# ---- block 1 ----
### The metal 4 layer, block 1

Scale: 2 px per micron. Cells faint in the background.
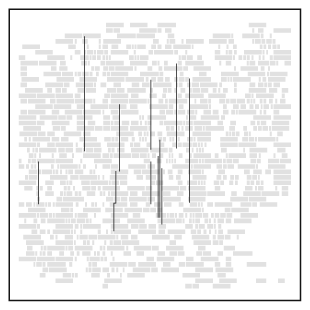

$ cat src/rtl/bdc_root_pkg.sv
// Shared constants and types for the brushed DC motor controller: register map,
// WDCTL bit positions, watchdog prescaler terminal counts and the SPI FSM states.
package bdc_root_pkg;

  localparam int         NUM_CH    = 3;
  localparam logic [7:0] HWCFG_VAL = 8'h30;

  localparam logic [3:0] A_HWCFG = 4'hD;
  localparam logic [3:0] A_WDDIV = 4'hE;
  localparam logic [3:0] A_WDCTL = 4'hF;

  localparam logic [1:0] CH_DUTY = 2'd0;
  localparam logic [1:0] CH_TACH = 2'd1;
  localparam logic [1:0] CH_CFG  = 2'd2;

  localparam int CFG_REV   = 0;
  localparam int CFG_BRAKE = 1;
  localparam int CFG_TINV  = 2;

  localparam int WD_TRIP    = 7;
  localparam int WD_MOTOREN = 3;

  localparam logic [7:0] WDDIV_RST = 8'hFF;

  localparam int          PRE_W       = 16;
  localparam logic [5:0]  PRE_FAST_TC = 6'h3F;
  localparam logic [15:0] PRE_SLOW_TC = 16'hFFFF;

  typedef enum logic [1:0] {
    SPI_CMD  = 2'd0,
    SPI_DATA = 2'd1,
    SPI_DONE = 2'd2
  } spi_st_e;

  // Position of a quadrature state along the forward sequence 00->01->11->10.
  function automatic logic [1:0] gray_pos(input logic [1:0] g);
    return {g[1], g[1] ^ g[0]};
  endfunction

endpackage

$ cat src/rtl/bdc_root_if.sv
// SPI slave port bundle; miso_pin is the tri-stated pad view of miso.
interface bdc_root_if;
  logic sclk;
  logic ss;
  logic mosi;
  logic miso;
  logic miso_oe;
  wire  miso_pin;

  assign miso_pin = miso_oe ? miso : 1'bz;

  modport slave  (input sclk, ss, mosi, output miso, miso_oe);
  modport master (output sclk, ss, mosi, input miso, miso_oe, miso_pin);
endinterface

$ cat src/rtl/bdc_motor_chan.sv
// One motor channel: DUTY/CFG registers, quadrature tach counter and
// PWM compare with enable/overcurrent gating.
module bdc_motor_chan
  import bdc_root_pkg::*;
(
  input  logic       clk,
  input  logic       rstn,
  input  logic       i_wr_en,
  input  logic [1:0] i_wr_sel,
  input  logic [7:0] i_wr_data,
  input  logic [1:0] i_rd_sel,
  output logic [7:0] o_rd_data,
  input  logic [7:0] i_pwm_cnt,
  input  logic       i_pwm_wrap,
  input  logic       i_enable,
  input  logic [1:0] i_tach,
  input  logic       i_currentlimit,
  output logic [1:0] o_pwm
);

  logic [1:0] r_tach_q1, r_tach_q2, r_tach_prev;
  logic       r_cl_q1, r_cl_q2, r_oc_hold;
  logic [7:0] r_duty, r_duty_act, r_cfg, r_tach_cnt;

  logic [1:0] w_step;
  logic       w_up, w_dn, w_oc, w_active;
  logic [1:0] w_drive;

  // +1 step forward, 3 (= -1) step reverse, 2 is an illegal double-bit change.
  assign w_step = gray_pos(r_tach_q2) - gray_pos(r_tach_prev);
  assign w_up   = r_cfg[CFG_TINV] ? (w_step == 2'd3) : (w_step == 2'd1);
  assign w_dn   = r_cfg[CFG_TINV] ? (w_step == 2'd1) : (w_step == 2'd3);

  always_ff @(posedge clk or negedge rstn) begin
    if (!rstn) begin
      r_tach_q1   <= '0;
      r_tach_q2   <= '0;
      r_tach_prev <= '0;
      r_cl_q1     <= 1'b0;
      r_cl_q2     <= 1'b0;
      r_oc_hold   <= 1'b0;
      r_duty      <= '0;
      r_duty_act  <= '0;
      r_cfg       <= '0;
      r_tach_cnt  <= '0;
    end else begin
      r_tach_q1   <= i_tach;
      r_tach_q2   <= r_tach_q1;
      r_tach_prev <= r_tach_q2;
      r_cl_q1     <= i_currentlimit;
      r_cl_q2     <= r_cl_q1;

      if (w_up)      r_tach_cnt <= r_tach_cnt + 8'd1;
      else if (w_dn) r_tach_cnt <= r_tach_cnt - 8'd1;

      // Overcurrent blanks the rest of the PWM period it was seen in.
      if (i_pwm_wrap)   r_oc_hold <= r_cl_q2;
      else if (r_cl_q2) r_oc_hold <= 1'b1;

      if (i_pwm_wrap) r_duty_act <= r_duty;

      if (i_wr_en) begin
        case (i_wr_sel)
          CH_DUTY: r_duty <= i_wr_data;
          CH_CFG:  r_cfg  <= i_wr_data;
          default: ;
        endcase
      end
    end
  end

  assign w_oc     = r_cl_q2 | r_oc_hold;
  assign w_active = i_pwm_cnt < r_duty_act;

  always_comb begin
    w_drive = 2'b00;
    if (r_cfg[CFG_BRAKE])   w_drive = 2'b11;
    else if (w_active)      w_drive = r_cfg[CFG_REV] ? 2'b10 : 2'b01;
    o_pwm = (i_enable && !w_oc) ? w_drive : 2'b00;
  end

  always_comb begin
    o_rd_data = '0;
    case (i_rd_sel)
      CH_DUTY: o_rd_data = r_duty;
      CH_TACH: o_rd_data = r_tach_cnt;
      CH_CFG:  o_rd_data = r_cfg;
      default: ;
    endcase
  end

endmodule

$ cat src/rtl/bdc_root.sv
// Three-channel brushed DC motor controller: SPI register slave, watchdog,
// shared PWM counter and register read mux around three bdc_motor_chan lanes.
module bdc_root
  import bdc_root_pkg::*;
(
  input  logic       clk,
  input  logic       rstn,
  bdc_root_if.slave  spi,
  input  logic       tstn,
  input  logic       wdogdisn,
  input  logic       currentlimit0,
  input  logic       currentlimit1,
  input  logic       currentlimit2,
  input  logic [1:0] tach0,
  input  logic [1:0] tach1,
  input  logic [1:0] tach2,
  output logic       motorena,
  output logic [1:0] pwm0,
  output logic [1:0] pwm1,
  output logic [1:0] pwm2
);

  logic [1:0] r_sclk_q, r_ss_q, r_mosi_q;
  logic       r_sclk_d;
  logic       w_sclk_s, w_ss_s, w_mosi_s, w_rise;

  spi_st_e    r_st, w_st_nxt;
  logic [2:0] r_bit;
  logic [6:0] r_rx;
  logic       r_rw;
  logic [3:0] r_addr;
  logic [7:0] r_tx;
  logic       w_cmd_done, w_xfer_done, w_wr_en;
  logic [7:0] w_wr_data, w_rd_data;
  logic [3:0] w_rd_addr;

  logic [7:0]       r_wddiv, r_wdcnt, r_pwm_cnt;
  logic [3:0]       r_wdctl;
  logic             r_trip;
  logic [PRE_W-1:0] r_pre;
  logic             w_wd_run, w_wd_tick, w_trip_clr, w_pwm_wrap;

  logic [NUM_CH-1:0]            w_ch_we, w_ch_en, w_ch_cl;
  logic [NUM_CH-1:0][1:0]       w_ch_tach, w_ch_pwm;
  logic [NUM_CH-1:0][7:0]       w_ch_rd;

  always_ff @(posedge clk or negedge rstn) begin
    if (!rstn) begin
      r_sclk_q <= 2'b11;
      r_sclk_d <= 1'b1;
      r_ss_q   <= 2'b00;
      r_mosi_q <= 2'b00;
    end else begin
      r_sclk_q <= {r_sclk_q[0], spi.sclk};
      r_sclk_d <= r_sclk_q[1];
      r_ss_q   <= {r_ss_q[0], spi.ss};
      r_mosi_q <= {r_mosi_q[0], spi.mosi};
    end
  end

  assign w_sclk_s = r_sclk_q[1];
  assign w_ss_s   = r_ss_q[1];
  assign w_mosi_s = r_mosi_q[1];
  assign w_rise   = w_sclk_s & ~r_sclk_d;

  always_ff @(posedge clk or negedge rstn) begin
    if (!rstn) r_st <= SPI_CMD;
    else       r_st <= w_st_nxt;
  end

  always_comb begin
    w_st_nxt    = r_st;
    w_cmd_done  = 1'b0;
    w_xfer_done = 1'b0;
    if (!w_ss_s) begin
      w_st_nxt = SPI_CMD;
    end else if (w_rise && r_bit == 3'd7) begin
      case (r_st)
        SPI_CMD:  begin w_st_nxt = SPI_DATA; w_cmd_done  = 1'b1; end
        SPI_DATA: begin w_st_nxt = SPI_DONE; w_xfer_done = 1'b1; end
        default:  ;
      endcase
    end
  end

  // Command byte is {rw, addr[3:0], 3'b000}; r_rx holds its first 7 bits at rise 8.
  assign w_rd_addr = r_rx[5:2];
  assign w_wr_data = {r_rx, w_mosi_s};
  assign w_wr_en   = w_xfer_done & ~r_rw;

  always_ff @(posedge clk or negedge rstn) begin
    if (!rstn) begin
      r_bit  <= '0;
      r_rx   <= '0;
      r_rw   <= 1'b0;
      r_addr <= '0;
      r_tx   <= 8'hFF;
    end else if (!w_ss_s) begin
      r_bit <= '0;
      r_tx  <= 8'hFF;
    end else if (w_rise && r_st != SPI_DONE) begin
      r_bit <= r_bit + 3'd1;
      r_rx  <= {r_rx[5:0], w_mosi_s};
      if (w_cmd_done) begin
        r_rw   <= r_rx[6];
        r_addr <= w_rd_addr;
        r_tx   <= w_rd_data;
      end else if (r_st == SPI_DATA) begin
        r_tx <= {r_tx[6:0], 1'b1};
      end
    end
  end

  assign spi.miso    = r_tx[7];
  assign spi.miso_oe = w_ss_s;

  always_comb begin
    w_rd_data = '0;
    case (w_rd_addr)
      A_HWCFG: w_rd_data = HWCFG_VAL;
      A_WDDIV: w_rd_data = r_wddiv;
      A_WDCTL: w_rd_data = {r_trip, 3'b000, r_wdctl};
      default: if (w_rd_addr[3:2] != 2'b11) w_rd_data = w_ch_rd[w_rd_addr[3:2]];
    endcase
  end

  assign w_wd_run   = r_wdctl[WD_MOTOREN] & ~r_trip & wdogdisn;
  assign w_wd_tick  = w_wd_run & (tstn ? (r_pre == PRE_SLOW_TC) : (r_pre[5:0] == PRE_FAST_TC));
  assign w_trip_clr = w_wr_en && (r_addr == A_WDCTL) && w_wr_data[WD_TRIP];
  assign w_pwm_wrap = &r_pwm_cnt;

  always_ff @(posedge clk or negedge rstn) begin
    if (!rstn) begin
      r_wddiv   <= WDDIV_RST;
      r_wdctl   <= '0;
      r_trip    <= 1'b0;
      r_pre     <= '0;
      r_wdcnt   <= '0;
      r_pwm_cnt <= '0;
    end else begin
      r_pwm_cnt <= r_pwm_cnt + 8'd1;

      if (w_wr_en && r_addr == A_WDDIV) r_wddiv <= w_wr_data;
      if (w_wr_en && r_addr == A_WDCTL) r_wdctl <= w_wr_data[3:0];

      if (!w_wd_run) r_pre <= '0;
      else           r_pre <= r_pre + 1'b1;

      // A kick in the terminal-count cycle still saves the motors.
      if (!w_wd_run || w_xfer_done) r_wdcnt <= '0;
      else if (w_wd_tick)           r_wdcnt <= r_wdcnt + 8'd1;

      if (w_trip_clr)
        r_trip <= 1'b0;
      else if (w_wd_tick && !w_xfer_done && r_wdcnt == r_wddiv)
        r_trip <= 1'b1;
    end
  end

  assign motorena = r_wdctl[WD_MOTOREN] & ~r_trip;

  for (genvar g = 0; g < NUM_CH; g++) begin : g_ch
    assign w_ch_we[g] = w_wr_en && (r_addr[3:2] == 2'(g));
    assign w_ch_en[g] = motorena & r_wdctl[g];
  end

  assign w_ch_tach = {tach2, tach1, tach0};
  assign w_ch_cl   = {currentlimit2, currentlimit1, currentlimit0};

  bdc_motor_chan u_chan [NUM_CH-1:0] (
    .clk            (clk),
    .rstn           (rstn),
    .i_wr_en        (w_ch_we),
    .i_wr_sel       (r_addr[1:0]),
    .i_wr_data      (w_wr_data),
    .i_rd_sel       (w_rd_addr[1:0]),
    .o_rd_data      (w_ch_rd),
    .i_pwm_cnt      (r_pwm_cnt),
    .i_pwm_wrap     (w_pwm_wrap),
    .i_enable       (w_ch_en),
    .i_tach         (w_ch_tach),
    .i_currentlimit (w_ch_cl),
    .o_pwm          (w_ch_pwm)
  );

  assign pwm0 = w_ch_pwm[0];
  assign pwm1 = w_ch_pwm[1];
  assign pwm2 = w_ch_pwm[2];

endmodule

$ cat src/flat_wrapper.sv
// flat-port wrapper written by rule: the top's interface ports become plain ports
module bdc_root_flat import bdc_root_pkg::*;
  (clk, rstn, tstn, wdogdisn, currentlimit0, currentlimit1, currentlimit2, tach0, tach1, tach2, motorena, pwm0, pwm1, pwm2, spi_sclk, spi_ss, spi_mosi, spi_miso, spi_miso_oe);
  bdc_root_if spi_i ();
  input  logic clk;
  input  logic rstn;
  input  logic tstn;
  input  logic wdogdisn;
  input  logic currentlimit0;
  input  logic currentlimit1;
  input  logic currentlimit2;
  input  logic [1:0] tach0;
  input  logic [1:0] tach1;
  input  logic [1:0] tach2;
  output logic motorena;
  output logic [1:0] pwm0;
  output logic [1:0] pwm1;
  output logic [1:0] pwm2;
  input wire logic [$bits(spi_i.sclk)-1:0] spi_sclk;
  input wire logic [$bits(spi_i.ss)-1:0] spi_ss;
  input wire logic [$bits(spi_i.mosi)-1:0] spi_mosi;
  output wire logic [$bits(spi_i.miso)-1:0] spi_miso;
  output wire logic [$bits(spi_i.miso_oe)-1:0] spi_miso_oe;
  assign spi_i.sclk = spi_sclk;
  assign spi_i.ss = spi_ss;
  assign spi_i.mosi = spi_mosi;
  assign spi_miso = spi_i.miso;
  assign spi_miso_oe = spi_i.miso_oe;
  bdc_root u_core (.clk(clk), .rstn(rstn), .spi(spi_i), .tstn(tstn), .wdogdisn(wdogdisn), .currentlimit0(currentlimit0), .currentlimit1(currentlimit1), .currentlimit2(currentlimit2), .tach0(tach0), .tach1(tach1), .tach2(tach2), .motorena(motorena), .pwm0(pwm0), .pwm1(pwm1), .pwm2(pwm2));
endmodule
$ cat config.mk
export PLATFORM = sky130hd
export DESIGN_NAME = bdc_root_flat
export DESIGN_NICKNAME = d
export VERILOG_FILES = /design/src/rtl/bdc_root_pkg.sv /design/src/rtl/bdc_root_if.sv /design/src/rtl/bdc_motor_chan.sv /design/src/rtl/bdc_root.sv /design/src/flat_wrapper.sv
export SDC_FILE = /design/constraint.sdc
export NUM_CORES = 1
export LEC_CHECK = 0
export ABC_CLOCK_PERIOD_IN_PS = 2800
export CORE_MARGIN = 4
export CORE_UTILIZATION = 52
export DETAILED_ROUTE_END_ITERATION = 16
export GPL_TIMING_DRIVEN = 0
export PLACE_DENSITY = 0.69
export SLEW_MARGIN = 20
export SYNTH_ARGS = -nofsm -noshare
export SYNTH_HDL_FRONTEND = slang
export SYNTH_SLANG_ARGS = --single-unit
$ cat constraint.sdc
create_clock -name clk -period 2.8 [get_ports clk]
set_input_delay 0.28 -clock clk [delete_from_list [all_inputs] [get_ports clk]]
set_output_delay 0.28 -clock clk [all_outputs]
set_load 0.005 [all_outputs]
# ---- block 2 ----
[src/rtl/pipeline_ctrl.sv]
// Pipeline hazard/stall/flush controller: latch enables and clears, halt drain, perf counters.
// Optional feature: define PIPELINE_CTRL_PERF_CNT_EN to build the stall/flush performance counters.
module pipeline_ctrl #(
    parameter int CNT_W = 16,
    parameter int DRAIN = 2
) (
    input  logic             CLK,
    input  logic             nRST,
    input  logic             ihit,
    input  logic             dhit,
    input  logic             ex_memop,
    input  logic             idex_memren,
    input  logic [4:0]       idex_regdest,
    input  logic [4:0]       ifid_rs,
    input  logic [4:0]       ifid_rt,
    input  logic             br_mispredict,
    input  logic             jump,
    input  logic             halt_mem,
    output logic             pc_en,
    output logic             ifid_en,
    output logic             idex_en,
    output logic             exmem_en,
    output logic             memwb_en,
    output logic             ifid_flush,
    output logic             idex_flush,
    output logic             exmem_flush,
    output logic             halt_out,
    output logic [2:0]       state,
    output logic [CNT_W-1:0] stall_cnt,
    output logic [CNT_W-1:0] flush_cnt
);

    localparam int DCW = (DRAIN < 1) ? 1 : $clog2(DRAIN + 1);

    typedef enum logic [2:0] {
        S_RUN    = 3'd0,
        S_DWAIT  = 3'd1,
        S_FLUSH  = 3'd2,
        S_DRAIN  = 3'd3,
        S_HALTED = 3'd4
    } state_t;

    state_t         r_state;
    state_t         w_state_next;
    logic [DCW-1:0] r_drain_cnt;
    logic [DCW-1:0] w_drain_next;
    logic           r_lu_block;
    logic           w_lu_block_next;
    logic           w_adv;
    logic           w_load_use;

    assign w_adv      = ihit & (~ex_memop | dhit);
    assign w_load_use = idex_memren & (idex_regdest != 5'd0) &
                        ((idex_regdest == ifid_rs) | (idex_regdest == ifid_rt));

    assign state    = r_state;
    assign halt_out = (r_state == S_HALTED);

    always_ff @(posedge CLK) begin
        if (!nRST) begin
            r_state     <= S_RUN;
            r_drain_cnt <= '0;
            r_lu_block  <= 1'b0;
        end else begin
            r_state     <= w_state_next;
            r_drain_cnt <= w_drain_next;
            r_lu_block  <= w_lu_block_next;
        end
    end

    always_comb begin
        pc_en           = 1'b0;
        ifid_en         = 1'b0;
        idex_en         = 1'b0;
        exmem_en        = 1'b0;
        memwb_en        = 1'b0;
        ifid_flush      = 1'b0;
        idex_flush      = 1'b0;
        exmem_flush     = 1'b0;
        w_state_next    = r_state;
        w_drain_next    = r_drain_cnt;
        w_lu_block_next = r_lu_block;

        case (r_state)
            S_RUN, S_DWAIT, S_FLUSH: begin
                if (!w_adv) begin
                    // FLUSH holds on a stall; only RUN/DWAIT move to DWAIT on a data miss.
                    if ((r_state != S_FLUSH) && ex_memop && !dhit) begin
                        w_state_next = S_DWAIT;
                    end
                end else begin
                    pc_en           = 1'b1;
                    ifid_en         = 1'b1;
                    idex_en         = 1'b1;
                    exmem_en        = 1'b1;
                    memwb_en        = 1'b1;
                    w_state_next    = S_RUN;
                    w_lu_block_next = 1'b0;
                    if (halt_mem) begin
                        pc_en        = 1'b0;
                        ifid_en      = 1'b0;
                        idex_en      = 1'b0;
                        exmem_en     = 1'b0;
                        ifid_flush   = 1'b1;
                        idex_flush   = 1'b1;
                        exmem_flush  = 1'b1;
                        w_drain_next = DCW'(DRAIN);
                        w_state_next = S_DRAIN;
                    end else if (br_mispredict) begin
                        ifid_flush   = 1'b1;
                        idex_flush   = 1'b1;
                        exmem_flush  = 1'b1;
                        w_state_next = S_FLUSH;
                    end else if (w_load_use && !r_lu_block && (r_state != S_FLUSH)) begin
                        // Bubble into ID/EX once; the block flag stops a re-stall on held inputs.
                        pc_en           = 1'b0;
                        ifid_en         = 1'b0;
                        idex_flush      = 1'b1;
                        w_lu_block_next = 1'b1;
                    end else if (jump) begin
                        ifid_flush = 1'b1;
                    end
                end
            end
            S_DRAIN: begin
                memwb_en     = 1'b1;
                w_drain_next = r_drain_cnt - DCW'(1);
                if (r_drain_cnt <= DCW'(1)) begin
                    w_state_next = S_HALTED;
                end
            end
            S_HALTED: begin
                w_state_next = S_HALTED;
            end
            default: begin
                w_state_next = S_RUN;
            end
        endcase
    end

`ifdef PIPELINE_CTRL_PERF_CNT_EN
    logic [CNT_W-1:0] r_stall_cnt;
    logic [CNT_W-1:0] r_flush_cnt;
    logic             w_stall_evt;
    logic             w_flush_evt;

    assign w_stall_evt = ~pc_en & (r_state != S_HALTED);
    assign w_flush_evt = ifid_flush | idex_flush | exmem_flush;

    always_ff @(posedge CLK) begin
        if (!nRST) begin
            r_stall_cnt <= '0;
            r_flush_cnt <= '0;
        end else begin
            if (w_stall_evt && (r_stall_cnt != {CNT_W{1'b1}})) begin
                r_stall_cnt <= r_stall_cnt + CNT_W'(1);
            end
            if (w_flush_evt && (r_flush_cnt != {CNT_W{1'b1}})) begin
                r_flush_cnt <= r_flush_cnt + CNT_W'(1);
            end
        end
    end

    assign stall_cnt = r_stall_cnt;
    assign flush_cnt = r_flush_cnt;
`else
    assign stall_cnt = '0;
    assign flush_cnt = '0;
`endif

endmodule

[config.mk]
export PLATFORM = sky130hd
export DESIGN_NAME = pipeline_ctrl
export DESIGN_NICKNAME = d
export VERILOG_FILES = /design/src/rtl/pipeline_ctrl.sv
export SDC_FILE = /design/constraint.sdc
export NUM_CORES = 1
export LEC_CHECK = 0
export ABC_AREA = 1
export CAP_MARGIN = 10
export CORE_AREA = 2 2 57 59
export DETAILED_ROUTE_END_ITERATION = 12
export DIE_AREA = 0 0 59 61
export PLACE_DENSITY = 0.79
export SLEW_MARGIN = 0
export SYNTH_ARGS = -nofsm -noshare
export SYNTH_HDL_FRONTEND = slang
export SYNTH_SLANG_ARGS = --single-unit
[constraint.sdc]
create_clock -name CLK -period 1.2 [get_ports CLK]
set_input_delay 0.18 -clock CLK [delete_from_list [all_inputs] [get_ports CLK]]
set_output_delay 0.18 -clock CLK [all_outputs]
set_load 0.05 [all_outputs]
# ---- block 3 ----
$ cat config.mk
export PLATFORM = sky130hd
export DESIGN_NAME = inv_pipe_stim_check
export DESIGN_NICKNAME = d
export VERILOG_FILES = /design/src/rtl/inv_pipe_pkg.sv /design/src/rtl/inv_pipe_stim_check_delay.sv /design/src/rtl/inv_pipe_stim_check.sv
export SDC_FILE = /design/constraint.sdc
export NUM_CORES = 1
export LEC_CHECK = 0
export CELL_PAD_IN_SITES_DETAIL_PLACEMENT = 1
export CELL_PAD_IN_SITES_GLOBAL_PLACEMENT = 1
export CORE_MARGIN = 8
export CORE_UTILIZATION = 30
export CTS_CLUSTER_DIAMETER = 150
export DETAILED_ROUTE_END_ITERATION = 8
export PLACE_DENSITY_LB_ADDON = 0.1
export RECOVER_POWER = 100
export SYNTH_ARGS = -nofsm -noshare
export SYNTH_HDL_FRONTEND = slang
export SYNTH_HIERARCHICAL = 1
export SYNTH_SLANG_ARGS = --single-unit
$ cat constraint.sdc
create_clock -name clk -period 5.2 [get_ports clk]
set_input_delay 0.52 -clock clk [delete_from_list [all_inputs] [get_ports clk]]
set_output_delay 0.52 -clock clk [all_outputs]
set_load 0.05 [all_outputs]
$ cat src/rtl/inv_pipe_pkg.sv
// Shared types and defaults for the inverting-pipeline stimulus/checker block.
package inv_pipe_pkg;

    typedef enum logic [1:0] {
        IDLE  = 2'd0,
        RUN   = 2'd1,
        DRAIN = 2'd2,
        DONE  = 2'd3
    } state_e;

    // Data width of the pipeline under test.
    localparam int DEF_WIDTH = 5;

endpackage : inv_pipe_pkg

$ cat src/rtl/inv_pipe_stim_check_delay.sv
// Fixed-depth valid+data shift register used to line expected values up
// with the pipeline output. Only the valid bits are cleared; the data bits
// are meaningless whenever their valid bit is low.
module inv_pipe_delay
    import inv_pipe_pkg::*;
#(
    parameter int DW    = 8,
    parameter int DEPTH = 2
) (
    input  logic          clk,
    input  logic          rst_n,
    input  logic          flush_i,
    input  logic          in_vld_i,
    input  logic [DW-1:0] in_data_i,
    output logic          out_vld_o,
    output logic [DW-1:0] out_data_o
);

    logic [DEPTH-1:0] vld_q;
    logic [DW-1:0]    data_q [DEPTH];

    // Valid bits: cleared by reset or flush so nothing stale reaches the head.
    always_ff @(posedge clk or negedge rst_n) begin
        if (!rst_n) begin
            vld_q <= '0;
        end else if (flush_i) begin
            vld_q <= '0;
        end else begin
            vld_q[0] <= in_vld_i;
            for (int i = 1; i < DEPTH; i++) begin
                vld_q[i] <= vld_q[i-1];
            end
        end
    end

    // Data bits: free-running shift, qualified by the valid bits.
    always_ff @(posedge clk) begin
        data_q[0] <= in_data_i;
        for (int i = 1; i < DEPTH; i++) begin
            data_q[i] <= data_q[i-1];
        end
    end

    assign out_vld_o  = vld_q[DEPTH-1];
    assign out_data_o = data_q[DEPTH-1];

endmodule : inv_pipe_delay

$ cat src/rtl/inv_pipe_stim_check.sv
// Stimulus driver and response checker for a register/invert pipeline.
// Drives a Galois-LFSR vector sequence, checks each returned vector against
// the delayed inverse of what was driven, and reports pass/fail, error
// count, first failing index and a coverage flag for one target vector.
module inv_pipe_stim_check
    import inv_pipe_pkg::*;
#(
    parameter int               WIDTH   = DEF_WIDTH,
    parameter int               LATENCY = 2,
    parameter int               NUM_VEC = 10,
    parameter logic [WIDTH-1:0] TAPS    = 5'b10100,
    parameter logic [WIDTH-1:0] TARGET  = 5'b10101,
    localparam int              CNT_W   = $clog2(NUM_VEC + 1)
) (
    input  logic             clk,
    input  logic             rst_n,
    input  logic             start,
    input  logic [WIDTH-1:0] seed,
    output logic [WIDTH-1:0] stim,
    input  logic [WIDTH-1:0] dut_out,
    output logic             busy,
    output logic             done,
    output logic             pass,
    output logic [7:0]       err_cnt,
    output logic [CNT_W-1:0] first_err_idx,
    output logic             cover_hit
);

    localparam int DRN_W = (LATENCY > 1) ? $clog2(LATENCY) : 1;
    localparam int PW    = WIDTH + CNT_W;

    state_e           state_q, state_d;
    logic [WIDTH-1:0] lfsr_q, lfsr_d;
    logic [WIDTH-1:0] stim_q, stim_d;
    logic [CNT_W-1:0] idx_q, idx_d;
    logic [DRN_W-1:0] drain_q, drain_d;
    logic [7:0]       err_q, err_d;
    logic [CNT_W-1:0] ferr_q, ferr_d;
    logic             cover_q, cover_d;

    logic             start_acc;
    logic [WIDTH-1:0] seed_eff;
    logic             head_vld;
    logic [PW-1:0]    head_data;
    logic [WIDTH-1:0] head_exp;
    logic [CNT_W-1:0] head_idx;
    logic             chk_fail;
    logic             chk_ok;

    // One Galois step: shift right, fold the mask in when a 1 falls out.
    function automatic logic [WIDTH-1:0] lfsr_next(input logic [WIDTH-1:0] v);
        return v[0] ? ((v >> 1) ^ TAPS) : (v >> 1);
    endfunction

    // Saturating 8-bit increment for the error counter.
    function automatic logic [7:0] sat_inc8(input logic [7:0] v);
        return (v == 8'hFF) ? v : (v + 8'd1);
    endfunction

    assign start_acc = start && ((state_q == IDLE) || (state_q == DONE));
    assign seed_eff  = (seed == '0) ? WIDTH'(1) : seed;

    // Expected value and index travel alongside the driven vector so that
    // they reach the comparator in the same cycle as the matching dut_out.
    inv_pipe_delay #(
        .DW    (PW),
        .DEPTH (LATENCY)
    ) u_delay (
        .clk        (clk),
        .rst_n      (rst_n),
        .flush_i    (start_acc),
        .in_vld_i   (state_q == RUN),
        .in_data_i  ({~stim_q, idx_q}),
        .out_vld_o  (head_vld),
        .out_data_o (head_data)
    );

    assign head_exp = head_data[PW-1:CNT_W];
    assign head_idx = head_data[CNT_W-1:0];
    assign chk_fail = head_vld && (dut_out != head_exp);
    assign chk_ok   = head_vld && (dut_out == head_exp);

    // State and datapath registers; reset aborts any run in progress.
    always_ff @(posedge clk or negedge rst_n) begin
        if (!rst_n) begin
            state_q <= IDLE;
            lfsr_q  <= '0;
            stim_q  <= '0;
            idx_q   <= '0;
            drain_q <= '0;
            err_q   <= '0;
            ferr_q  <= '0;
            cover_q <= 1'b0;
        end else begin
            state_q <= state_d;
            lfsr_q  <= lfsr_d;
            stim_q  <= stim_d;
            idx_q   <= idx_d;
            drain_q <= drain_d;
            err_q   <= err_d;
            ferr_q  <= ferr_d;
            cover_q <= cover_d;
        end
    end

    // Next-state logic: sequencing, LFSR advance and result accumulation.
    // The accepted-start edge already places the seed on stim, so stim shows
    // vector idx during RUN cycle idx and the last vector during the final
    // RUN cycle; lfsr_q always holds the vector to drive next.
    always_comb begin
        state_d = state_q;
        lfsr_d  = lfsr_q;
        stim_d  = stim_q;
        idx_d   = idx_q;
        drain_d = drain_q;
        err_d   = err_q;
        ferr_d  = ferr_q;
        cover_d = cover_q;

        if (chk_fail) begin
            err_d = sat_inc8(err_q);
            if (err_q == 8'd0) begin
                ferr_d = head_idx;
            end
        end
        if (chk_ok && (~head_exp == TARGET)) begin
            cover_d = 1'b1;
        end

        case (state_q)
            IDLE, DONE: begin
                stim_d = '0;
                if (start_acc) begin
                    state_d = RUN;
                    stim_d  = seed_eff;
                    lfsr_d  = lfsr_next(seed_eff);
                    idx_d   = '0;
                    drain_d = '0;
                    err_d   = '0;
                    ferr_d  = '0;
                    cover_d = 1'b0;
                end
            end
            RUN: begin
                if (idx_q == CNT_W'(NUM_VEC - 1)) begin
                    state_d = DRAIN;
                    stim_d  = '0;
                    drain_d = '0;
                end else begin
                    stim_d = lfsr_q;
                    lfsr_d = lfsr_next(lfsr_q);
                    idx_d  = idx_q + CNT_W'(1);
                end
            end
            DRAIN: begin
                stim_d = '0;
                if (drain_q == DRN_W'(LATENCY - 1)) begin
                    state_d = DONE;
                end else begin
                    drain_d = drain_q + DRN_W'(1);
                end
            end
            default: begin
                state_d = IDLE;
                stim_d  = '0;
            end
        endcase
    end

    assign stim          = stim_q;
    assign busy          = (state_q == RUN) || (state_q == DRAIN);
    assign done          = (state_q == DONE);
    assign pass          = (state_q == DONE) && (err_q == 8'd0);
    assign err_cnt       = err_q;
    assign first_err_idx = ferr_q;
    assign cover_hit     = cover_q;

endmodule : inv_pipe_stim_check

# ---- block 4 ----
===== config.mk =====
export PLATFORM = sky130hd
export DESIGN_NAME = multu_hilo_unit
export DESIGN_NICKNAME = d
export VERILOG_FILES = /design/src/rtl/multu_hilo_unit.sv
export SDC_FILE = /design/constraint.sdc
export NUM_CORES = 1
export LEC_CHECK = 0
export ABC_AREA = 1
export CORE_UTILIZATION = 30
export CTS_BUF_LIST = sky130_fd_sc_hd__clkbuf_4 sky130_fd_sc_hd__clkbuf_8
export DETAILED_ROUTE_END_ITERATION = 16
export PLACE_DENSITY = 0.59
export REMOVE_ABC_BUFFERS = 1
export SKIP_LAST_GASP = 1
export SLEW_MARGIN = 5
export SYNTH_ARGS = -nofsm -noshare
export SYNTH_HDL_FRONTEND = slang
export SYNTH_SLANG_ARGS = --single-unit

===== constraint.sdc =====
create_clock -name clk -period 7.7 [get_ports clk]
set_input_delay 1.155 -clock clk [delete_from_list [all_inputs] [get_ports clk]]
set_output_delay 1.155 -clock clk [all_outputs]
set_load 0.03 [all_outputs]

===== src/rtl/multu_hilo_unit.sv =====
// Unsigned WIDTH x WIDTH shift-add multiplier with HI/LO result registers.
// One start per IDLE cycle, WIDTH iterations in RUN, and one DONE cycle that
// commits the product. hilo_out serves MFHI/MFLO reads combinationally.
module multu_hilo_unit #(
    parameter int unsigned WIDTH = 32,
    parameter int unsigned CNT_W = 6
) (
    input  logic             clk,
    input  logic             rst,
    input  logic             multuOp,
    input  logic [WIDTH-1:0] dataA,
    input  logic [WIDTH-1:0] dataB,
    input  logic [1:0]       hilo_sel,
    output logic [WIDTH-1:0] hilo_out,
    output logic             busy,
    output logic             done
);

    localparam int unsigned PW = 2 * WIDTH;
    localparam logic [CNT_W-1:0] LastCnt = CNT_W'(WIDTH - 1);

    typedef enum logic [1:0] {
        StIdle,
        StRun,
        StDone
    } state_e;

    state_e           state_q, state_d;
    logic [PW-1:0]    mcand_q, mcand_d;
    logic [WIDTH-1:0] mplier_q, mplier_d;
    logic [PW-1:0]    prod_q, prod_d;
    logic [CNT_W-1:0] count_q, count_d;
    logic [WIDTH-1:0] hi_q, hi_d;
    logic [WIDTH-1:0] lo_q, lo_d;
    logic             busy_q, busy_d;
    logic             done_q, done_d;

    // Next-state: start latch, one shift-add step per RUN cycle, HI/LO commit in DONE.
    always_comb begin
        state_d  = state_q;
        mcand_d  = mcand_q;
        mplier_d = mplier_q;
        prod_d   = prod_q;
        count_d  = count_q;
        hi_d     = hi_q;
        lo_d     = lo_q;
        busy_d   = busy_q;
        done_d   = 1'b0;
        case (state_q)
            StIdle: begin
                // Requests are only honoured here, so a start while busy is dropped.
                if (multuOp) begin
                    mcand_d  = {{WIDTH{1'b0}}, dataA};
                    mplier_d = dataB;
                    prod_d   = '0;
                    count_d  = '0;
                    busy_d   = 1'b1;
                    state_d  = StRun;
                end
            end
            StRun: begin
                if (mplier_q[0]) begin
                    prod_d = prod_q + mcand_q;
                end
                mcand_d  = mcand_q << 1;
                mplier_d = mplier_q >> 1;
                count_d  = count_q + CNT_W'(1);
                // No early exit on zero operands: latency is fixed.
                if (count_q == LastCnt) begin
                    state_d = StDone;
                end
            end
            StDone: begin
                hi_d    = prod_q[PW-1:WIDTH];
                lo_d    = prod_q[WIDTH-1:0];
                done_d  = 1'b1;
                busy_d  = 1'b0;
                state_d = StIdle;
            end
            default: begin
                busy_d  = 1'b0;
                state_d = StIdle;
            end
        endcase
    end

    // State and datapath registers; reset discards any multiply in flight.
    always_ff @(posedge clk or posedge rst) begin
        if (rst) begin
            state_q  <= StIdle;
            mcand_q  <= '0;
            mplier_q <= '0;
            prod_q   <= '0;
            count_q  <= '0;
            hi_q     <= '0;
            lo_q     <= '0;
            busy_q   <= 1'b0;
            done_q   <= 1'b0;
        end else begin
            state_q  <= state_d;
            mcand_q  <= mcand_d;
            mplier_q <= mplier_d;
            prod_q   <= prod_d;
            count_q  <= count_d;
            hi_q     <= hi_d;
            lo_q     <= lo_d;
            busy_q   <= busy_d;
            done_q   <= done_d;
        end
    end

    // Read mux: HI on 01, LO on 10; the ALU/shifter codes read as zero.
    always_comb begin
        case (hilo_sel)
            2'b01:   hilo_out = hi_q;
            2'b10:   hilo_out = lo_q;
            default: hilo_out = '0;
        endcase
    end

    assign busy = busy_q;
    assign done = done_q;

endmodule



==> layout pictures side by side <==
The metal 1 layer.
image #1
Scale: 1.5 px per micron. Cells faint in the background.
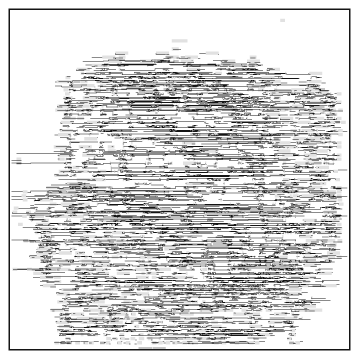
image #2
Scale: 2 px per micron. Cells faint in the background.
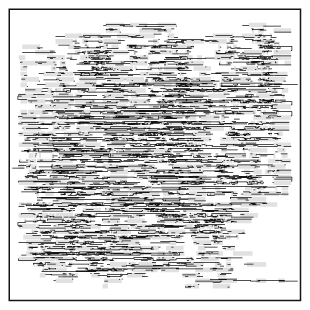
image #3
Scale: 4 px per micron. Cells faint in the background.
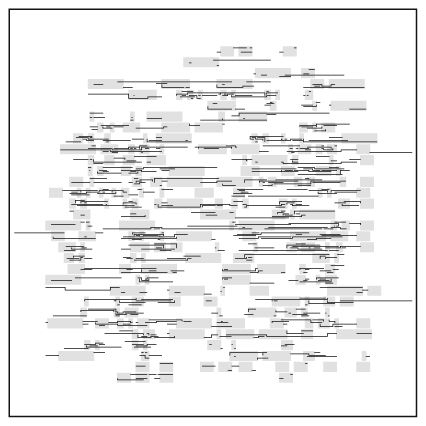
image #4
Scale: 6 px per micron. Cells faint in the background.
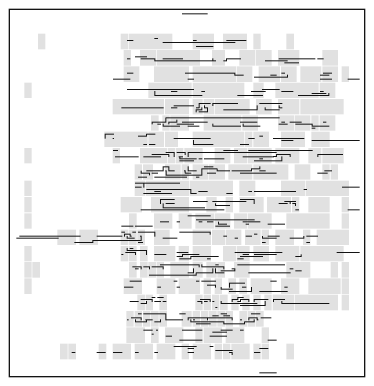
image #2: block 1
image #1: block 4
image #3: block 3
image #4: block 2

### Pin map, block 3

Scale: 4 px per micron. Pins as bars across the die edge, other pins in gray.
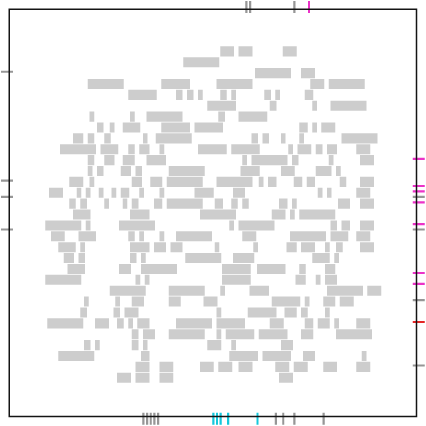
color	port	pins	direction	edge
magenta	err_cnt	8	output	7 right, 1 top
cyan	stim	5	output	bottom
red	cover_hit	1	output	right
all pins by edge	14 bottom, 12 right, 4 left, 4 top

==> CHANGELOG.md, block 3 <==
## Implementation

* Seq pwr at 0.606 mW
* Fin Setup TNS at 0 ns
* # IOs at 34
* Yosys warnings at 6
* Static leakage at 1.21 nW
* Post-synth ARST share at 64.0%
* Nets at 263
* Fmax at 352 MHz
* Initial drt markers at 19
* Max-cap violations at 2
* Run status: complete, but fails checks
* Flop area at 1160 sq um
* Failing checks: capacitance limit, slew limit
* Area of the mapped netlist at 2190 sq um
* Slew Limit Fails at 34
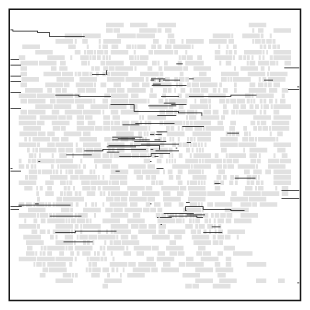
*The metal 3 layer, block 1*
Scale: 2 px per micron. Cells faint in the background.
wire length on this layer	798 microns
main direction	horizontal
longest straight run	25.8 microns

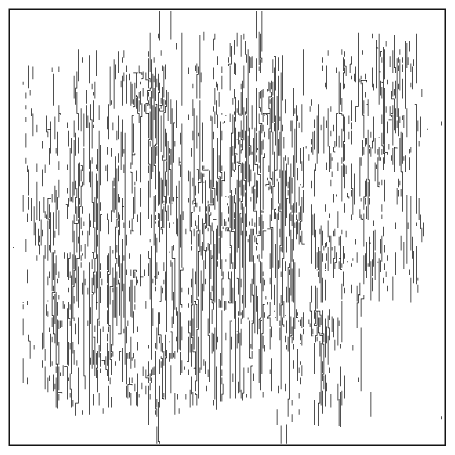
*Metal 2, block 1*
Scale: 3 px per micron.
share of all routed wire	46%
nets with wire on the layer	833

About 'The metal 4 layer' of block 1:
longest straight run	61.9 microns
main direction	vertical

==> CHANGELOG.md, block 1 <==
## Implementation

* Hold Violations, Final at 0
* Unrepaired setup endpoints after global routing: yes
* Yosys top cell by area: dfrtp_1
* Vias at 6701
* First-pass GRT wire length at 35000 microns
* WL met3 at 797 microns
* Grt met2 use at 33.0%
* Clk root buf: clkbuf_16
* Net Sw Frac at 33.6%
* Min Tclk post-route at 2.70 ns
* Clock buffer cells at 19
* Hold Path Depth at 1
* P&R area growth vs syn at 13.7%
* Design Power at 7.76 mW
* CP cell instances: ha_1 > a21o_1 > a2111oi_2 > o21ai_1 > buf_4 > a21oi_2 > dlygate4sd2_1
* Drt via density at 5.67
* Synth area leaders: dfrtp_1 (46%), mux2_2 (9.1%), dfstp_2 (5.1%)
* Crit-path slowest cell: dfrtp_2
* Startpoint Class: flop
* Highest-count logic cell in the final layout: dfrtp_1
* Drt first pass iters at 5
* Nonclk buf count at 80
* Flop count at 200
* Post-synth mux share at 12.2%
* EDFF count, synth at 0
* R2r worst-path depth at 9
* Top logic family: simple AND/OR/NAND/NOR gates
* Final WS setup at 0.0986 ns
* Fp_density at 53.5%
* Final setup viols at 0
* Worst-Margin Slew at 0.876 ns
* Part of the power in the clock network at 31.8%
* Maximum clock insertion buffer count at 2
* Fraction of area in multi-input gates at 40.4%
* R2R Path Start: u_core.r_bit[0]
* Worst R2R End: u_core.u_chan[2].r_cfg[6]
* Comb area at 4470 sq um
* Yosys cell types at 57
* CTS tree: built
* Chip width at 145 microns
* Synth Seq Share at 51.6%
* RD Place Congestion at 0.908
* Gate power share at 24.7%
* Average size of a mapped cell at 11.0 sq um
* #FFs+latches synth at 200
* Run status: finished clean
* H-tree depth at 4
* Clock-cell share at 5.33%
* Die extent in y at 145 microns
* DP Area at 10300 sq um
* # diodes at 0
* Yosys top cell area share at 46.5%
* Tap cells at 229
* Post-Layout Cell Count at 1182
* Final Core Density at 60.8%
* Seq pwr at 3.38 mW
* P_int at 5.15 mW
* Sequential fraction of design power at 43.5%
* Most common reg cell: dfrtp_1
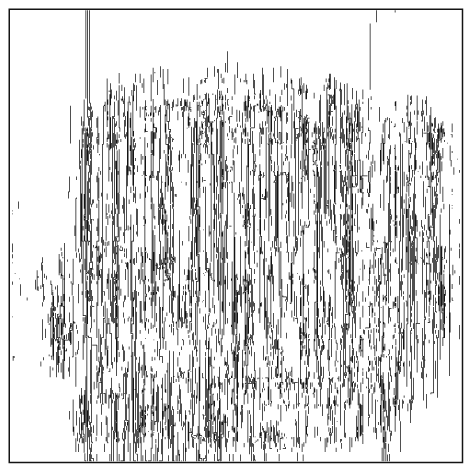
*Metal 2, block 4*
Scale: 2 px per micron.
nets with wire on the layer	1935
longest straight run	91.5 microns
share of all routed wire	44%
wire length on this layer	22.7 mm

==> CHANGELOG.md, block 4 <==
## Implementation

* Worst R2R End: prod_q[9]
* EDFF count, synth at 0
* Met3 GRT Util at 2.86%
* Most numerous logic cells after layout: nand2_1 (868), inv_1 (411), dfrtp_1 (234), nor2_1 (232), o22ai_1 (103)
* Die extent in y at 226 microns
* Nets at 2538
* Yosys warnings at 0
* Part of the power in the clock network at 15.4%
* CTS Sinks at 234
* Total congestion overflow at 0
* Design Power at 8.76 mW
* Final period utilization at 58.2%
* Average size of a mapped cell at 6.53 sq um
* Fmax at 223 MHz
* Post-Place Setup Slack at 3.25 ns
* #FFs+latches synth at 234
* Worst EP required at 6.55 ns
* Startpoint Class: input pin
* FA/HA/MAJ Cells, Area Fraction at 5.62%
* Crit path max-delay family: buffers and inverters
* Critical path class: input pin to output pin
* Max power group: combinational cells
* Biggest Area Class: combinational gates
* Slew Limit Fails at 0
* Post-detail-place hpwl at 39700 microns
* Clock-cell share at 5.40%
* Number of cells on the critical path at 7
* Yosys top cell by area: dfrtp_1
* Fin Setup TNS at 0 ns
* Post-route design area at 17700 sq um
* Final Core Density at 36.0%
* Synth area leaders: dfrtp_1 (39%), nand2_1 (22%), inv_1 (10%)
* Unrepaired setup endpoints after global routing: no
* Hold Path Depth at 2
* Most frequent cells after synthesis: nand2_1 (868), inv_1 (412), dfrtp_1 (234)
* Grt met2 use at 32.5%
* Crit path top cell by count: clkdlybuf4s50_1
* Sequential fraction of design power at 26.1%
* Peak VDD IR at 0.000195 V
* Worst-Margin Slew at 1.14 ns
* Initial drt markers at 1059
* Crit path max fanout at 32
* Most common reg cell: dfrtp_1
* Post-Synth XOR/XNOR Area at 0.116%
* Inverters at 417
* CTS Hold Buffers Added at 0
* HP Start: hi_q[11]
* R2r worst-path depth at 7
* CTS tree: built
* Final WS setup at 3.22 ns
* Post-synth mux share at 0%
* Run status: finished clean
* Net Sw Frac at 51.9%
* Rows at 81
* Flop area at 5860 sq um
* Setup crit end kind: output pin
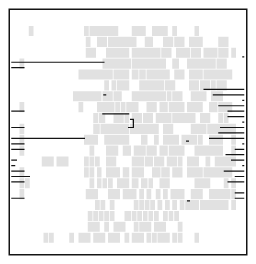
*The metal 3 layer, block 2*
Scale: 4 px per micron. Cells faint in the background.
main direction	horizontal
wire length on this layer	160 microns
nets with wire on the layer	37

==> CHANGELOG.md, block 2 <==
## Implementation

* WL per Instance at 9.63 microns
* Chip width at 59 microns
* Crit path max-delay family: buffers and inverters
* Unrepaired setup endpoints after global routing: yes
* Grt met2 use at 24.3%
* Worst R2R End: r_drain_cnt[0]
* Most frequent cells after synthesis: buf_4 (34), nand2_1 (31), inv_1 (20)
* Pin count of the biggest net entering global routing at 6
* Max reg flops at 3
* Ys cells at 139
* P_int at 0.692 mW
* Post_cts resized at 37
* Die area at 3600 sq um
* Flop count at 6
* Failing checks: setup timing
* Cells after Synth at 139
* Peak VDD IR at 0.000333 V
* Final setup viols at 14
* RD Place Congestion at 0.779
* Yosys top cell area share at 30.6%
* Run status: complete, but fails checks
* #FFs+latches synth at 6
* Top sig layer: met4
* Yosys top cell by area: buf_4
* Critical path arrival at 1.42 ns
* Drt via density at 4.13
* Post-Synth XOR/XNOR Area at 2.10%
* Inverters at 23
* Slew Limit Fails at 0
* Fmax at 624 MHz
* Final WS setup at -0.402 ns
* Design Power at 1.35 mW
* Switching Power at 0.660 mW
* Post-CTS Setup Bufs at 6
* Post-synth mux share at 0%
* Crit path max fanout at 4
* R2r worst-path depth at 12
* Average size of a mapped cell at 6.00 sq um
* Min Tclk post-route at 1.60 ns
* Clk. pwr at 0.205 mW
* Net Sw Frac at 48.8%
* Critical path class: flop to output pin
* Reg clk slew, reported paths at 0.04 ns
* CTS buffer count at 3
* Rows at 20
* Complex Gates by Area at 9.30%

# ---- block 5 ----
### Metal 2, block 5

Scale: 6 px per micron.
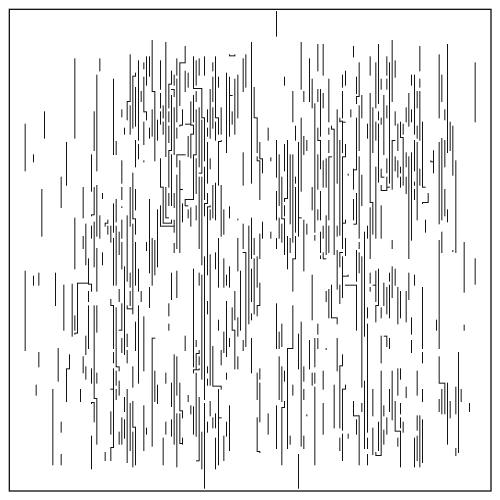

## config.mk

```make
export PLATFORM = sky130hd
export DESIGN_NAME = button_event_conditioner
export DESIGN_NICKNAME = d
export VERILOG_FILES = /design/src/rtl/button_event_conditioner.sv
export SDC_FILE = /design/constraint.sdc
export NUM_CORES = 1
export LEC_CHECK = 0
export CORE_MARGIN = 2
export CORE_UTILIZATION = 60
export DETAILED_ROUTE_END_ITERATION = 8
export PLACE_DENSITY = 0.78
export SLEW_MARGIN = 20
export SYNTH_ARGS = -nofsm -noshare
export SYNTH_HDL_FRONTEND = slang
export SYNTH_SLANG_ARGS = --single-unit
```

## constraint.sdc

```tcl
create_clock -name clk -period 3.23 [get_ports clk]
set_clock_uncertainty 0.2 [all_clocks]
set_input_delay 0.4845 -clock clk [delete_from_list [all_inputs] [get_ports clk]]
set_output_delay 0.4845 -clock clk [all_outputs]
set_load 0.02 [all_outputs]
```

## src/rtl/button_event_conditioner.sv

```systemverilog
// Turns three raw push-button levels into clean, mutually exclusive one-cycle
// inc/dec/clr command pulses: synchronise, tick-sample, debounce, press FSM with auto-repeat.
module button_event_conditioner #(
    parameter int unsigned CLOCK_FREQ     = 100_000_000,
    parameter int unsigned SAMPLE_MS      = 10,
    parameter int unsigned STABLE_SAMPLES = 3,
    parameter int unsigned REPEAT_DELAY   = 50,
    parameter int unsigned REPEAT_RATE    = 10,
    parameter int unsigned REPEAT_EN      = 1
) (
    input  logic       clk,
    input  logic       reset_n,
    input  logic       btn_up,
    input  logic       btn_down,
    input  logic       btn_clr,
    output logic       inc_pulse,
    output logic       dec_pulse,
    output logic       clr_pulse,
    output logic [2:0] held
);

    localparam int unsigned TICK_RAW = (CLOCK_FREQ / 1000) * SAMPLE_MS;
    localparam int unsigned TICK_DIV = (TICK_RAW < 2) ? 2 : TICK_RAW;
    localparam int unsigned TICK_W   = $clog2(TICK_DIV);
    localparam int unsigned AGREE_W  = 4;
    localparam int unsigned TMAX     = (REPEAT_DELAY > REPEAT_RATE) ? REPEAT_DELAY : REPEAT_RATE;
    localparam int unsigned TIMER_W  = $clog2(TMAX + 1);

    typedef enum logic [1:0] {P_IDLE, P_DELAY, P_REPEAT} press_state_e;
    typedef enum logic {C_IDLE, C_HELD} clr_state_e;

    logic [2:0]         sync1_q, sync2_q;
    logic [TICK_W-1:0]  tick_cnt_q, tick_cnt_d;
    logic               tick_c;
    logic [2:0]         stable_q, stable_d;
    logic [2:0]         rise_c;
    logic [AGREE_W-1:0] agree_q [3];
    logic [AGREE_W-1:0] agree_d [3];
    press_state_e       press_q [2];
    press_state_e       press_d [2];
    logic [TIMER_W-1:0] timer_q [2];
    logic [TIMER_W-1:0] timer_d [2];
    clr_state_e         clr_st_q, clr_st_d;
    logic [2:0]         req_c;
    logic               inc_q, inc_d, dec_q, dec_d, clr_q, clr_d;

    // State register; bit order everywhere is {clr, down, up}
    always_ff @(posedge clk or negedge reset_n) begin
        if (!reset_n) begin
            sync1_q    <= '0;
            sync2_q    <= '0;
            tick_cnt_q <= '0;
            stable_q   <= '0;
            for (int i = 0; i < 3; i++) agree_q[i] <= '0;
            for (int i = 0; i < 2; i++) begin
                press_q[i] <= P_IDLE;
                timer_q[i] <= '0;
            end
            clr_st_q <= C_IDLE;
            inc_q    <= 1'b0;
            dec_q    <= 1'b0;
            clr_q    <= 1'b0;
        end else begin
            sync1_q    <= {btn_clr, btn_down, btn_up};
            sync2_q    <= sync1_q;
            tick_cnt_q <= tick_cnt_d;
            stable_q   <= stable_d;
            for (int i = 0; i < 3; i++) agree_q[i] <= agree_d[i];
            for (int i = 0; i < 2; i++) begin
                press_q[i] <= press_d[i];
                timer_q[i] <= timer_d[i];
            end
            clr_st_q <= clr_st_d;
            inc_q    <= inc_d;
            dec_q    <= dec_d;
            clr_q    <= clr_d;
        end
    end

    always_comb begin
        tick_c     = (tick_cnt_q == TICK_W'(TICK_DIV - 1));
        tick_cnt_d = tick_c ? '0 : tick_cnt_q + TICK_W'(1);
        stable_d   = stable_q;
        req_c      = '0;
        inc_d      = 1'b0;
        dec_d      = 1'b0;
        clr_d      = 1'b0;
        clr_st_d   = clr_st_q;

        // Debounce: a level flips only after STABLE_SAMPLES consecutive disagreeing samples
        for (int i = 0; i < 3; i++) begin
            agree_d[i] = agree_q[i];
            if (tick_c) begin
                if (sync2_q[i] != stable_q[i]) begin
                    if (agree_q[i] + AGREE_W'(1) == AGREE_W'(STABLE_SAMPLES)) begin
                        stable_d[i] = ~stable_q[i];
                        agree_d[i]  = '0;
                    end else begin
                        agree_d[i] = agree_q[i] + AGREE_W'(1);
                    end
                end else begin
                    agree_d[i] = '0;
                end
            end
        end
        rise_c = stable_d & ~stable_q;

        // Up/down press FSMs; a release always wins over a same-cycle timer expiry
        for (int i = 0; i < 2; i++) begin
            press_d[i] = press_q[i];
            timer_d[i] = timer_q[i];
            case (press_q[i])
                P_IDLE: begin
                    if (rise_c[i]) begin
                        req_c[i]   = 1'b1;
                        timer_d[i] = TIMER_W'(REPEAT_DELAY);
                        press_d[i] = P_DELAY;
                    end
                end
                P_DELAY, P_REPEAT: begin
                    if (!stable_d[i]) begin
                        press_d[i] = P_IDLE;
                        timer_d[i] = '0;
                    end else if (tick_c && timer_q[i] != '0) begin
                        timer_d[i] = timer_q[i] - TIMER_W'(1);
                        if (timer_q[i] == TIMER_W'(1) &&
                            (press_q[i] == P_REPEAT || REPEAT_EN != 0)) begin
                            req_c[i]   = 1'b1;
                            timer_d[i] = TIMER_W'(REPEAT_RATE);
                            press_d[i] = P_REPEAT;
                        end
                    end
                end
                default: begin
                    press_d[i] = P_IDLE;
                    timer_d[i] = '0;
                end
            endcase
        end

        case (clr_st_q)
            C_IDLE: begin
                if (stable_d[2]) begin
                    req_c[2] = 1'b1;
                    clr_st_d = C_HELD;
                end
            end
            C_HELD: if (!stable_d[2]) clr_st_d = C_IDLE;
            default: clr_st_d = C_IDLE;
        endcase

        // Clear wins; a held clear masks up/down; simultaneous up+down cancel
        if (req_c[2]) begin
            clr_d = 1'b1;
        end else if (!stable_d[2] && !(req_c[0] && req_c[1])) begin
            inc_d = req_c[0];
            dec_d = req_c[1];
        end
    end

    assign inc_pulse = inc_q;
    assign dec_pulse = dec_q;
    assign clr_pulse = clr_q;
    assign held      = stable_q;

endmodule

```

# ---- block 6 ----
===== src/rtl/pp_stream_packer.sv =====
// ---------------------------------------------------------------------------
// pp_stream_packer
//
// Packs the nibble readout of a two-bank ping-pong buffer into 16-bit words,
// tags each word with its source bank and end-of-frame, and buffers the words
// in a first-word-fall-through FIFO that drives a valid/ready stream. The
// ping-pong side cannot be stalled, so a word arriving at a full FIFO (with no
// pop on the same edge) is dropped and flagged.
//
// Ports
//   clk_100     : system clock, rising edge
//   rst_n       : synchronous active-low reset
//   din_a/vld_a : bank A nibble and its valid
//   din_b/vld_b : bank B nibble and its valid
//   m_data      : packed word, first nibble in [3:0], fourth in [15:12]
//   m_bank      : source bank of m_data (0 = A, 1 = B)
//   m_last      : m_data is the final word of a frame
//   m_valid     : FIFO head valid
//   m_ready     : consumer accepts the head
//   fifo_level  : current FIFO occupancy
//   frame_cnt   : frames completed since reset (wraps)
//   ovf_err     : sticky, a word was dropped on a full FIFO
//   frm_err     : sticky, a frame was truncated or both valids were high
//   clr_err     : synchronous clear of ovf_err and frm_err
// ---------------------------------------------------------------------------
module pp_stream_packer #(
  parameter int FRAME_LEN  = 1024,
  parameter int FIFO_DEPTH = 16,
  parameter int CNT_W      = 16
) (
  input  logic                          clk_100,
  input  logic                          rst_n,
  input  logic [3:0]                    din_a,
  input  logic                          vld_a,
  input  logic [3:0]                    din_b,
  input  logic                          vld_b,
  output logic [15:0]                   m_data,
  output logic                          m_bank,
  output logic                          m_last,
  output logic                          m_valid,
  input  logic                          m_ready,
  output logic [$clog2(FIFO_DEPTH):0]   fifo_level,
  output logic [CNT_W-1:0]              frame_cnt,
  output logic                          ovf_err,
  output logic                          frm_err,
  input  logic                          clr_err
);

  localparam int AW = $clog2(FIFO_DEPTH);
  localparam int LW = AW + 1;
  localparam int SW = $clog2(FRAME_LEN);
  localparam logic [SW-1:0] LAST_SMP = SW'(FRAME_LEN - 1);
  localparam logic [LW-1:0] FULL_LVL = LW'(FIFO_DEPTH);

  // FIFO entry layout: {last, bank, data[15:0]}
  typedef logic [17:0] entry_t;

  // ---------------------------------------------------------------------------
  // State
  // ---------------------------------------------------------------------------
  logic [1:0]       idx_q,   idx_d;
  logic [15:0]      pack_q,  pack_d;
  logic [SW-1:0]    smp_q,   smp_d;
  logic             bank_q,  bank_d;
  logic [CNT_W-1:0] frame_q, frame_d;

  logic             stg_vld_q,  stg_vld_d;
  entry_t           stg_word_q, stg_word_d;

  entry_t           mem [FIFO_DEPTH];
  logic [AW-1:0]    wptr_q,  wptr_d;
  logic [AW-1:0]    rptr_q,  rptr_d;
  logic [LW-1:0]    level_q, level_d;
  entry_t           head_q,  head_d;

  logic             ovf_q, ovf_d;
  logic             frm_q, frm_d;

  // ---------------------------------------------------------------------------
  // Input select: bank A wins when both valids are high.
  // ---------------------------------------------------------------------------
  logic       acc;
  logic       both;
  logic [3:0] nib;
  logic       nbank;
  logic       bank_chg;

  assign acc      = vld_a | vld_b;
  assign both     = vld_a & vld_b;
  assign nib      = vld_a ? din_a : din_b;
  assign nbank    = ~vld_a;
  assign bank_chg = acc && (nbank != bank_q) && (smp_q != '0);

  // ---------------------------------------------------------------------------
  // Packer and frame tracking. A completed or flushed word goes to a one-entry
  // staging register and is written to the FIFO on the following edge.
  // ---------------------------------------------------------------------------
  logic [15:0] flush_word;
  logic        frm_evt;

  always_comb begin
    // Lanes at or above the current index are not part of the partial word.
    flush_word = pack_q;
    for (int j = 0; j < 4; j++) begin
      if (2'(j) >= idx_q) flush_word[j*4 +: 4] = 4'h0;
    end
  end

  always_comb begin
    idx_d      = idx_q;
    pack_d     = pack_q;
    smp_d      = smp_q;
    bank_d     = bank_q;
    frame_d    = frame_q;
    stg_vld_d  = 1'b0;
    stg_word_d = stg_word_q;
    frm_evt    = both;

    if (acc) begin
      bank_d = nbank;
      if (bank_chg) begin
        // Truncated frame: close it under the old bank and restart at lane 0.
        // With no nibbles pending (index 0) there is nothing left to flush.
        frm_evt    = 1'b1;
        stg_vld_d  = (idx_q != 2'd0);
        stg_word_d = {1'b1, bank_q, flush_word};
        pack_d     = {12'h000, nib};
        idx_d      = 2'd1;
        smp_d      = SW'(1);
      end else if (idx_q == 2'd3) begin
        stg_vld_d  = 1'b1;
        stg_word_d = {(smp_q == LAST_SMP), nbank, nib, pack_q[11:0]};
        idx_d      = 2'd0;
        if (smp_q == LAST_SMP) begin
          smp_d   = '0;
          frame_d = frame_q + 1'b1;
        end else begin
          smp_d = smp_q + 1'b1;
        end
      end else begin
        pack_d[{idx_q, 2'b00} +: 4] = nib;
        idx_d = idx_q + 1'b1;
        smp_d = smp_q + 1'b1;
      end
    end
  end

  // ---------------------------------------------------------------------------
  // FIFO control. A full FIFO still takes the word if the head leaves on the
  // same edge.
  // ---------------------------------------------------------------------------
  logic pop;
  logic push_ok;
  logic drop;

  assign pop     = (level_q != '0) && m_ready;
  assign push_ok = stg_vld_q && ((level_q != FULL_LVL) || pop);
  assign drop    = stg_vld_q && (level_q == FULL_LVL) && !pop;

  always_comb begin
    wptr_d  = push_ok ? wptr_q + 1'b1 : wptr_q;
    rptr_d  = pop     ? rptr_q + 1'b1 : rptr_q;
    level_d = level_q;
    case ({push_ok, pop})
      2'b10:   level_d = level_q + 1'b1;
      2'b01:   level_d = level_q - 1'b1;
      default: level_d = level_q;
    endcase
  end

  // Registered head: the next head comes from memory when at least two entries
  // are present, otherwise directly from the word being written this edge.
  // With nothing to show, the head keeps its last value.
  always_comb begin
    head_d = head_q;
    if (level_q == '0) begin
      if (push_ok) head_d = stg_word_q;
    end else if (pop) begin
      if (level_q >= LW'(2))  head_d = mem[rptr_q + 1'b1];
      else if (push_ok)       head_d = stg_word_q;
    end
  end

  // ---------------------------------------------------------------------------
  // Sticky errors: a new event on the same edge as clr_err wins.
  // ---------------------------------------------------------------------------
  always_comb begin
    ovf_d = (clr_err ? 1'b0 : ovf_q) | drop;
    frm_d = (clr_err ? 1'b0 : frm_q) | frm_evt;
  end

  // ---------------------------------------------------------------------------
  // Control registers
  // ---------------------------------------------------------------------------
  always_ff @(posedge clk_100) begin
    if (!rst_n) begin
      idx_q     <= '0;
      smp_q     <= '0;
      bank_q    <= 1'b0;
      frame_q   <= '0;
      stg_vld_q <= 1'b0;
      wptr_q    <= '0;
      rptr_q    <= '0;
      level_q   <= '0;
      head_q    <= '0;
      ovf_q     <= 1'b0;
      frm_q     <= 1'b0;
    end else begin
      idx_q     <= idx_d;
      smp_q     <= smp_d;
      bank_q    <= bank_d;
      frame_q   <= frame_d;
      stg_vld_q <= stg_vld_d;
      wptr_q    <= wptr_d;
      rptr_q    <= rptr_d;
      level_q   <= level_d;
      head_q    <= head_d;
      ovf_q     <= ovf_d;
      frm_q     <= frm_d;
    end
  end

  // ---------------------------------------------------------------------------
  // Data registers (qualified by the control state above)
  // ---------------------------------------------------------------------------
  always_ff @(posedge clk_100) begin
    pack_q     <= pack_d;
    stg_word_q <= stg_word_d;
    if (push_ok) mem[wptr_q] <= stg_word_q;
  end

  assign m_data     = head_q[15:0];
  assign m_bank     = head_q[16];
  assign m_last     = head_q[17];
  assign m_valid    = (level_q != '0);
  assign fifo_level = level_q;
  assign frame_cnt  = frame_q;
  assign ovf_err    = ovf_q;
  assign frm_err    = frm_q;

endmodule


===== config.mk =====
export PLATFORM = sky130hd
export DESIGN_NAME = pp_stream_packer
export DESIGN_NICKNAME = d
export VERILOG_FILES = /design/src/rtl/pp_stream_packer.sv
export SDC_FILE = /design/constraint.sdc
export NUM_CORES = 1
export LEC_CHECK = 0
export CAP_MARGIN = 25
export CORE_UTILIZATION = 30
export DETAILED_ROUTE_END_ITERATION = 6
export SLEW_MARGIN = 5
export SYNTH_ARGS = -nofsm -noshare
export SYNTH_HDL_FRONTEND = slang
export SYNTH_SLANG_ARGS = --single-unit

===== constraint.sdc =====
create_clock -name clk_100 -period 2.45 [get_ports clk_100]
set_input_delay 0.245 -clock clk_100 [delete_from_list [all_inputs] [get_ports clk_100]]
set_output_delay 0.245 -clock clk_100 [all_outputs]
set_load 0.02 [all_outputs]

# ---- block 7 ----
File: config.mk
export PLATFORM = sky130hd
export DESIGN_NAME = clock_divider_multi
export DESIGN_NICKNAME = d
export VERILOG_FILES = /design/src/rtl/kgp_clk_pkg.sv /design/src/rtl/clk_div_channel.sv /design/src/rtl/clock_divider_multi.sv
export SDC_FILE = /design/constraint.sdc
export NUM_CORES = 1
export LEC_CHECK = 0
export ABC_CLOCK_PERIOD_IN_PS = 2200
export CAP_MARGIN = 30
export CORE_MARGIN = 2
export CORE_UTILIZATION = 40
export CTS_BUF_LIST = sky130_fd_sc_hd__clkbuf_2
export DETAILED_ROUTE_END_ITERATION = 12
export HOLD_SLACK_MARGIN = 0.1
export MAX_ROUTING_LAYER = met4
export SETUP_SLACK_MARGIN = 0.2
export SYNTH_ARGS = -nofsm -noshare
export SYNTH_HDL_FRONTEND = slang
export SYNTH_SLANG_ARGS = --single-unit
File: constraint.sdc
create_clock -name clock -period 2.2 [get_ports clock]
set_input_delay 0.66 -clock clock [delete_from_list [all_inputs] [get_ports clock]]
set_output_delay 0.66 -clock clock [all_outputs]
set_load 0.005 [all_outputs]
File: src/rtl/kgp_clk_pkg.sv
// Shared definitions for the KGP-RISC multi-channel clock-enable generator.
// Holds the default channel count, divisor width and reset divisor. The reset
// divisor of 8 gives a half period of 9 cycles, which is the legacy /18 rate.
package kgp_clk_pkg;

  // Default number of independent divider channels (legal range 1..8).
  localparam int unsigned KGP_CH_DEF  = 2;

  // Default width of each channel's half-period divisor D.
  localparam int unsigned KGP_DIV_W   = 8;

  // Divisor loaded into every channel at reset: period 2*(8+1) = 18 cycles.
  localparam int unsigned KGP_DIV_RST = 8;

  // Index type wide enough for the largest supported channel count (8).
  typedef logic [2:0] kgp_ch_idx_t;

endpackage

File: src/rtl/clk_div_channel.sv
// One divider channel: a half-period counter, an active/pending divisor pair
// and the registered divided clock, rise tick and busy flag.
//
// The counter runs 0..div_act and toggles the output at the terminal count.
// A newly loaded divisor is parked in div_pend and only becomes active on the
// terminal count of a low half, i.e. exactly where the output rises. No half
// period is ever shortened or stretched by a mid-period load.
// Holding the channel (sync strobe or enable low) restarts it from the low
// phase with cnt=0, and any pending divisor takes effect immediately.
module clk_div_channel
  import kgp_clk_pkg::*;
#(
  parameter int unsigned DIV_W   = KGP_DIV_W,
  parameter int unsigned DIV_RST = KGP_DIV_RST
) (
  input  logic             clock,
  input  logic             reset_n,
  input  logic             en_i,
  input  logic             load_i,
  input  logic [DIV_W-1:0] div_i,
  input  logic             sync_i,
  output logic             clk_o,
  output logic             tick_o,
  output logic             busy_o
);

  localparam logic [DIV_W-1:0] LP_DIV_RST = DIV_W'(DIV_RST);
  localparam logic [DIV_W-1:0] LP_ZERO    = {DIV_W{1'b0}};
  localparam logic [DIV_W-1:0] LP_ONE     = DIV_W'(1);

  logic [DIV_W-1:0] r_cnt;
  logic [DIV_W-1:0] r_div_act;
  logic [DIV_W-1:0] r_div_pend;
  logic             r_pend;
  logic             r_clk;
  logic             r_tick;

  logic             w_term;
  logic             w_rise;
  logic             w_hold;
  logic             w_apply;
  logic [DIV_W-1:0] w_next_div;

  // Decode the terminal count, the hold condition and the divisor to apply.
  // A load in the same cycle as an apply point wins over the older pending value.
  always_comb begin
    w_term  = (r_cnt == r_div_act);
    w_rise  = w_term & ~r_clk;
    w_hold  = sync_i | ~en_i;
    w_apply = w_hold | w_rise;
    if (load_i) begin
      w_next_div = div_i;
    end else if (r_pend) begin
      w_next_div = r_div_pend;
    end else begin
      w_next_div = r_div_act;
    end
  end

  // Divisor bookkeeping: apply at a rise boundary or while held, else park loads.
  always_ff @(posedge clock or negedge reset_n) begin
    if (!reset_n) begin
      r_div_act  <= LP_DIV_RST;
      r_div_pend <= LP_DIV_RST;
      r_pend     <= 1'b0;
    end else if (w_apply) begin
      r_div_act  <= w_next_div;
      r_div_pend <= w_next_div;
      r_pend     <= 1'b0;
    end else if (load_i) begin
      r_div_pend <= div_i;
      r_pend     <= 1'b1;
    end else begin
      r_div_pend <= r_div_pend;
      r_pend     <= r_pend;
    end
  end

  // Phase counter and registered outputs; hold beats terminal count beats count-up.
  always_ff @(posedge clock or negedge reset_n) begin
    if (!reset_n) begin
      r_cnt  <= LP_ZERO;
      r_clk  <= 1'b0;
      r_tick <= 1'b0;
    end else if (w_hold) begin
      r_cnt  <= LP_ZERO;
      r_clk  <= 1'b0;
      r_tick <= 1'b0;
    end else if (w_term) begin
      r_cnt  <= LP_ZERO;
      r_clk  <= ~r_clk;
      r_tick <= ~r_clk;
    end else begin
      r_cnt  <= r_cnt + LP_ONE;
      r_tick <= 1'b0;
    end
  end

  assign clk_o  = r_clk;
  assign tick_o = r_tick;
  assign busy_o = r_pend;

endmodule

File: src/rtl/clock_divider_multi.sv
// Multi-channel clock-enable generator for the KGP-RISC core.
// Instantiates one clk_div_channel per channel, slices the packed divisor bus
// and fans the common phase-align strobe out to every channel. All outputs
// come straight from channel flops.
module clock_divider_multi
  import kgp_clk_pkg::*;
#(
  parameter int unsigned CH      = KGP_CH_DEF,
  parameter int unsigned DIV_W   = KGP_DIV_W,
  parameter int unsigned DIV_RST = KGP_DIV_RST
) (
  input  logic                clock,
  input  logic                reset_n,
  input  logic [CH-1:0]       en_i,
  input  logic [CH-1:0]       load_i,
  input  logic [CH*DIV_W-1:0] div_i,
  input  logic                sync_i,
  output logic [CH-1:0]       clk_o,
  output logic [CH-1:0]       tick_o,
  output logic [CH-1:0]       busy_o
);

  for (genvar k = 0; k < CH; k++) begin : g_ch
    clk_div_channel #(
      .DIV_W   (DIV_W),
      .DIV_RST (DIV_RST)
    ) u_chan (
      .clock   (clock),
      .reset_n (reset_n),
      .en_i    (en_i[k]),
      .load_i  (load_i[k]),
      .div_i   (div_i[k*DIV_W +: DIV_W]),
      .sync_i  (sync_i),
      .clk_o   (clk_o[k]),
      .tick_o  (tick_o[k]),
      .busy_o  (busy_o[k])
    );
  end

endmodule

# ---- block 8 ----
## src/rtl/popcount_seq_pkg.sv

```systemverilog
// ---------------------------------------------------------------------------
// popcount_seq_pkg
//   Shared definitions for the sequential popcount block:
//     - state_t    : FSM state encoding (IDLE / BUSY / DONE)
//     - calc_cw    : width needed to hold a count of 0..width
//     - calc_nchunk: number of CHUNK-bit slices needed to cover a word
// ---------------------------------------------------------------------------
package popcount_seq_pkg;

  typedef enum logic [1:0] {
    ST_IDLE = 2'd0,
    ST_BUSY = 2'd1,
    ST_DONE = 2'd2
  } state_t;

  // Bits required to represent any count from 0 to width inclusive.
  function automatic int calc_cw(input int width);
    return $clog2(width + 1);
  endfunction

  // Ceiling division: chunks needed to cover width bits.
  function automatic int calc_nchunk(input int width, input int chunk);
    return (width + chunk - 1) / chunk;
  endfunction

endpackage

```

## src/rtl/popcount_seq_chunk.sv

```systemverilog
// ---------------------------------------------------------------------------
// popcount_chunk
//   Combinational ones-counter for a single CHUNK-bit slice. Only bits whose
//   mask bit is set contribute, so the caller can exclude padding positions.
//   Ports:
//     i_bits  [CHUNK-1:0]        slice to count (already inverted if needed)
//     i_mask  [CHUNK-1:0]        1 = bit position is part of the real word
//     o_count [clog2(CHUNK+1)-1:0] number of set, unmasked bits
// ---------------------------------------------------------------------------
module popcount_chunk #(
  parameter int CHUNK = 4
) (
  input  logic [CHUNK-1:0]             i_bits,
  input  logic [CHUNK-1:0]             i_mask,
  output logic [$clog2(CHUNK+1)-1:0]   o_count
);

  localparam int CCW = $clog2(CHUNK + 1);

  logic [CHUNK-1:0] w_live;

  assign w_live = i_bits & i_mask;

  always_comb begin
    o_count = '0;
    for (int i = 0; i < CHUNK; i++) begin
      o_count = o_count + CCW'(w_live[i]);
    end
  end

endmodule

```

## src/rtl/popcount_seq.sv

```systemverilog
// ---------------------------------------------------------------------------
// popcount_seq
//   Multi-cycle ones/zeros counter. A WIDTH-bit word is accepted over a
//   valid/ready handshake, counted CHUNK bits per clock, and the result is
//   offered over a second valid/ready handshake. Every delivered count is
//   added to a saturating running total with a sticky saturation flag.
//   Ports:
//     clk, rst              clock (rising edge), async active-high reset
//     in_valid/in_ready     input handshake
//     in_bits [WIDTH-1:0]   word to count
//     in_mode               0 = count ones, 1 = count zeros (latched with word)
//     out_valid/out_ready   output handshake
//     out_count [CW-1:0]    per-word count, valid only while out_valid=1
//     acc_clr               synchronous clear of the running total
//     acc_total [ACC_W-1:0] saturating running total
//     acc_sat               sticky: running total has clamped
// ---------------------------------------------------------------------------
module popcount_seq
  import popcount_seq_pkg::*;
#(
  parameter int WIDTH = 12,
  parameter int CHUNK = 4,
  parameter int ACC_W = 16
) (
  input  logic                           clk,
  input  logic                           rst,
  input  logic                           in_valid,
  output logic                           in_ready,
  input  logic [WIDTH-1:0]               in_bits,
  input  logic                           in_mode,
  output logic                           out_valid,
  input  logic                           out_ready,
  output logic [calc_cw(WIDTH)-1:0]      out_count,
  input  logic                           acc_clr,
  output logic [ACC_W-1:0]               acc_total,
  output logic                           acc_sat
);

  localparam int CW        = calc_cw(WIDTH);
  localparam int NCHUNK    = calc_nchunk(WIDTH, CHUNK);
  localparam int PAD_W     = NCHUNK * CHUNK;
  localparam int LAST_BITS = WIDTH - (NCHUNK - 1) * CHUNK;
  localparam int IDX_W     = (NCHUNK > 1) ? $clog2(NCHUNK) : 1;
  localparam int CCW       = $clog2(CHUNK + 1);

  // State and datapath registers
  state_t             r_state;
  state_t             w_state_next;
  logic [PAD_W-1:0]   r_word;
  logic               r_mode;
  logic [IDX_W-1:0]   r_idx;
  logic [CW-1:0]      r_count;
  logic [ACC_W-1:0]   r_acc;
  logic               r_sat;

  // Chunk selection and counting
  logic [CHUNK-1:0]   w_chunks [NCHUNK];
  logic [CHUNK-1:0]   w_chunk;
  logic [CHUNK-1:0]   w_chunk_in;
  logic [CHUNK-1:0]   w_last_mask;
  logic [CHUNK-1:0]   w_mask;
  logic [CCW-1:0]     w_chunk_cnt;
  logic               w_last;

  // Accumulator arithmetic
  logic               w_out_hs;
  logic [ACC_W-1:0]   w_acc_base;
  logic [ACC_W:0]     w_acc_sum;
  logic               w_acc_ovf;

  // Slice the zero-padded word into chunks.
  for (genvar gi = 0; gi < NCHUNK; gi++) begin : g_chunks
    assign w_chunks[gi] = r_word[gi*CHUNK +: CHUNK];
  end

  // Positions beyond WIDTH in the final chunk are padding; they would read
  // as ones in zeros mode after inversion, so they are masked off here.
  for (genvar gi = 0; gi < CHUNK; gi++) begin : g_last_mask
    assign w_last_mask[gi] = (gi < LAST_BITS);
  end

  assign w_last     = (r_idx == IDX_W'(NCHUNK - 1));
  assign w_chunk    = w_chunks[r_idx];
  assign w_chunk_in = r_mode ? ~w_chunk : w_chunk;
  assign w_mask     = w_last ? w_last_mask : {CHUNK{1'b1}};

  popcount_chunk #(
    .CHUNK (CHUNK)
  ) u_chunk (
    .i_bits  (w_chunk_in),
    .i_mask  (w_mask),
    .o_count (w_chunk_cnt)
  );

  // FSM state register
  always_ff @(posedge clk or posedge rst) begin
    if (rst) begin
      r_state <= ST_IDLE;
    end else begin
      r_state <= w_state_next;
    end
  end

  // FSM next-state and handshake outputs
  always_comb begin
    w_state_next = r_state;
    in_ready     = 1'b0;
    out_valid    = 1'b0;
    case (r_state)
      ST_IDLE: begin
        in_ready = 1'b1;
        if (in_valid) begin
          w_state_next = ST_BUSY;
        end
      end
      ST_BUSY: begin
        if (w_last) begin
          w_state_next = ST_DONE;
        end
      end
      ST_DONE: begin
        out_valid = 1'b1;
        if (out_ready) begin
          w_state_next = ST_IDLE;
        end
      end
      default: begin
        w_state_next = ST_IDLE;
      end
    endcase
  end

  // Word capture, chunk index and working count
  always_ff @(posedge clk or posedge rst) begin
    if (rst) begin
      r_word  <= '0;
      r_mode  <= 1'b0;
      r_idx   <= '0;
      r_count <= '0;
    end else begin
      case (r_state)
        ST_IDLE: begin
          if (in_valid) begin
            r_word  <= PAD_W'(in_bits);
            r_mode  <= in_mode;
            r_idx   <= '0;
            r_count <= '0;
          end
        end
        ST_BUSY: begin
          r_count <= r_count + CW'(w_chunk_cnt);
          if (!w_last) begin
            r_idx <= r_idx + 1'b1;
          end
        end
        default: begin
        end
      endcase
    end
  end

  // A clear coinciding with a handshake restarts the total from this count,
  // so the clear is folded into the addend base instead of being a priority.
  assign w_out_hs   = (r_state == ST_DONE) && out_ready;
  assign w_acc_base = acc_clr ? '0 : r_acc;
  assign w_acc_sum  = {1'b0, w_acc_base} + (ACC_W+1)'(r_count);
  assign w_acc_ovf  = w_acc_sum[ACC_W];

  always_ff @(posedge clk or posedge rst) begin
    if (rst) begin
      r_acc <= '0;
      r_sat <= 1'b0;
    end else if (w_out_hs) begin
      r_acc <= w_acc_ovf ? {ACC_W{1'b1}} : w_acc_sum[ACC_W-1:0];
      r_sat <= (r_sat & ~acc_clr) | w_acc_ovf;
    end else if (acc_clr) begin
      r_acc <= '0;
      r_sat <= 1'b0;
    end
  end

  assign out_count = (r_state == ST_DONE) ? r_count : '0;
  assign acc_total = r_acc;
  assign acc_sat   = r_sat;

endmodule

```

## config.mk

```make
export PLATFORM = sky130hd
export DESIGN_NAME = popcount_seq
export DESIGN_NICKNAME = d
export VERILOG_FILES = /design/src/rtl/popcount_seq_pkg.sv /design/src/rtl/popcount_seq_chunk.sv /design/src/rtl/popcount_seq.sv
export SDC_FILE = /design/constraint.sdc
export NUM_CORES = 1
export LEC_CHECK = 0
export ABC_AREA = 1
export ABC_CLOCK_PERIOD_IN_PS = 3400
export CORE_UTILIZATION = 52
export DETAILED_ROUTE_END_ITERATION = 10
export PLACE_DENSITY = 0.8
export SYNTH_ARGS = -nofsm -noshare
export SYNTH_HDL_FRONTEND = slang
export SYNTH_SLANG_ARGS = --single-unit
```

## constraint.sdc

```tcl
create_clock -name clk -period 3.4 [get_ports clk]
set_input_delay 0.68 -clock clk [delete_from_list [all_inputs] [get_ports clk]]
set_output_delay 0.68 -clock clk [all_outputs]
set_load 0.02 [all_outputs]
```


==> gallery <==
Track usage over the die.
(a)
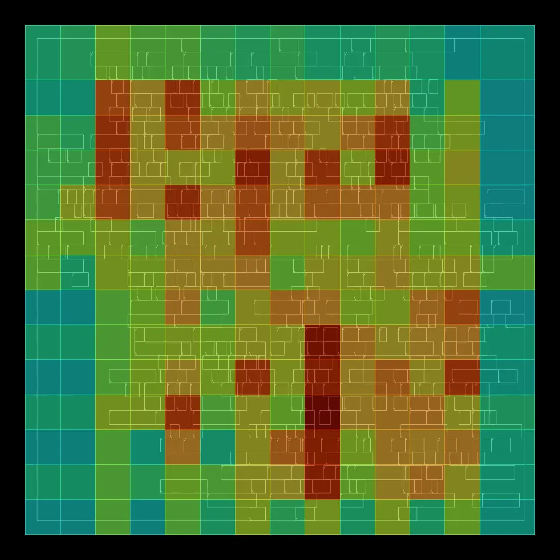
(b)
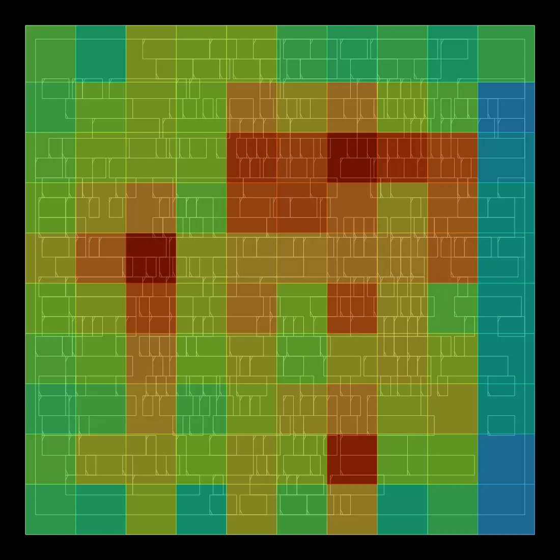
(c)
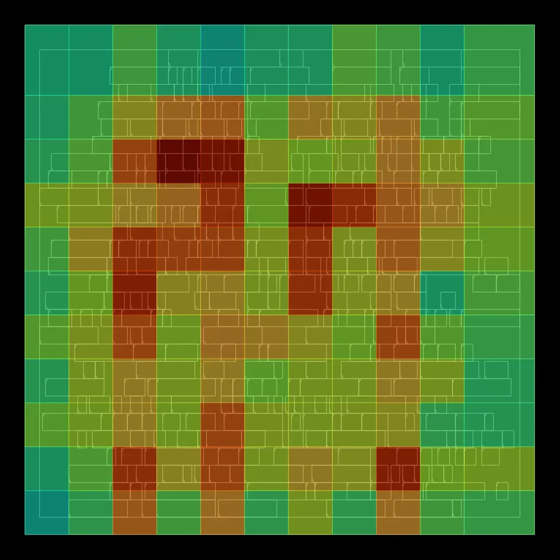
(d)
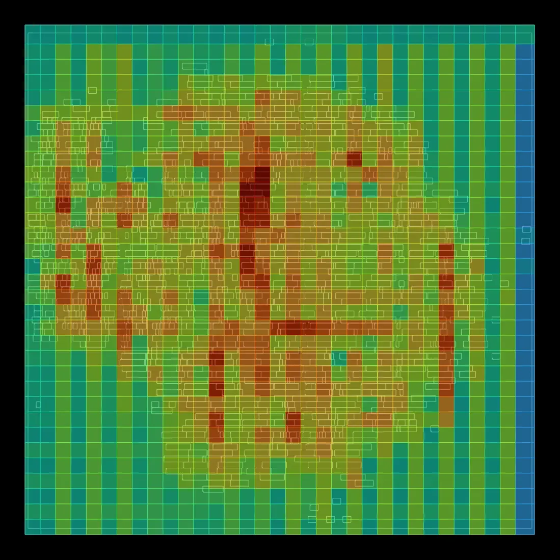
(a) -> block 7
(b) -> block 8
(c) -> block 5
(d) -> block 6
Of these, lowest utilization: (d)

### The metal 4 layer, block 5

Scale: 3 px per micron. Cells faint in the background.
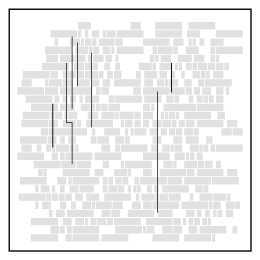
wire length on this layer	162 microns
share of all routed wire	2.3%
nets with wire on the layer	5

Notes on 'Metal 2' of block 5 above:
share of all routed wire	47%
nets with wire on the layer	324

==> CHANGELOG.md, block 5 <==
## Implementation

* Run status: finished clean
* CTS buffer count at 9
* Top sig layer: met4
* Clk. pwr at 0.757 mW
* Flop area at 1500 sq um
* Met2 routed WL at 3230 microns
* EDFF count, synth at 0
* Min Tclk post-route at 2.86 ns
* Static leakage at 1.68 nW
* Comb group at 0.0256 mW
* Yosys top cell area share at 43.3%
* Relative slew slack at 48.9%
* Crit path max fanout at 6
* IO Port Bufs at 10
* Worst-Margin Slew at 0.767 ns
* Top flop regs: tick_cnt_q (20), agree_q (12), timer_q (12)
* # diodes at 0
* H-tree depth at 3
* CTS Hold Buffers Added at 0
* R2r worst-path depth at 7
* Comb gates at 261
* Part of the power in the clock network at 49.1%
* Startpoint Class: flop
* Drt drc at 0
* Setup crit end kind: flop
* Clock-cell share at 5.79%
* Clk latency of the worst-skew pair at 0.34 ns
* # fillers at 421
* Synth Seq Share at 43.3%
* Top cell type by instance count after synthesis: dfrtp_1
* CTS tree: built
* Final Core Density at 69.9%
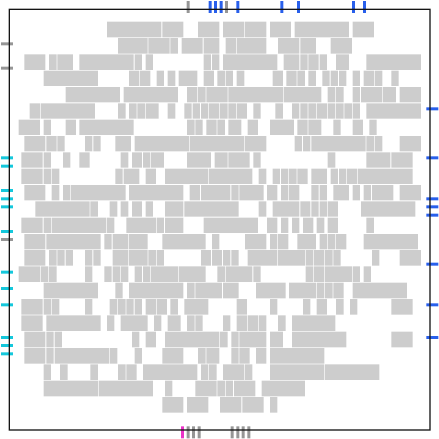
*Pin map, block 8*
Scale: 6 px per micron. Pins as bars across the die edge, other pins in gray.
color	port	pins	direction	edge
cyan	in_bits	12	input	left
magenta	out_ready	1	input	bottom
blue	acc_total	16	output	8 right, 8 top

==> CHANGELOG.md, block 8 <==
## Implementation

* Post-Place Setup Slack at 0.486 ns
* Min Tclk post-route at 2.91 ns
* WHS at 0.483 ns
* Worst EP required at 3.57 ns
* Design Power at 2.18 mW
* Final Core Density at 66.8%
* Tightest Hold Check Type: flop to flop
* Comb gates at 218
* Die extent in y at 69.9 microns
* CTS Hold Buffers Added at 0
* Hold Path Depth at 2
* Crit-path slowest cell: dfrtp_1
* Run status: finished clean
* Clk. pwr at 0.326 mW
* Cell Pwr Density at 744 nW/um^2
* Cells after Synth at 312
* M1 WL at 2180 microns
* Final WS setup at 0.487 ns
* R2r worst-path depth at 13
* Number of cells on the critical path at 13
* WL per Instance at 12.2 microns
* Seq area share at 32.5%
* Area of the mapped netlist at 2400 sq um
* Post-CTS Setup Bufs at 0
* Final WL at 4970 microns
* Nets at 385
* Grt met2 use at 36.4%
* Net Sw Frac at 43.1%
* FA/HA/MAJ Cells, Area Fraction at 7.73%
* Initial drt markers at 99
* Most numerous logic cells after layout: nand2_1 (88), inv_1 (46), clkdlybuf4s50_1 (40), dfrtp_1 (38), nor2_1 (30)
* Nets at Floorplan at 343
* Top sig layer: met4
* Yosys synthesis chip area at 2400 sq um
* Fin Setup TNS at 0 ns
* Most Crowded Layer GR: met2
* Fp_density at 54.7%
* Crit path max fanout at 7
* Final period utilization at 85.7%
* Gate power share at 54.6%
* Drt via density at 5.17
* CTS Sinks at 38
* Most common reg cell: dfrtp_1
* Critical path class: flop to flop
* R2r setup slk at 0.49 ns
* Initial antenna violation count at 0
* Seq pwr at 0.663 mW
* Dpl cells at 399
* Number of global-route vias before repair at 1977
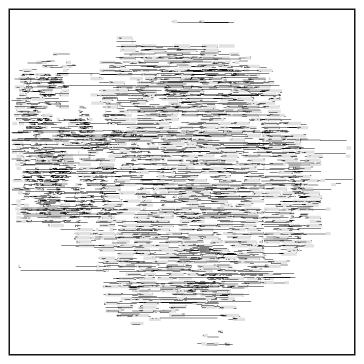
*The metal 1 layer, block 6*
Scale: 1.5 px per micron. Cells faint in the background.
wire length on this layer	15600 microns
main direction	horizontal
share of all routed wire	44%
nets with wire on the layer	1039

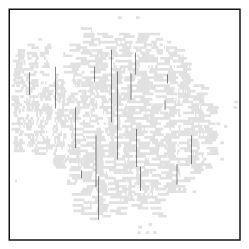
*The metal 4 layer, block 6*
Scale: 1 px per micron. Cells faint in the background.
nets with wire on the layer	8
share of all routed wire	1.6%
main direction	vertical
longest straight run	87.7 microns

==> CHANGELOG.md, block 6 <==
## Implementation

* Post-CTS Setup Bufs at 0
* Cell Pwr Density at 947 nW/um^2
* Cells after Synth at 965
* Tightest Hold Check Type: input pin to flop
* HP Start: rst_n
* # diodes at 0
* R2r setup slk at 0.13 ns
* First-pass GRT wire length at 54900 microns
* P_int at 13.0 mW
* Crit path max fanout at 6
* R2r worst-path depth at 8
* Switching Power at 4.87 mW
* Critical path arrival at 2.78 ns
* # fillers at 4716
* Number of global-route vias before repair at 8968
* Synth area leaders: edfxtp_1 (62%), mux4_2 (10%), dfxtp_1 (8.1%)
* Drt first pass iters at 5
* Run status: finished clean
* Die area at 52600 sq um
* Yosys cell types at 57
* Max-cap violations at 0
* WL met3 at 2580 microns
* Critical path class: flop to flop
* Nonclk buf count at 128
* Tool Warnings at 36
* Nets at Floorplan at 996
* Top logic family: multiplexers
* WHS at 0.231 ns
* Crit-path slowest cell: or4_4
* CTS Sinks at 381
* #FFs+latches synth at 381
* Worst Path Buf+Inv at 1
* Initial drt markers at 515
* Pin count of the biggest net entering global routing at 60
* Final setup viols at 0
* Top cell type by instance count after synthesis: edfxtp_1
* Post-Synth XOR/XNOR Area at 0.791%
* Area of the mapped netlist at 15500 sq um
* Drt drc at 0
* Slew Limit Fails at 0
* Gate power share at 23.8%
* Nets at 1118
* H-tree depth at 2
* FA/HA/MAJ Cells, Area Fraction at 1.37%
* WL per Instance at 19.8 microns
* Clock-cell share at 6.79%
* Relative slew slack at 43.1%
* Setup crit start: fifo_level[0]
* Clk latency of the worst-skew pair at 0.54 ns
* Reg clk slew, reported paths at 0.06 ns
* GRT Total Usage at 13.7%
* Biggest Area Class: flip-flops and latches
* DP Area at 17500 sq um
* Fraction of area in non-clock buffers at 6.93%
* Clk_skew at 0.0212 ns
* Most numerous logic cells after layout: edfxtp_1 (318), nand2_1 (103), mux4_2 (72), dfxtp_1 (62), buf_4 (56)
* Static leakage at 6.05 nW
* Rows at 82
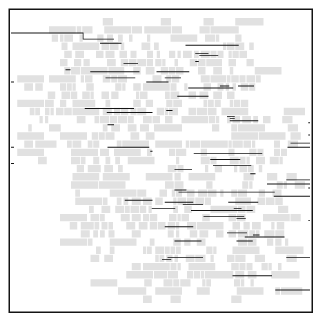
*The metal 3 layer, block 7*
Scale: 3 px per micron. Cells faint in the background.
nets with wire on the layer	44
longest straight run	31.7 microns
main direction	horizontal
wire length on this layer	527 microns

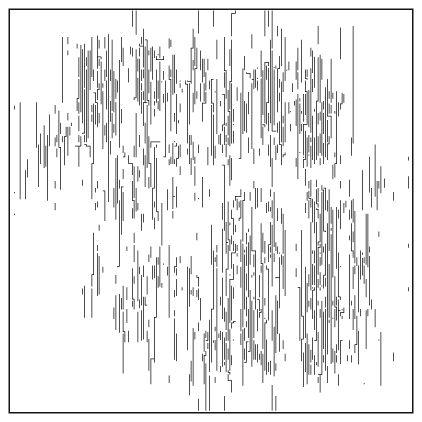
*Metal 2, block 7*
Scale: 4 px per micron.
main direction	vertical
wire length on this layer	4510 microns
nets with wire on the layer	401
share of all routed wire	44%
longest straight run	41.8 microns

==> CHANGELOG.md, block 7 <==
## Implementation

* Worst-Margin Slew at 0.689 ns
* R2R Path Start: g_ch[1].u_chan.r_cnt[4]
* Run status: finished clean
* Post_cts resized at 7
* Relative slew slack at 53.9%
* Vias at 3539
* Worst R2R End: g_ch[1].u_chan.r_div_act[0]
* WHS at 0.100 ns
* Drt via density at 6.24
* Clk root buf: clkbuf_2
* Number of global-route vias before repair at 3510
* # fillers at 900
* Yosys warnings at 0
* Most frequent cells after synthesis: dfrtp_1 (50), nor2_1 (42), a31oi_1 (38)
* Seq pwr at 1.19 mW
* Tightest Hold Check Type: input pin to asynchronous set/reset pin
* Post-synth ARST share at 100%
* CTS buffer count at 5
* Tool Warnings at 28
* Post-detail-place hpwl at 6910 microns
* Comb gates at 300

# ---- block 9 ----
### Metal 2, block 9

Scale: 6 px per micron.
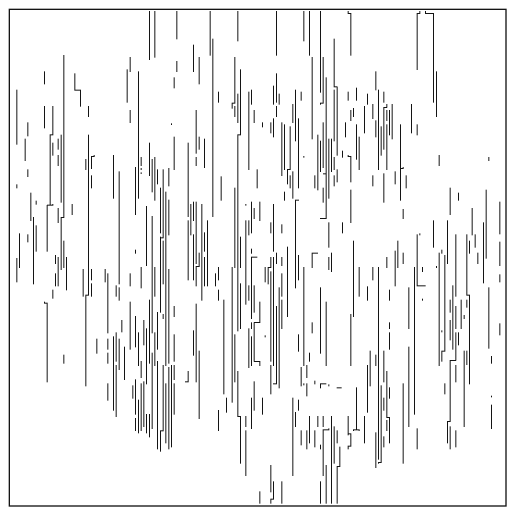

**src/rtl/rs422_pkg.sv**
```systemverilog
// Shared types and constants for the RS422 frame router: FSM state encoding,
// default widths, channel indices and a one-hot test.
package rs422_pkg;

    localparam int DEF_NUM_CH = 5;
    localparam int DEF_DW     = 8;
    localparam int MAX_CH     = 32;

    localparam int CH_TC = 0;
    localparam int CH_HK = 1;
    localparam int CH_SD = 2;
    localparam int CH_DI = 3;
    localparam int CH_PF = 4;

    typedef enum logic [2:0] {
        ST_IDLE,
        ST_ROUTE,
        ST_DISCARD,
        ST_FLUSH,
        ST_WAIT_DONE
    } router_state_e;

    // Select vectors narrower than MAX_CH are zero-extended by the caller.
    function automatic logic is_onehot(input logic [MAX_CH-1:0] v);
        return (v != '0) && ((v & (v - MAX_CH'(1))) == '0);
    endfunction

endpackage

```
**src/rtl/rs422_skid_reg.sv**
```systemverilog
// One-entry valid/ready output register; accepts a new word in the same cycle
// the held word drains, so it sustains one word per cycle.
module rs422_skid_reg #(
    parameter int DW = 8
) (
    input  logic          clk,
    input  logic          rst,
    input  logic          clr,
    input  logic          in_valid,
    output logic          in_ready,
    input  logic [DW-1:0] in_data,
    output logic          out_valid,
    input  logic          out_ready,
    output logic [DW-1:0] out_data
);

    assign in_ready = !out_valid || out_ready;

    // out_data is only loaded on a fill, so it holds while out_valid is low.
    always_ff @(posedge clk or posedge rst) begin
        if (rst) begin
            out_valid <= 1'b0;
            out_data  <= '0;
        end else if (clr) begin
            out_valid <= 1'b0;
        end else if (in_valid && in_ready) begin
            out_valid <= 1'b1;
            out_data  <= in_data;
        end else if (out_ready) begin
            out_valid <= 1'b0;
        end
    end

endmodule

```
**src/rtl/rs422_frame_router.sv**
```systemverilog
// Routes RS422 command frames to one of NUM_CH channel FIFOs by a one-hot select.
// Optional idle-timeout abort is built when ROUTER_TIMEOUT_EN is defined.
//
// state        | meaning
// -------------+----------------------------------------------------------
// ST_IDLE      | no frame; waiting for sof
// ST_ROUTE     | forwarding bytes to channel sel
// ST_DISCARD   | illegal select; dropping bytes until in_last
// ST_FLUSH     | frame fully accepted; draining the output register
// ST_WAIT_DONE | waiting for ch_done[sel] before reporting frame_done
module rs422_frame_router
    import rs422_pkg::*;
#(
    parameter int NUM_CH      = DEF_NUM_CH,
    parameter int DW          = DEF_DW,
    parameter int MAX_LEN     = 256,
    parameter int CNT_W       = 9,
    parameter int TIMEOUT_CYC = 100000
) (
    input  logic              clk,
    input  logic              rst,
    input  logic              sof,
    input  logic [NUM_CH-1:0] cmd,
    input  logic              in_valid,
    input  logic [DW-1:0]     in_data,
    input  logic              in_last,
    output logic              in_ready,
    output logic [NUM_CH-1:0] ch_valid,
    output logic [DW-1:0]     ch_data,
    input  logic [NUM_CH-1:0] ch_ready,
    input  logic [NUM_CH-1:0] ch_done,
    output logic [NUM_CH-1:0] sel,
    output logic              busy,
    output logic              frame_done,
    output logic              frame_err,
    output logic [7:0]        err_cnt
);

    router_state_e state, state_n;

    logic [CNT_W-1:0] byte_cnt;
    logic             skid_in_valid;
    logic             skid_in_ready;
    logic             skid_valid;
    logic             skid_out_ready;
    logic             up_xfer;
    logic             load_sel;
    logic             err_evt;
    logic             done_evt;
    logic             abort;
    logic             timeout_hit;
    logic             last_slot;

    assign up_xfer        = in_valid && in_ready;
    assign last_slot      = (byte_cnt == CNT_W'(MAX_LEN - 1));
    assign skid_in_valid  = in_valid && (state == ST_ROUTE);
    assign skid_out_ready = |(ch_ready & sel);
    assign ch_valid       = sel & {NUM_CH{skid_valid}};
    assign busy           = (state != ST_IDLE);

    rs422_skid_reg #(.DW(DW)) u_skid (
        .clk       (clk),
        .rst       (rst),
        .clr       (abort),
        .in_valid  (skid_in_valid),
        .in_ready  (skid_in_ready),
        .in_data   (in_data),
        .out_valid (skid_valid),
        .out_ready (skid_out_ready),
        .out_data  (ch_data)
    );

`ifdef ROUTER_TIMEOUT_EN
    localparam int TO_W = $clog2(TIMEOUT_CYC + 1);
    logic [TO_W-1:0] idle_cnt;
    logic            to_active;

    assign to_active   = (state == ST_ROUTE) || (state == ST_DISCARD);
    assign timeout_hit = to_active && !up_xfer && (idle_cnt == '0);

    // Down-counter reloaded on every transfer; terminal count on the
    // TIMEOUT_CYC-th consecutive idle cycle.
    always_ff @(posedge clk or posedge rst) begin
        if (rst) begin
            idle_cnt <= TO_W'(TIMEOUT_CYC - 1);
        end else if (!to_active || up_xfer) begin
            idle_cnt <= TO_W'(TIMEOUT_CYC - 1);
        end else if (idle_cnt != '0) begin
            idle_cnt <= idle_cnt - TO_W'(1);
        end
    end
`else
    logic unused_timeout;
    assign unused_timeout = (TIMEOUT_CYC != 0);
    assign timeout_hit    = 1'b0;
`endif

    always_ff @(posedge clk or posedge rst) begin
        if (rst) state <= ST_IDLE;
        else     state <= state_n;
    end

    always_comb begin
        state_n  = state;
        in_ready = 1'b0;
        load_sel = 1'b0;
        err_evt  = 1'b0;
        done_evt = 1'b0;
        abort    = 1'b0;
        case (state)
            ST_IDLE: begin
                if (sof) begin
                    if (is_onehot(MAX_CH'(cmd))) begin
                        load_sel = 1'b1;
                        state_n  = ST_ROUTE;
                    end else begin
                        err_evt = 1'b1;
                        state_n = ST_DISCARD;
                    end
                end
            end
            ST_ROUTE: begin
                in_ready = skid_in_ready;
                if (in_valid && skid_in_ready && (in_last || last_slot)) begin
                    state_n = ST_FLUSH;
                    if (!in_last) err_evt = 1'b1;
                end
            end
            ST_DISCARD: begin
                in_ready = 1'b1;
                if (in_valid && in_last) state_n = ST_IDLE;
            end
            ST_FLUSH: begin
                if (!skid_valid) state_n = ST_WAIT_DONE;
            end
            ST_WAIT_DONE: begin
                if (|(ch_done & sel)) begin
                    done_evt = 1'b1;
                    state_n  = ST_IDLE;
                end
            end
            default: state_n = ST_IDLE;
        endcase
        if (sof && (state != ST_IDLE)) err_evt = 1'b1;
        if (timeout_hit) begin
            abort   = 1'b1;
            err_evt = 1'b1;
            state_n = ST_IDLE;
        end
    end

    always_ff @(posedge clk or posedge rst) begin
        if (rst) begin
            sel        <= '0;
            byte_cnt   <= '0;
            err_cnt    <= '0;
            frame_done <= 1'b0;
            frame_err  <= 1'b0;
        end else begin
            frame_done <= done_evt;
            frame_err  <= err_evt;
            if (err_evt && (err_cnt != 8'hFF)) err_cnt <= err_cnt + 8'd1;
            if (load_sel) begin
                sel      <= cmd;
                byte_cnt <= '0;
            end else if (state_n == ST_IDLE) begin
                sel <= '0;
            end
            if ((state == ST_ROUTE) && up_xfer) byte_cnt <= byte_cnt + CNT_W'(1);
        end
    end

endmodule

```
**config.mk**
```make
export PLATFORM = sky130hd
export DESIGN_NAME = rs422_frame_router
export DESIGN_NICKNAME = d
export VERILOG_FILES = /design/src/rtl/rs422_pkg.sv /design/src/rtl/rs422_skid_reg.sv /design/src/rtl/rs422_frame_router.sv
export SDC_FILE = /design/constraint.sdc
export NUM_CORES = 1
export LEC_CHECK = 0
export ABC_AREA = 1
export CAP_MARGIN = 15
export CORE_UTILIZATION = 30
export CTS_CLUSTER_DIAMETER = 30
export DETAILED_ROUTE_END_ITERATION = 8
export PLACE_DENSITY = 0.55
export SLEW_MARGIN = 20
export SYNTH_ARGS = -nofsm -noshare
export SYNTH_HDL_FRONTEND = slang
export SYNTH_SLANG_ARGS = --single-unit
```
**constraint.sdc**
```tcl
create_clock -name clk -period 1.85 [get_ports clk]
set_input_delay 0.555 -clock clk [delete_from_list [all_inputs] [get_ports clk]]
set_output_delay 0.555 -clock clk [all_outputs]
set_load 0.05 [all_outputs]
```
# ---- block 10 ----
File: config.mk
export PLATFORM = sky130hd
export DESIGN_NAME = hazard_unit_mc
export DESIGN_NICKNAME = d
export VERILOG_FILES = /design/src/rtl/hazard_unit_mc.sv
export SDC_FILE = /design/constraint.sdc
export NUM_CORES = 1
export LEC_CHECK = 0
export ABC_AREA = 0
export CAP_MARGIN = 10
export CORE_UTILIZATION = 30
export DETAILED_ROUTE_END_ITERATION = 12
export DONT_BUFFER_PORTS = 1
export PLACE_DENSITY_LB_ADDON = 0.2
export SLEW_MARGIN = 20
export SYNTH_ARGS = -nofsm -noshare
export SYNTH_HDL_FRONTEND = slang
export SYNTH_SLANG_ARGS = --single-unit
File: constraint.sdc
create_clock -name clk -period 3.5 [get_ports clk]
set_input_delay 0.7 -clock clk [delete_from_list [all_inputs] [get_ports clk]]
set_output_delay 0.7 -clock clk [all_outputs]
set_load 0.03 [all_outputs]
File: src/rtl/hazard_unit_mc.sv
// Hazard controller for the 5-stage pipeline: load-use stalls with configurable latency,
// multi-cycle EX holds, taken-branch flushes and a saturating stall-cycle counter.
module hazard_unit_mc #(
    parameter int unsigned REG_AW   = 5,
    parameter int unsigned LOAD_LAT = 1,
    parameter int unsigned MUL_LAT  = 4,
    parameter int unsigned CNT_W    = 4,
    parameter int unsigned PERF_W   = 32
) (
    input  logic              clk,
    input  logic              rst,
    input  logic [REG_AW-1:0] id_rs1,
    input  logic [REG_AW-1:0] id_rs2,
    input  logic              id_use_rs1,
    input  logic              id_use_rs2,
    input  logic [REG_AW-1:0] ex_rd,
    input  logic              ex_memread,
    input  logic              ex_mul_start,
    input  logic              branch_taken_ex,
    output logic              pc_hold,
    output logic              if_id_hold,
    output logic              id_ex_hold,
    output logic              bubble_ex,
    output logic              bubble_mem,
    output logic              flush_if_id,
    output logic              busy,
    output logic [PERF_W-1:0] stall_cycles
);

    localparam logic [1:0] StIdle      = 2'd0;
    localparam logic [1:0] StLoadStall = 2'd1;
    localparam logic [1:0] StMulBusy   = 2'd2;

    // cnt holds the number of further stall-state cycles after the current one.
    // The detecting IDLE cycle already stalls, so LOAD_STALL covers LOAD_LAT-1 cycles and
    // MUL_BUSY covers MUL_LAT-2 cycles (the op's first EX cycle needs no hold).
    localparam logic [CNT_W-1:0] LoadInit = (LOAD_LAT > 1) ? CNT_W'(LOAD_LAT - 2) : '0;
    localparam logic [CNT_W-1:0] MulInit  = (MUL_LAT > 2) ? CNT_W'(MUL_LAT - 3) : '0;

    logic [1:0]        state_q, state_d;
    logic [CNT_W-1:0]  cnt_q, cnt_d;
    logic [PERF_W-1:0] stall_q, stall_d;
    logic              dep, lu;

    always_comb begin
        dep = (ex_rd != '0) &&
              ((id_use_rs1 && (id_rs1 == ex_rd)) || (id_use_rs2 && (id_rs2 == ex_rd)));
        lu  = ex_memread && dep;
    end

    always_comb begin
        pc_hold     = 1'b0;
        if_id_hold  = 1'b0;
        id_ex_hold  = 1'b0;
        bubble_ex   = 1'b0;
        bubble_mem  = 1'b0;
        flush_if_id = 1'b0;
        busy        = 1'b0;
        state_d     = state_q;
        cnt_d       = cnt_q;

        if (!rst) begin
            busy = (state_q != StIdle);
            case (state_q)
                StIdle: begin
                    if (branch_taken_ex) begin
                        flush_if_id = 1'b1;
                        bubble_ex   = 1'b1;
                    end else if (ex_mul_start && (MUL_LAT > 1)) begin
                        pc_hold    = 1'b1;
                        if_id_hold = 1'b1;
                        id_ex_hold = 1'b1;
                        bubble_mem = 1'b1;
                        if (MUL_LAT > 2) begin
                            state_d = StMulBusy;
                            cnt_d   = MulInit;
                        end
                    end else if (lu) begin
                        pc_hold    = 1'b1;
                        if_id_hold = 1'b1;
                        bubble_ex  = 1'b1;
                        if (LOAD_LAT > 1) begin
                            state_d = StLoadStall;
                            cnt_d   = LoadInit;
                        end
                    end
                end

                StLoadStall: begin
                    if (branch_taken_ex) begin
                        // Stall was for a wrong-path instruction; abandon it.
                        flush_if_id = 1'b1;
                        bubble_ex   = 1'b1;
                        state_d     = StIdle;
                        cnt_d       = '0;
                    end else begin
                        pc_hold    = 1'b1;
                        if_id_hold = 1'b1;
                        bubble_ex  = 1'b1;
                        if (cnt_q == '0) begin
                            state_d = StIdle;
                        end else begin
                            cnt_d = cnt_q - 1'b1;
                        end
                    end
                end

                StMulBusy: begin
                    pc_hold    = 1'b1;
                    if_id_hold = 1'b1;
                    id_ex_hold = 1'b1;
                    bubble_mem = 1'b1;
                    if (cnt_q == '0) begin
                        state_d = StIdle;
                    end else begin
                        cnt_d = cnt_q - 1'b1;
                    end
                end

                default: begin
                    state_d = StIdle;
                    cnt_d   = '0;
                end
            endcase
        end
    end

    always_comb begin
        stall_d = stall_q;
        if (pc_hold && (stall_q != {PERF_W{1'b1}})) begin
            stall_d = stall_q + PERF_W'(1);
        end
    end

    always_ff @(posedge clk) begin
        if (rst) begin
            state_q <= StIdle;
            cnt_q   <= '0;
            stall_q <= '0;
        end else begin
            state_q <= state_d;
            cnt_q   <= cnt_d;
            stall_q <= stall_d;
        end
    end

    assign stall_cycles = stall_q;

endmodule

# ---- block 11 ----
<file path="src/rtl/vga_pkg.sv">
// Default VGA 640x480@60 timing constants, derived totals and a decode helper
// shared by the timing generator and its output register stage.
package vga_pkg;

  localparam int H_ACTIVE_DEF = 640;
  localparam int H_FP_DEF     = 16;
  localparam int H_SYNC_DEF   = 96;
  localparam int H_BP_DEF     = 48;
  localparam int V_ACTIVE_DEF = 480;
  localparam int V_FP_DEF     = 10;
  localparam int V_SYNC_DEF   = 2;
  localparam int V_BP_DEF     = 33;

  localparam int H_TOTAL = H_ACTIVE_DEF + H_FP_DEF + H_SYNC_DEF + H_BP_DEF;
  localparam int V_TOTAL = V_ACTIVE_DEF + V_FP_DEF + V_SYNC_DEF + V_BP_DEF;

  // Half-open window test [lo, hi) on a 10-bit counter value.
  function automatic logic in_window(input logic [9:0] val,
                                     input logic [9:0] lo,
                                     input logic [9:0] hi);
    return (val >= lo) && (val < hi);
  endfunction

endpackage

</file>
<file path="src/rtl/vga_out_reg.sv">
// Output register stage: registers sync, visible flag and blank-gated colour
// together so every pin carries the same single cycle of latency.
module vga_out_reg (
  input  logic       clk,
  input  logic       rst_n,
  input  logic       hsync_next,
  input  logic       vsync_next,
  input  logic       visible,
  input  logic [3:0] red,
  input  logic [3:0] green,
  input  logic [3:0] blue,
  output logic       hsync,
  output logic       vsync,
  output logic       active,
  output logic [3:0] vga_r,
  output logic [3:0] vga_g,
  output logic [3:0] vga_b
);

  // Sync idles high (inactive); colour is forced black outside the visible area.
  always_ff @(posedge clk or negedge rst_n) begin
    if (!rst_n) begin
      hsync  <= 1'b1;
      vsync  <= 1'b1;
      active <= 1'b0;
      vga_r  <= '0;
      vga_g  <= '0;
      vga_b  <= '0;
    end else begin
      hsync  <= hsync_next;
      vsync  <= vsync_next;
      active <= visible;
      vga_r  <= visible ? red   : 4'h0;
      vga_g  <= visible ? green : 4'h0;
      vga_b  <= visible ? blue  : 4'h0;
    end
  end

endmodule

</file>
<file path="src/rtl/vga_timing.sv">
// VGA timing generator: pixel/line counters, sync decode and registered outputs.
// Define VGA_FRAME_TICK_EN to add the FrameTick pulse and FrameCount outputs.
module vga_timing
  import vga_pkg::*;
#(
  parameter int H_ACTIVE = H_ACTIVE_DEF,
  parameter int H_FP     = H_FP_DEF,
  parameter int H_SYNC   = H_SYNC_DEF,
  parameter int H_BP     = H_BP_DEF,
  parameter int V_ACTIVE = V_ACTIVE_DEF,
  parameter int V_FP     = V_FP_DEF,
  parameter int V_SYNC   = V_SYNC_DEF,
  parameter int V_BP     = V_BP_DEF
) (
  input  logic       CLK25M,
  input  logic       ResetN,
  output logic [9:0] Hcount,
  output logic [8:0] Vcount,
  input  logic [7:0] RedIn,
  input  logic [7:0] GreenIn,
  input  logic [7:0] BlueIn,
  output logic [3:0] VGA_R,
  output logic [3:0] VGA_G,
  output logic [3:0] VGA_B,
  output logic       HSYNC,
  output logic       VSYNC,
  output logic       Active
`ifdef VGA_FRAME_TICK_EN
  ,
  output logic       FrameTick,
  output logic [7:0] FrameCount
`endif
);

  localparam logic [9:0] H_LAST   = 10'(H_ACTIVE + H_FP + H_SYNC + H_BP - 1);
  localparam logic [9:0] V_LAST   = 10'(V_ACTIVE + V_FP + V_SYNC + V_BP - 1);
  localparam logic [9:0] H_VIS    = 10'(H_ACTIVE);
  localparam logic [9:0] V_VIS    = 10'(V_ACTIVE);
  localparam logic [9:0] HS_START = 10'(H_ACTIVE + H_FP);
  localparam logic [9:0] HS_END   = 10'(H_ACTIVE + H_FP + H_SYNC);
  localparam logic [9:0] VS_START = 10'(V_ACTIVE + V_FP);
  localparam logic [9:0] VS_END   = 10'(V_ACTIVE + V_FP + V_SYNC);

  logic [9:0] hcnt;
  logic [9:0] vcnt;
  logic       visible;
  logic       hsync_next;
  logic       vsync_next;

  // NOTE: state registers use non-blocking assignments so every flop samples
  // the pre-edge value of its neighbours, independent of statement order.
  always_ff @(posedge CLK25M or negedge ResetN) begin
    if (!ResetN) begin
      hcnt <= '0;
      vcnt <= '0;
    end else if (hcnt == H_LAST) begin
      hcnt <= '0;
      vcnt <= (vcnt == V_LAST) ? 10'd0 : vcnt + 10'd1;
    end else begin
      hcnt <= hcnt + 10'd1;
    end
  end

  assign Hcount = hcnt;
  // Lines past the visible area report 0 so counts >= 512 cannot alias into 9 bits.
  assign Vcount = (vcnt < V_VIS) ? vcnt[8:0] : 9'd0;

  assign visible    = (hcnt < H_VIS) && (vcnt < V_VIS);
  assign hsync_next = !in_window(hcnt, HS_START, HS_END);
  assign vsync_next = !in_window(vcnt, VS_START, VS_END);

  // The DAC is only 4 bits wide per channel; the low input bits are dropped.
  logic unused_low_bits;
  assign unused_low_bits = ^{RedIn[3:0], GreenIn[3:0], BlueIn[3:0]};

  vga_out_reg u_out_reg (
    .clk        (CLK25M),
    .rst_n      (ResetN),
    .hsync_next (hsync_next),
    .vsync_next (vsync_next),
    .visible    (visible),
    .red        (RedIn[7:4]),
    .green      (GreenIn[7:4]),
    .blue       (BlueIn[7:4]),
    .hsync      (HSYNC),
    .vsync      (VSYNC),
    .active     (Active),
    .vga_r      (VGA_R),
    .vga_g      (VGA_G),
    .vga_b      (VGA_B)
  );

`ifdef VGA_FRAME_TICK_EN
  logic frame_start;
  assign frame_start = (hcnt == 10'd0) && (vcnt == 10'd0);

  // Registered alongside the output stage so the tick lines up with pixel (0,0).
  always_ff @(posedge CLK25M or negedge ResetN) begin
    if (!ResetN) begin
      FrameTick  <= 1'b0;
      FrameCount <= '0;
    end else begin
      FrameTick <= frame_start;
      if (frame_start) FrameCount <= FrameCount + 8'd1;
    end
  end
`endif

endmodule

</file>
<file path="config.mk">
export PLATFORM = sky130hd
export DESIGN_NAME = vga_timing
export DESIGN_NICKNAME = d
export VERILOG_FILES = /design/src/rtl/vga_pkg.sv /design/src/rtl/vga_out_reg.sv /design/src/rtl/vga_timing.sv
export SDC_FILE = /design/constraint.sdc
export NUM_CORES = 1
export LEC_CHECK = 0
export CAP_MARGIN = 20
export CORE_MARGIN = 4
export CORE_UTILIZATION = 39
export CTS_BUF_LIST = sky130_fd_sc_hd__clkbuf_4 sky130_fd_sc_hd__clkbuf_8 sky130_fd_sc_hd__clkbuf_16
export DETAILED_ROUTE_END_ITERATION = 8
export PLACE_DENSITY = 0.81
export SETUP_SLACK_MARGIN = 0.5
export SYNTH_ARGS = -nofsm -noshare
export SYNTH_HDL_FRONTEND = slang
export SYNTH_SLANG_ARGS = --single-unit
</file>
<file path="constraint.sdc">
create_clock -name CLK25M -period 1.9 [get_ports CLK25M]
set_clock_uncertainty 0.2 [all_clocks]
set_input_delay 0.475 -clock CLK25M [delete_from_list [all_inputs] [get_ports CLK25M]]
set_output_delay 0.475 -clock CLK25M [all_outputs]
set_load 0.05 [all_outputs]
</file>
### The metal 3 layer, block 10

Scale: 3 px per micron. Cells faint in the background.
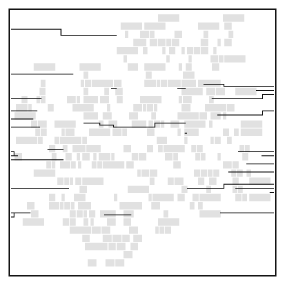
longest straight run	20.5 microns
wire length on this layer	369 microns
main direction	horizontal
share of all routed wire	6.7%
nets with wire on the layer	25

==> CHANGELOG.md, block 10 <==
## Implementation

* Cell Pwr Density at 352 nW/um^2
* Initial antenna violation count at 0
* Number of cells on the critical path at 5
* Post-Layout Cell Count at 360
* Unrepaired setup endpoints after global routing: no
* Part of the power in the clock network at 38.0%
* Yosys cell types at 57
* Crit path max fanout at 9
* # diodes at 0
* CTS Sinks at 38
* R2r worst-path depth at 6
* Total congestion overflow at 0
* Post-synth ARST share at 0%
* Clk. pwr at 0.322 mW
* Run status: finished clean
* DP Area at 2310 sq um
* H-tree depth at 2
* Fraction of final layout cells with drive strength greater than 1 at 13.8%
* Post-detail-place hpwl at 3970 microns
* Vias at 1924
* Critical path arrival at 2.07 ns
* Worst-Margin Slew at 0.730 ns
* Area of the mapped netlist at 2240 sq um
* Highest-count logic cell in the final layout: dfxtp_1
* Drt drc at 0
* Most common reg cell: dfxtp_1
* Nonclk buf count at 8
* Most numerous logic cells after layout: dfxtp_1 (38), a21oi_1 (23), nor2_1 (18), nand2_1 (16), or3_1 (15)
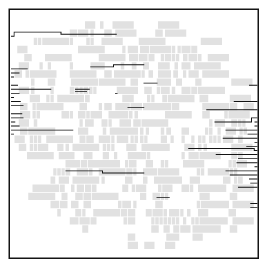
*The metal 3 layer, block 9*
Scale: 3 px per micron. Cells faint in the background.
share of all routed wire	6.6%
main direction	horizontal
nets with wire on the layer	43
longest straight run	21.9 microns
wire length on this layer	328 microns

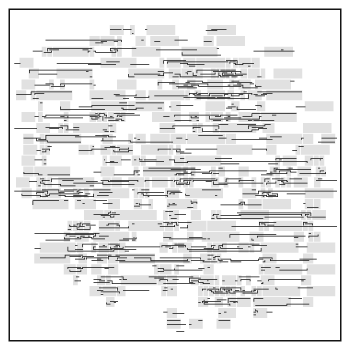
*The metal 1 layer, block 9*
Scale: 4 px per micron. Cells faint in the background.
wire length on this layer	2210 microns
main direction	horizontal

About 'Metal 2' of block 9:
nets with wire on the layer	282
longest straight run	32.6 microns
main direction	vertical
share of all routed wire	47%

==> CHANGELOG.md, block 9 <==
## Implementation

* EDFF count, synth at 0
* Comb group at 2.52 mW
* HP Start: u_skid.out_data[7]
* # fillers at 590
* Worst-Margin Slew at 0.514 ns
* Hold Violations, Final at 0
* Yosys cell types at 29
* #FFs+latches synth at 36
* Met3 GRT Util at 5.71%
* Maximum clock insertion buffer count at 2
* Final setup viols at 8
* Hold EP: u_skid.out_data[7]
* Nets at Floorplan at 279
* Post-CTS Setup Bufs at 2
* CTS buffer count at 5
* CTS Sinks at 36
* Initial drt markers at 87
* Comb gates at 178
* Number of cells on the critical path at 9
* IO Port Bufs at 57
* Design Power at 4.58 mW
* Yosys top cell area share at 46.3%
* Net Sw Frac at 45.7%
* Max reg flops at 9
* WL per Instance at 12.0 microns
* Final Core Density at 52.7%
* Final WS setup at -0.0165 ns
* Nets at 368
* Clk. pwr at 0.691 mW
* Critical Path Sink: sel[0]
* Most numerous logic cells after layout: nand2_1 (87), buf_4 (38), inv_1 (28), dfrtp_1 (28), clkdlybuf4s50_1 (21)
* # IOs at 58
* WL met3 at 327 microns
* Slew Limit Fails at 0
* Vias at 1859
* Met2 routed WL at 2340 microns
* Fraction of area in non-clock buffers at 29.1%
* Worst R2R End: err_cnt[7]
* Flop area at 911 sq um
* Drt via density at 4.50
* Biggest Area Class: combinational gates
* Failing checks: setup timing
* Max power group: combinational cells
* Tap cells at 75
* Run status: complete, but fails checks
* Core area at 6100 sq um
* Drt drc at 0
* Top cell type by instance count after synthesis: nand2_1
* Critical path arrival at 2.06 ns
* Static leakage at 1.60 nW
* Clk_skew at 0.00499 ns
* Yosys warnings at 0
* Startpoint Class: input pin
* R2R Path Start: byte_cnt[1]
* Part of the power in the clock network at 15.1%
* # diodes at 0
* Final WL at 4940 microns
* Nonclk buf count at 85
* Average size of a mapped cell at 7.85 sq um
* Clk latency of the worst-skew pair at 0.29 ns
* H-tree depth at 2
* Setup crit end kind: flop
* Crit-path slowest cell: clkdlybuf4s50_1
* Unrepaired setup endpoints after global routing: yes
* Top sig layer: met4
* Drt first pass iters at 4
* Final period utilization at 101%
* Grt met2 use at 26.8%
* Hold Path Depth at 2
* Crit path max fanout at 5
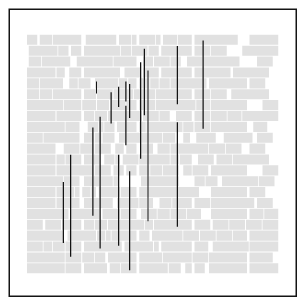
*The metal 4 layer, block 11*
Scale: 4 px per micron. Cells faint in the background.
longest straight run	37.4 microns
share of all routed wire	4.1%

==> CHANGELOG.md, block 11 <==
## Implementation

* WL per Instance at 25.8 microns
* Post-Synth XOR/XNOR Area at 7.27%
* Final WS setup at -0.230 ns
* Nets at Floorplan at 173
* Nets at 284
* Hold Violations, Final at 0
* Yosys warnings at 0
* IO Port Bufs at 47
* Switching Power at 0.402 mW
* Yosys top cell by area: dfrtp_1
* Final setup viols at 19
* Cell Pwr Density at 503 nW/um^2
* Run status: complete, but fails checks
* Failing checks: setup timing
* Top cell type by instance count after synthesis: dfrtp_1
* WL met3 at 649 microns
* Tool Warnings at 44
* And+or+nand+nor area frac at 25.4%
* #FFs+latches synth at 35


==> gallery <==
Track usage over the die.
panel A
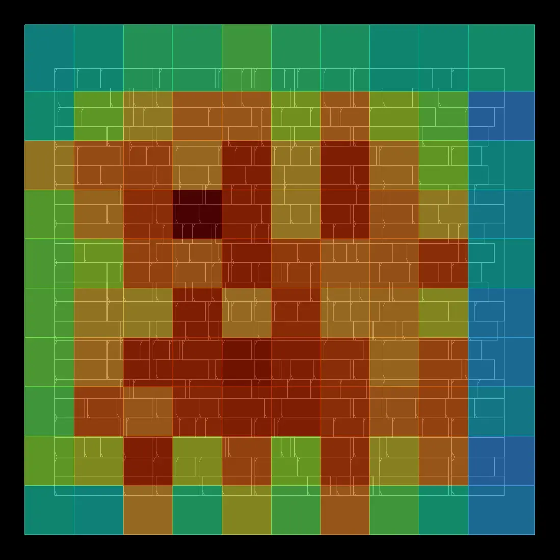
panel B
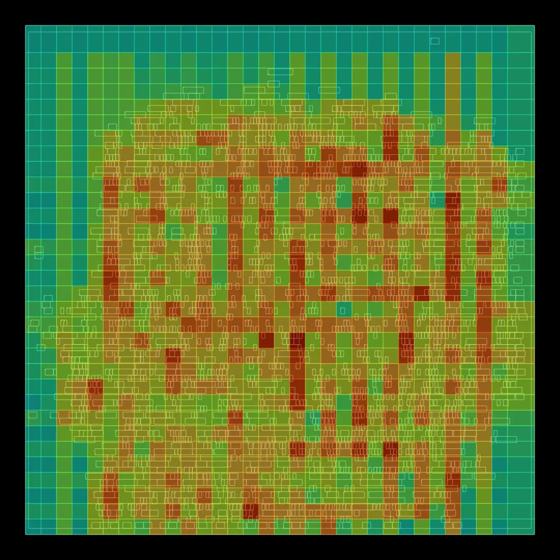
panel C
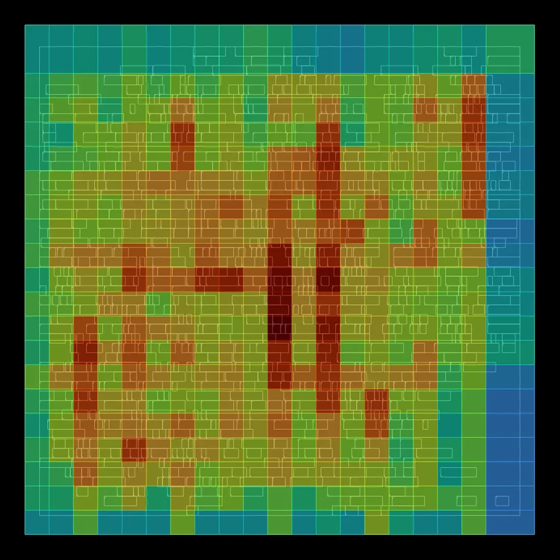
panel D
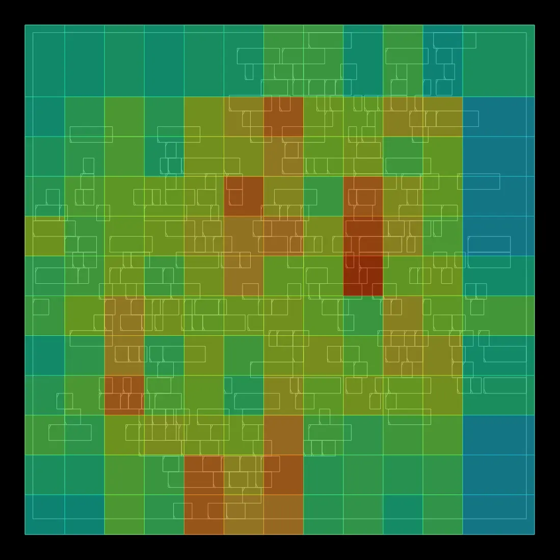
panel E
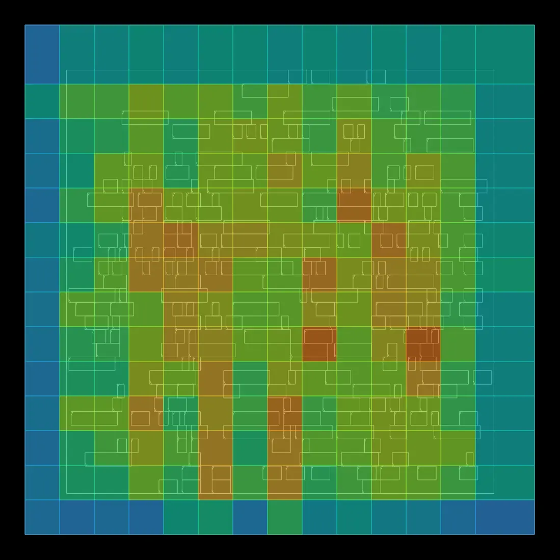
panel F
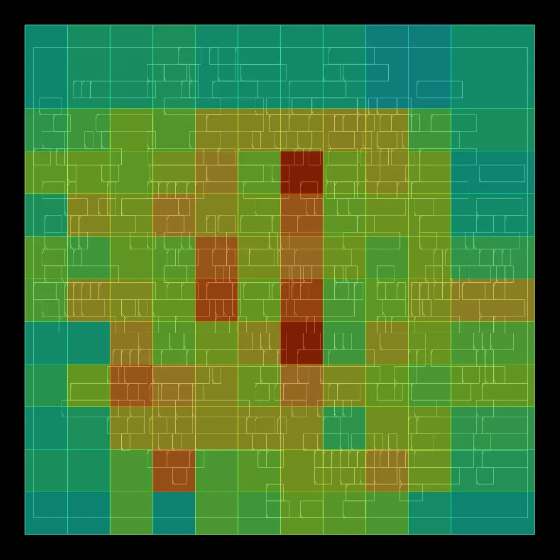
Of these, least wire per cell: panel F
Of these, most wire per cell: panel A
block 1: panel C
block 9: panel F
block 3: panel E
block 4: panel B
block 11: panel A
block 10: panel D


## Gallery

The metal 1 layer.
Plate I
Scale: 4 px per micron. Cells faint in the background.
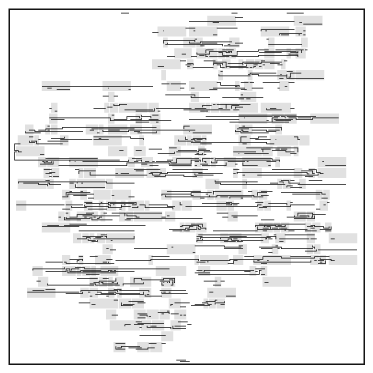
Plate II
Scale: 4 px per micron. Cells faint in the background.
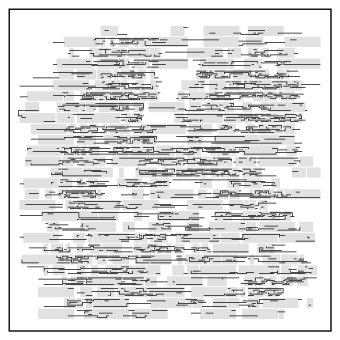
Plate III
Scale: 4 px per micron. Cells faint in the background.
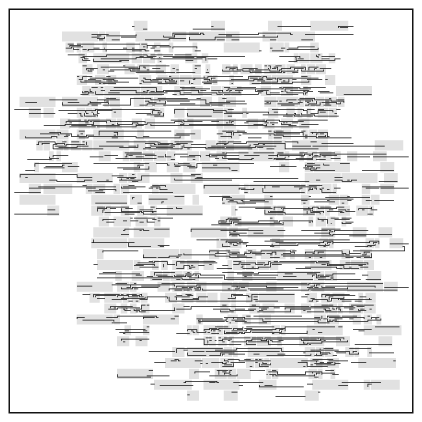
Plate IV
Scale: 4 px per micron. Cells faint in the background.
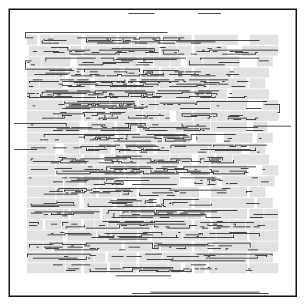
Plate V
Scale: 6 px per micron. Cells faint in the background.
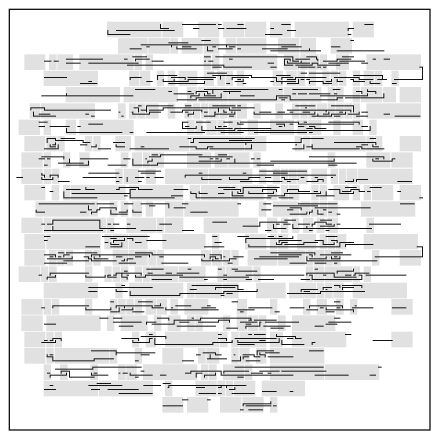
Of these, largest die: Plate III
| from | picture |
|---|---|
| block 11 | Plate IV |
| block 10 | Plate I |
| block 7 | Plate III |
| block 5 | Plate II |
| block 8 | Plate V |

Power is estimated from default activity; no workload was simulated.
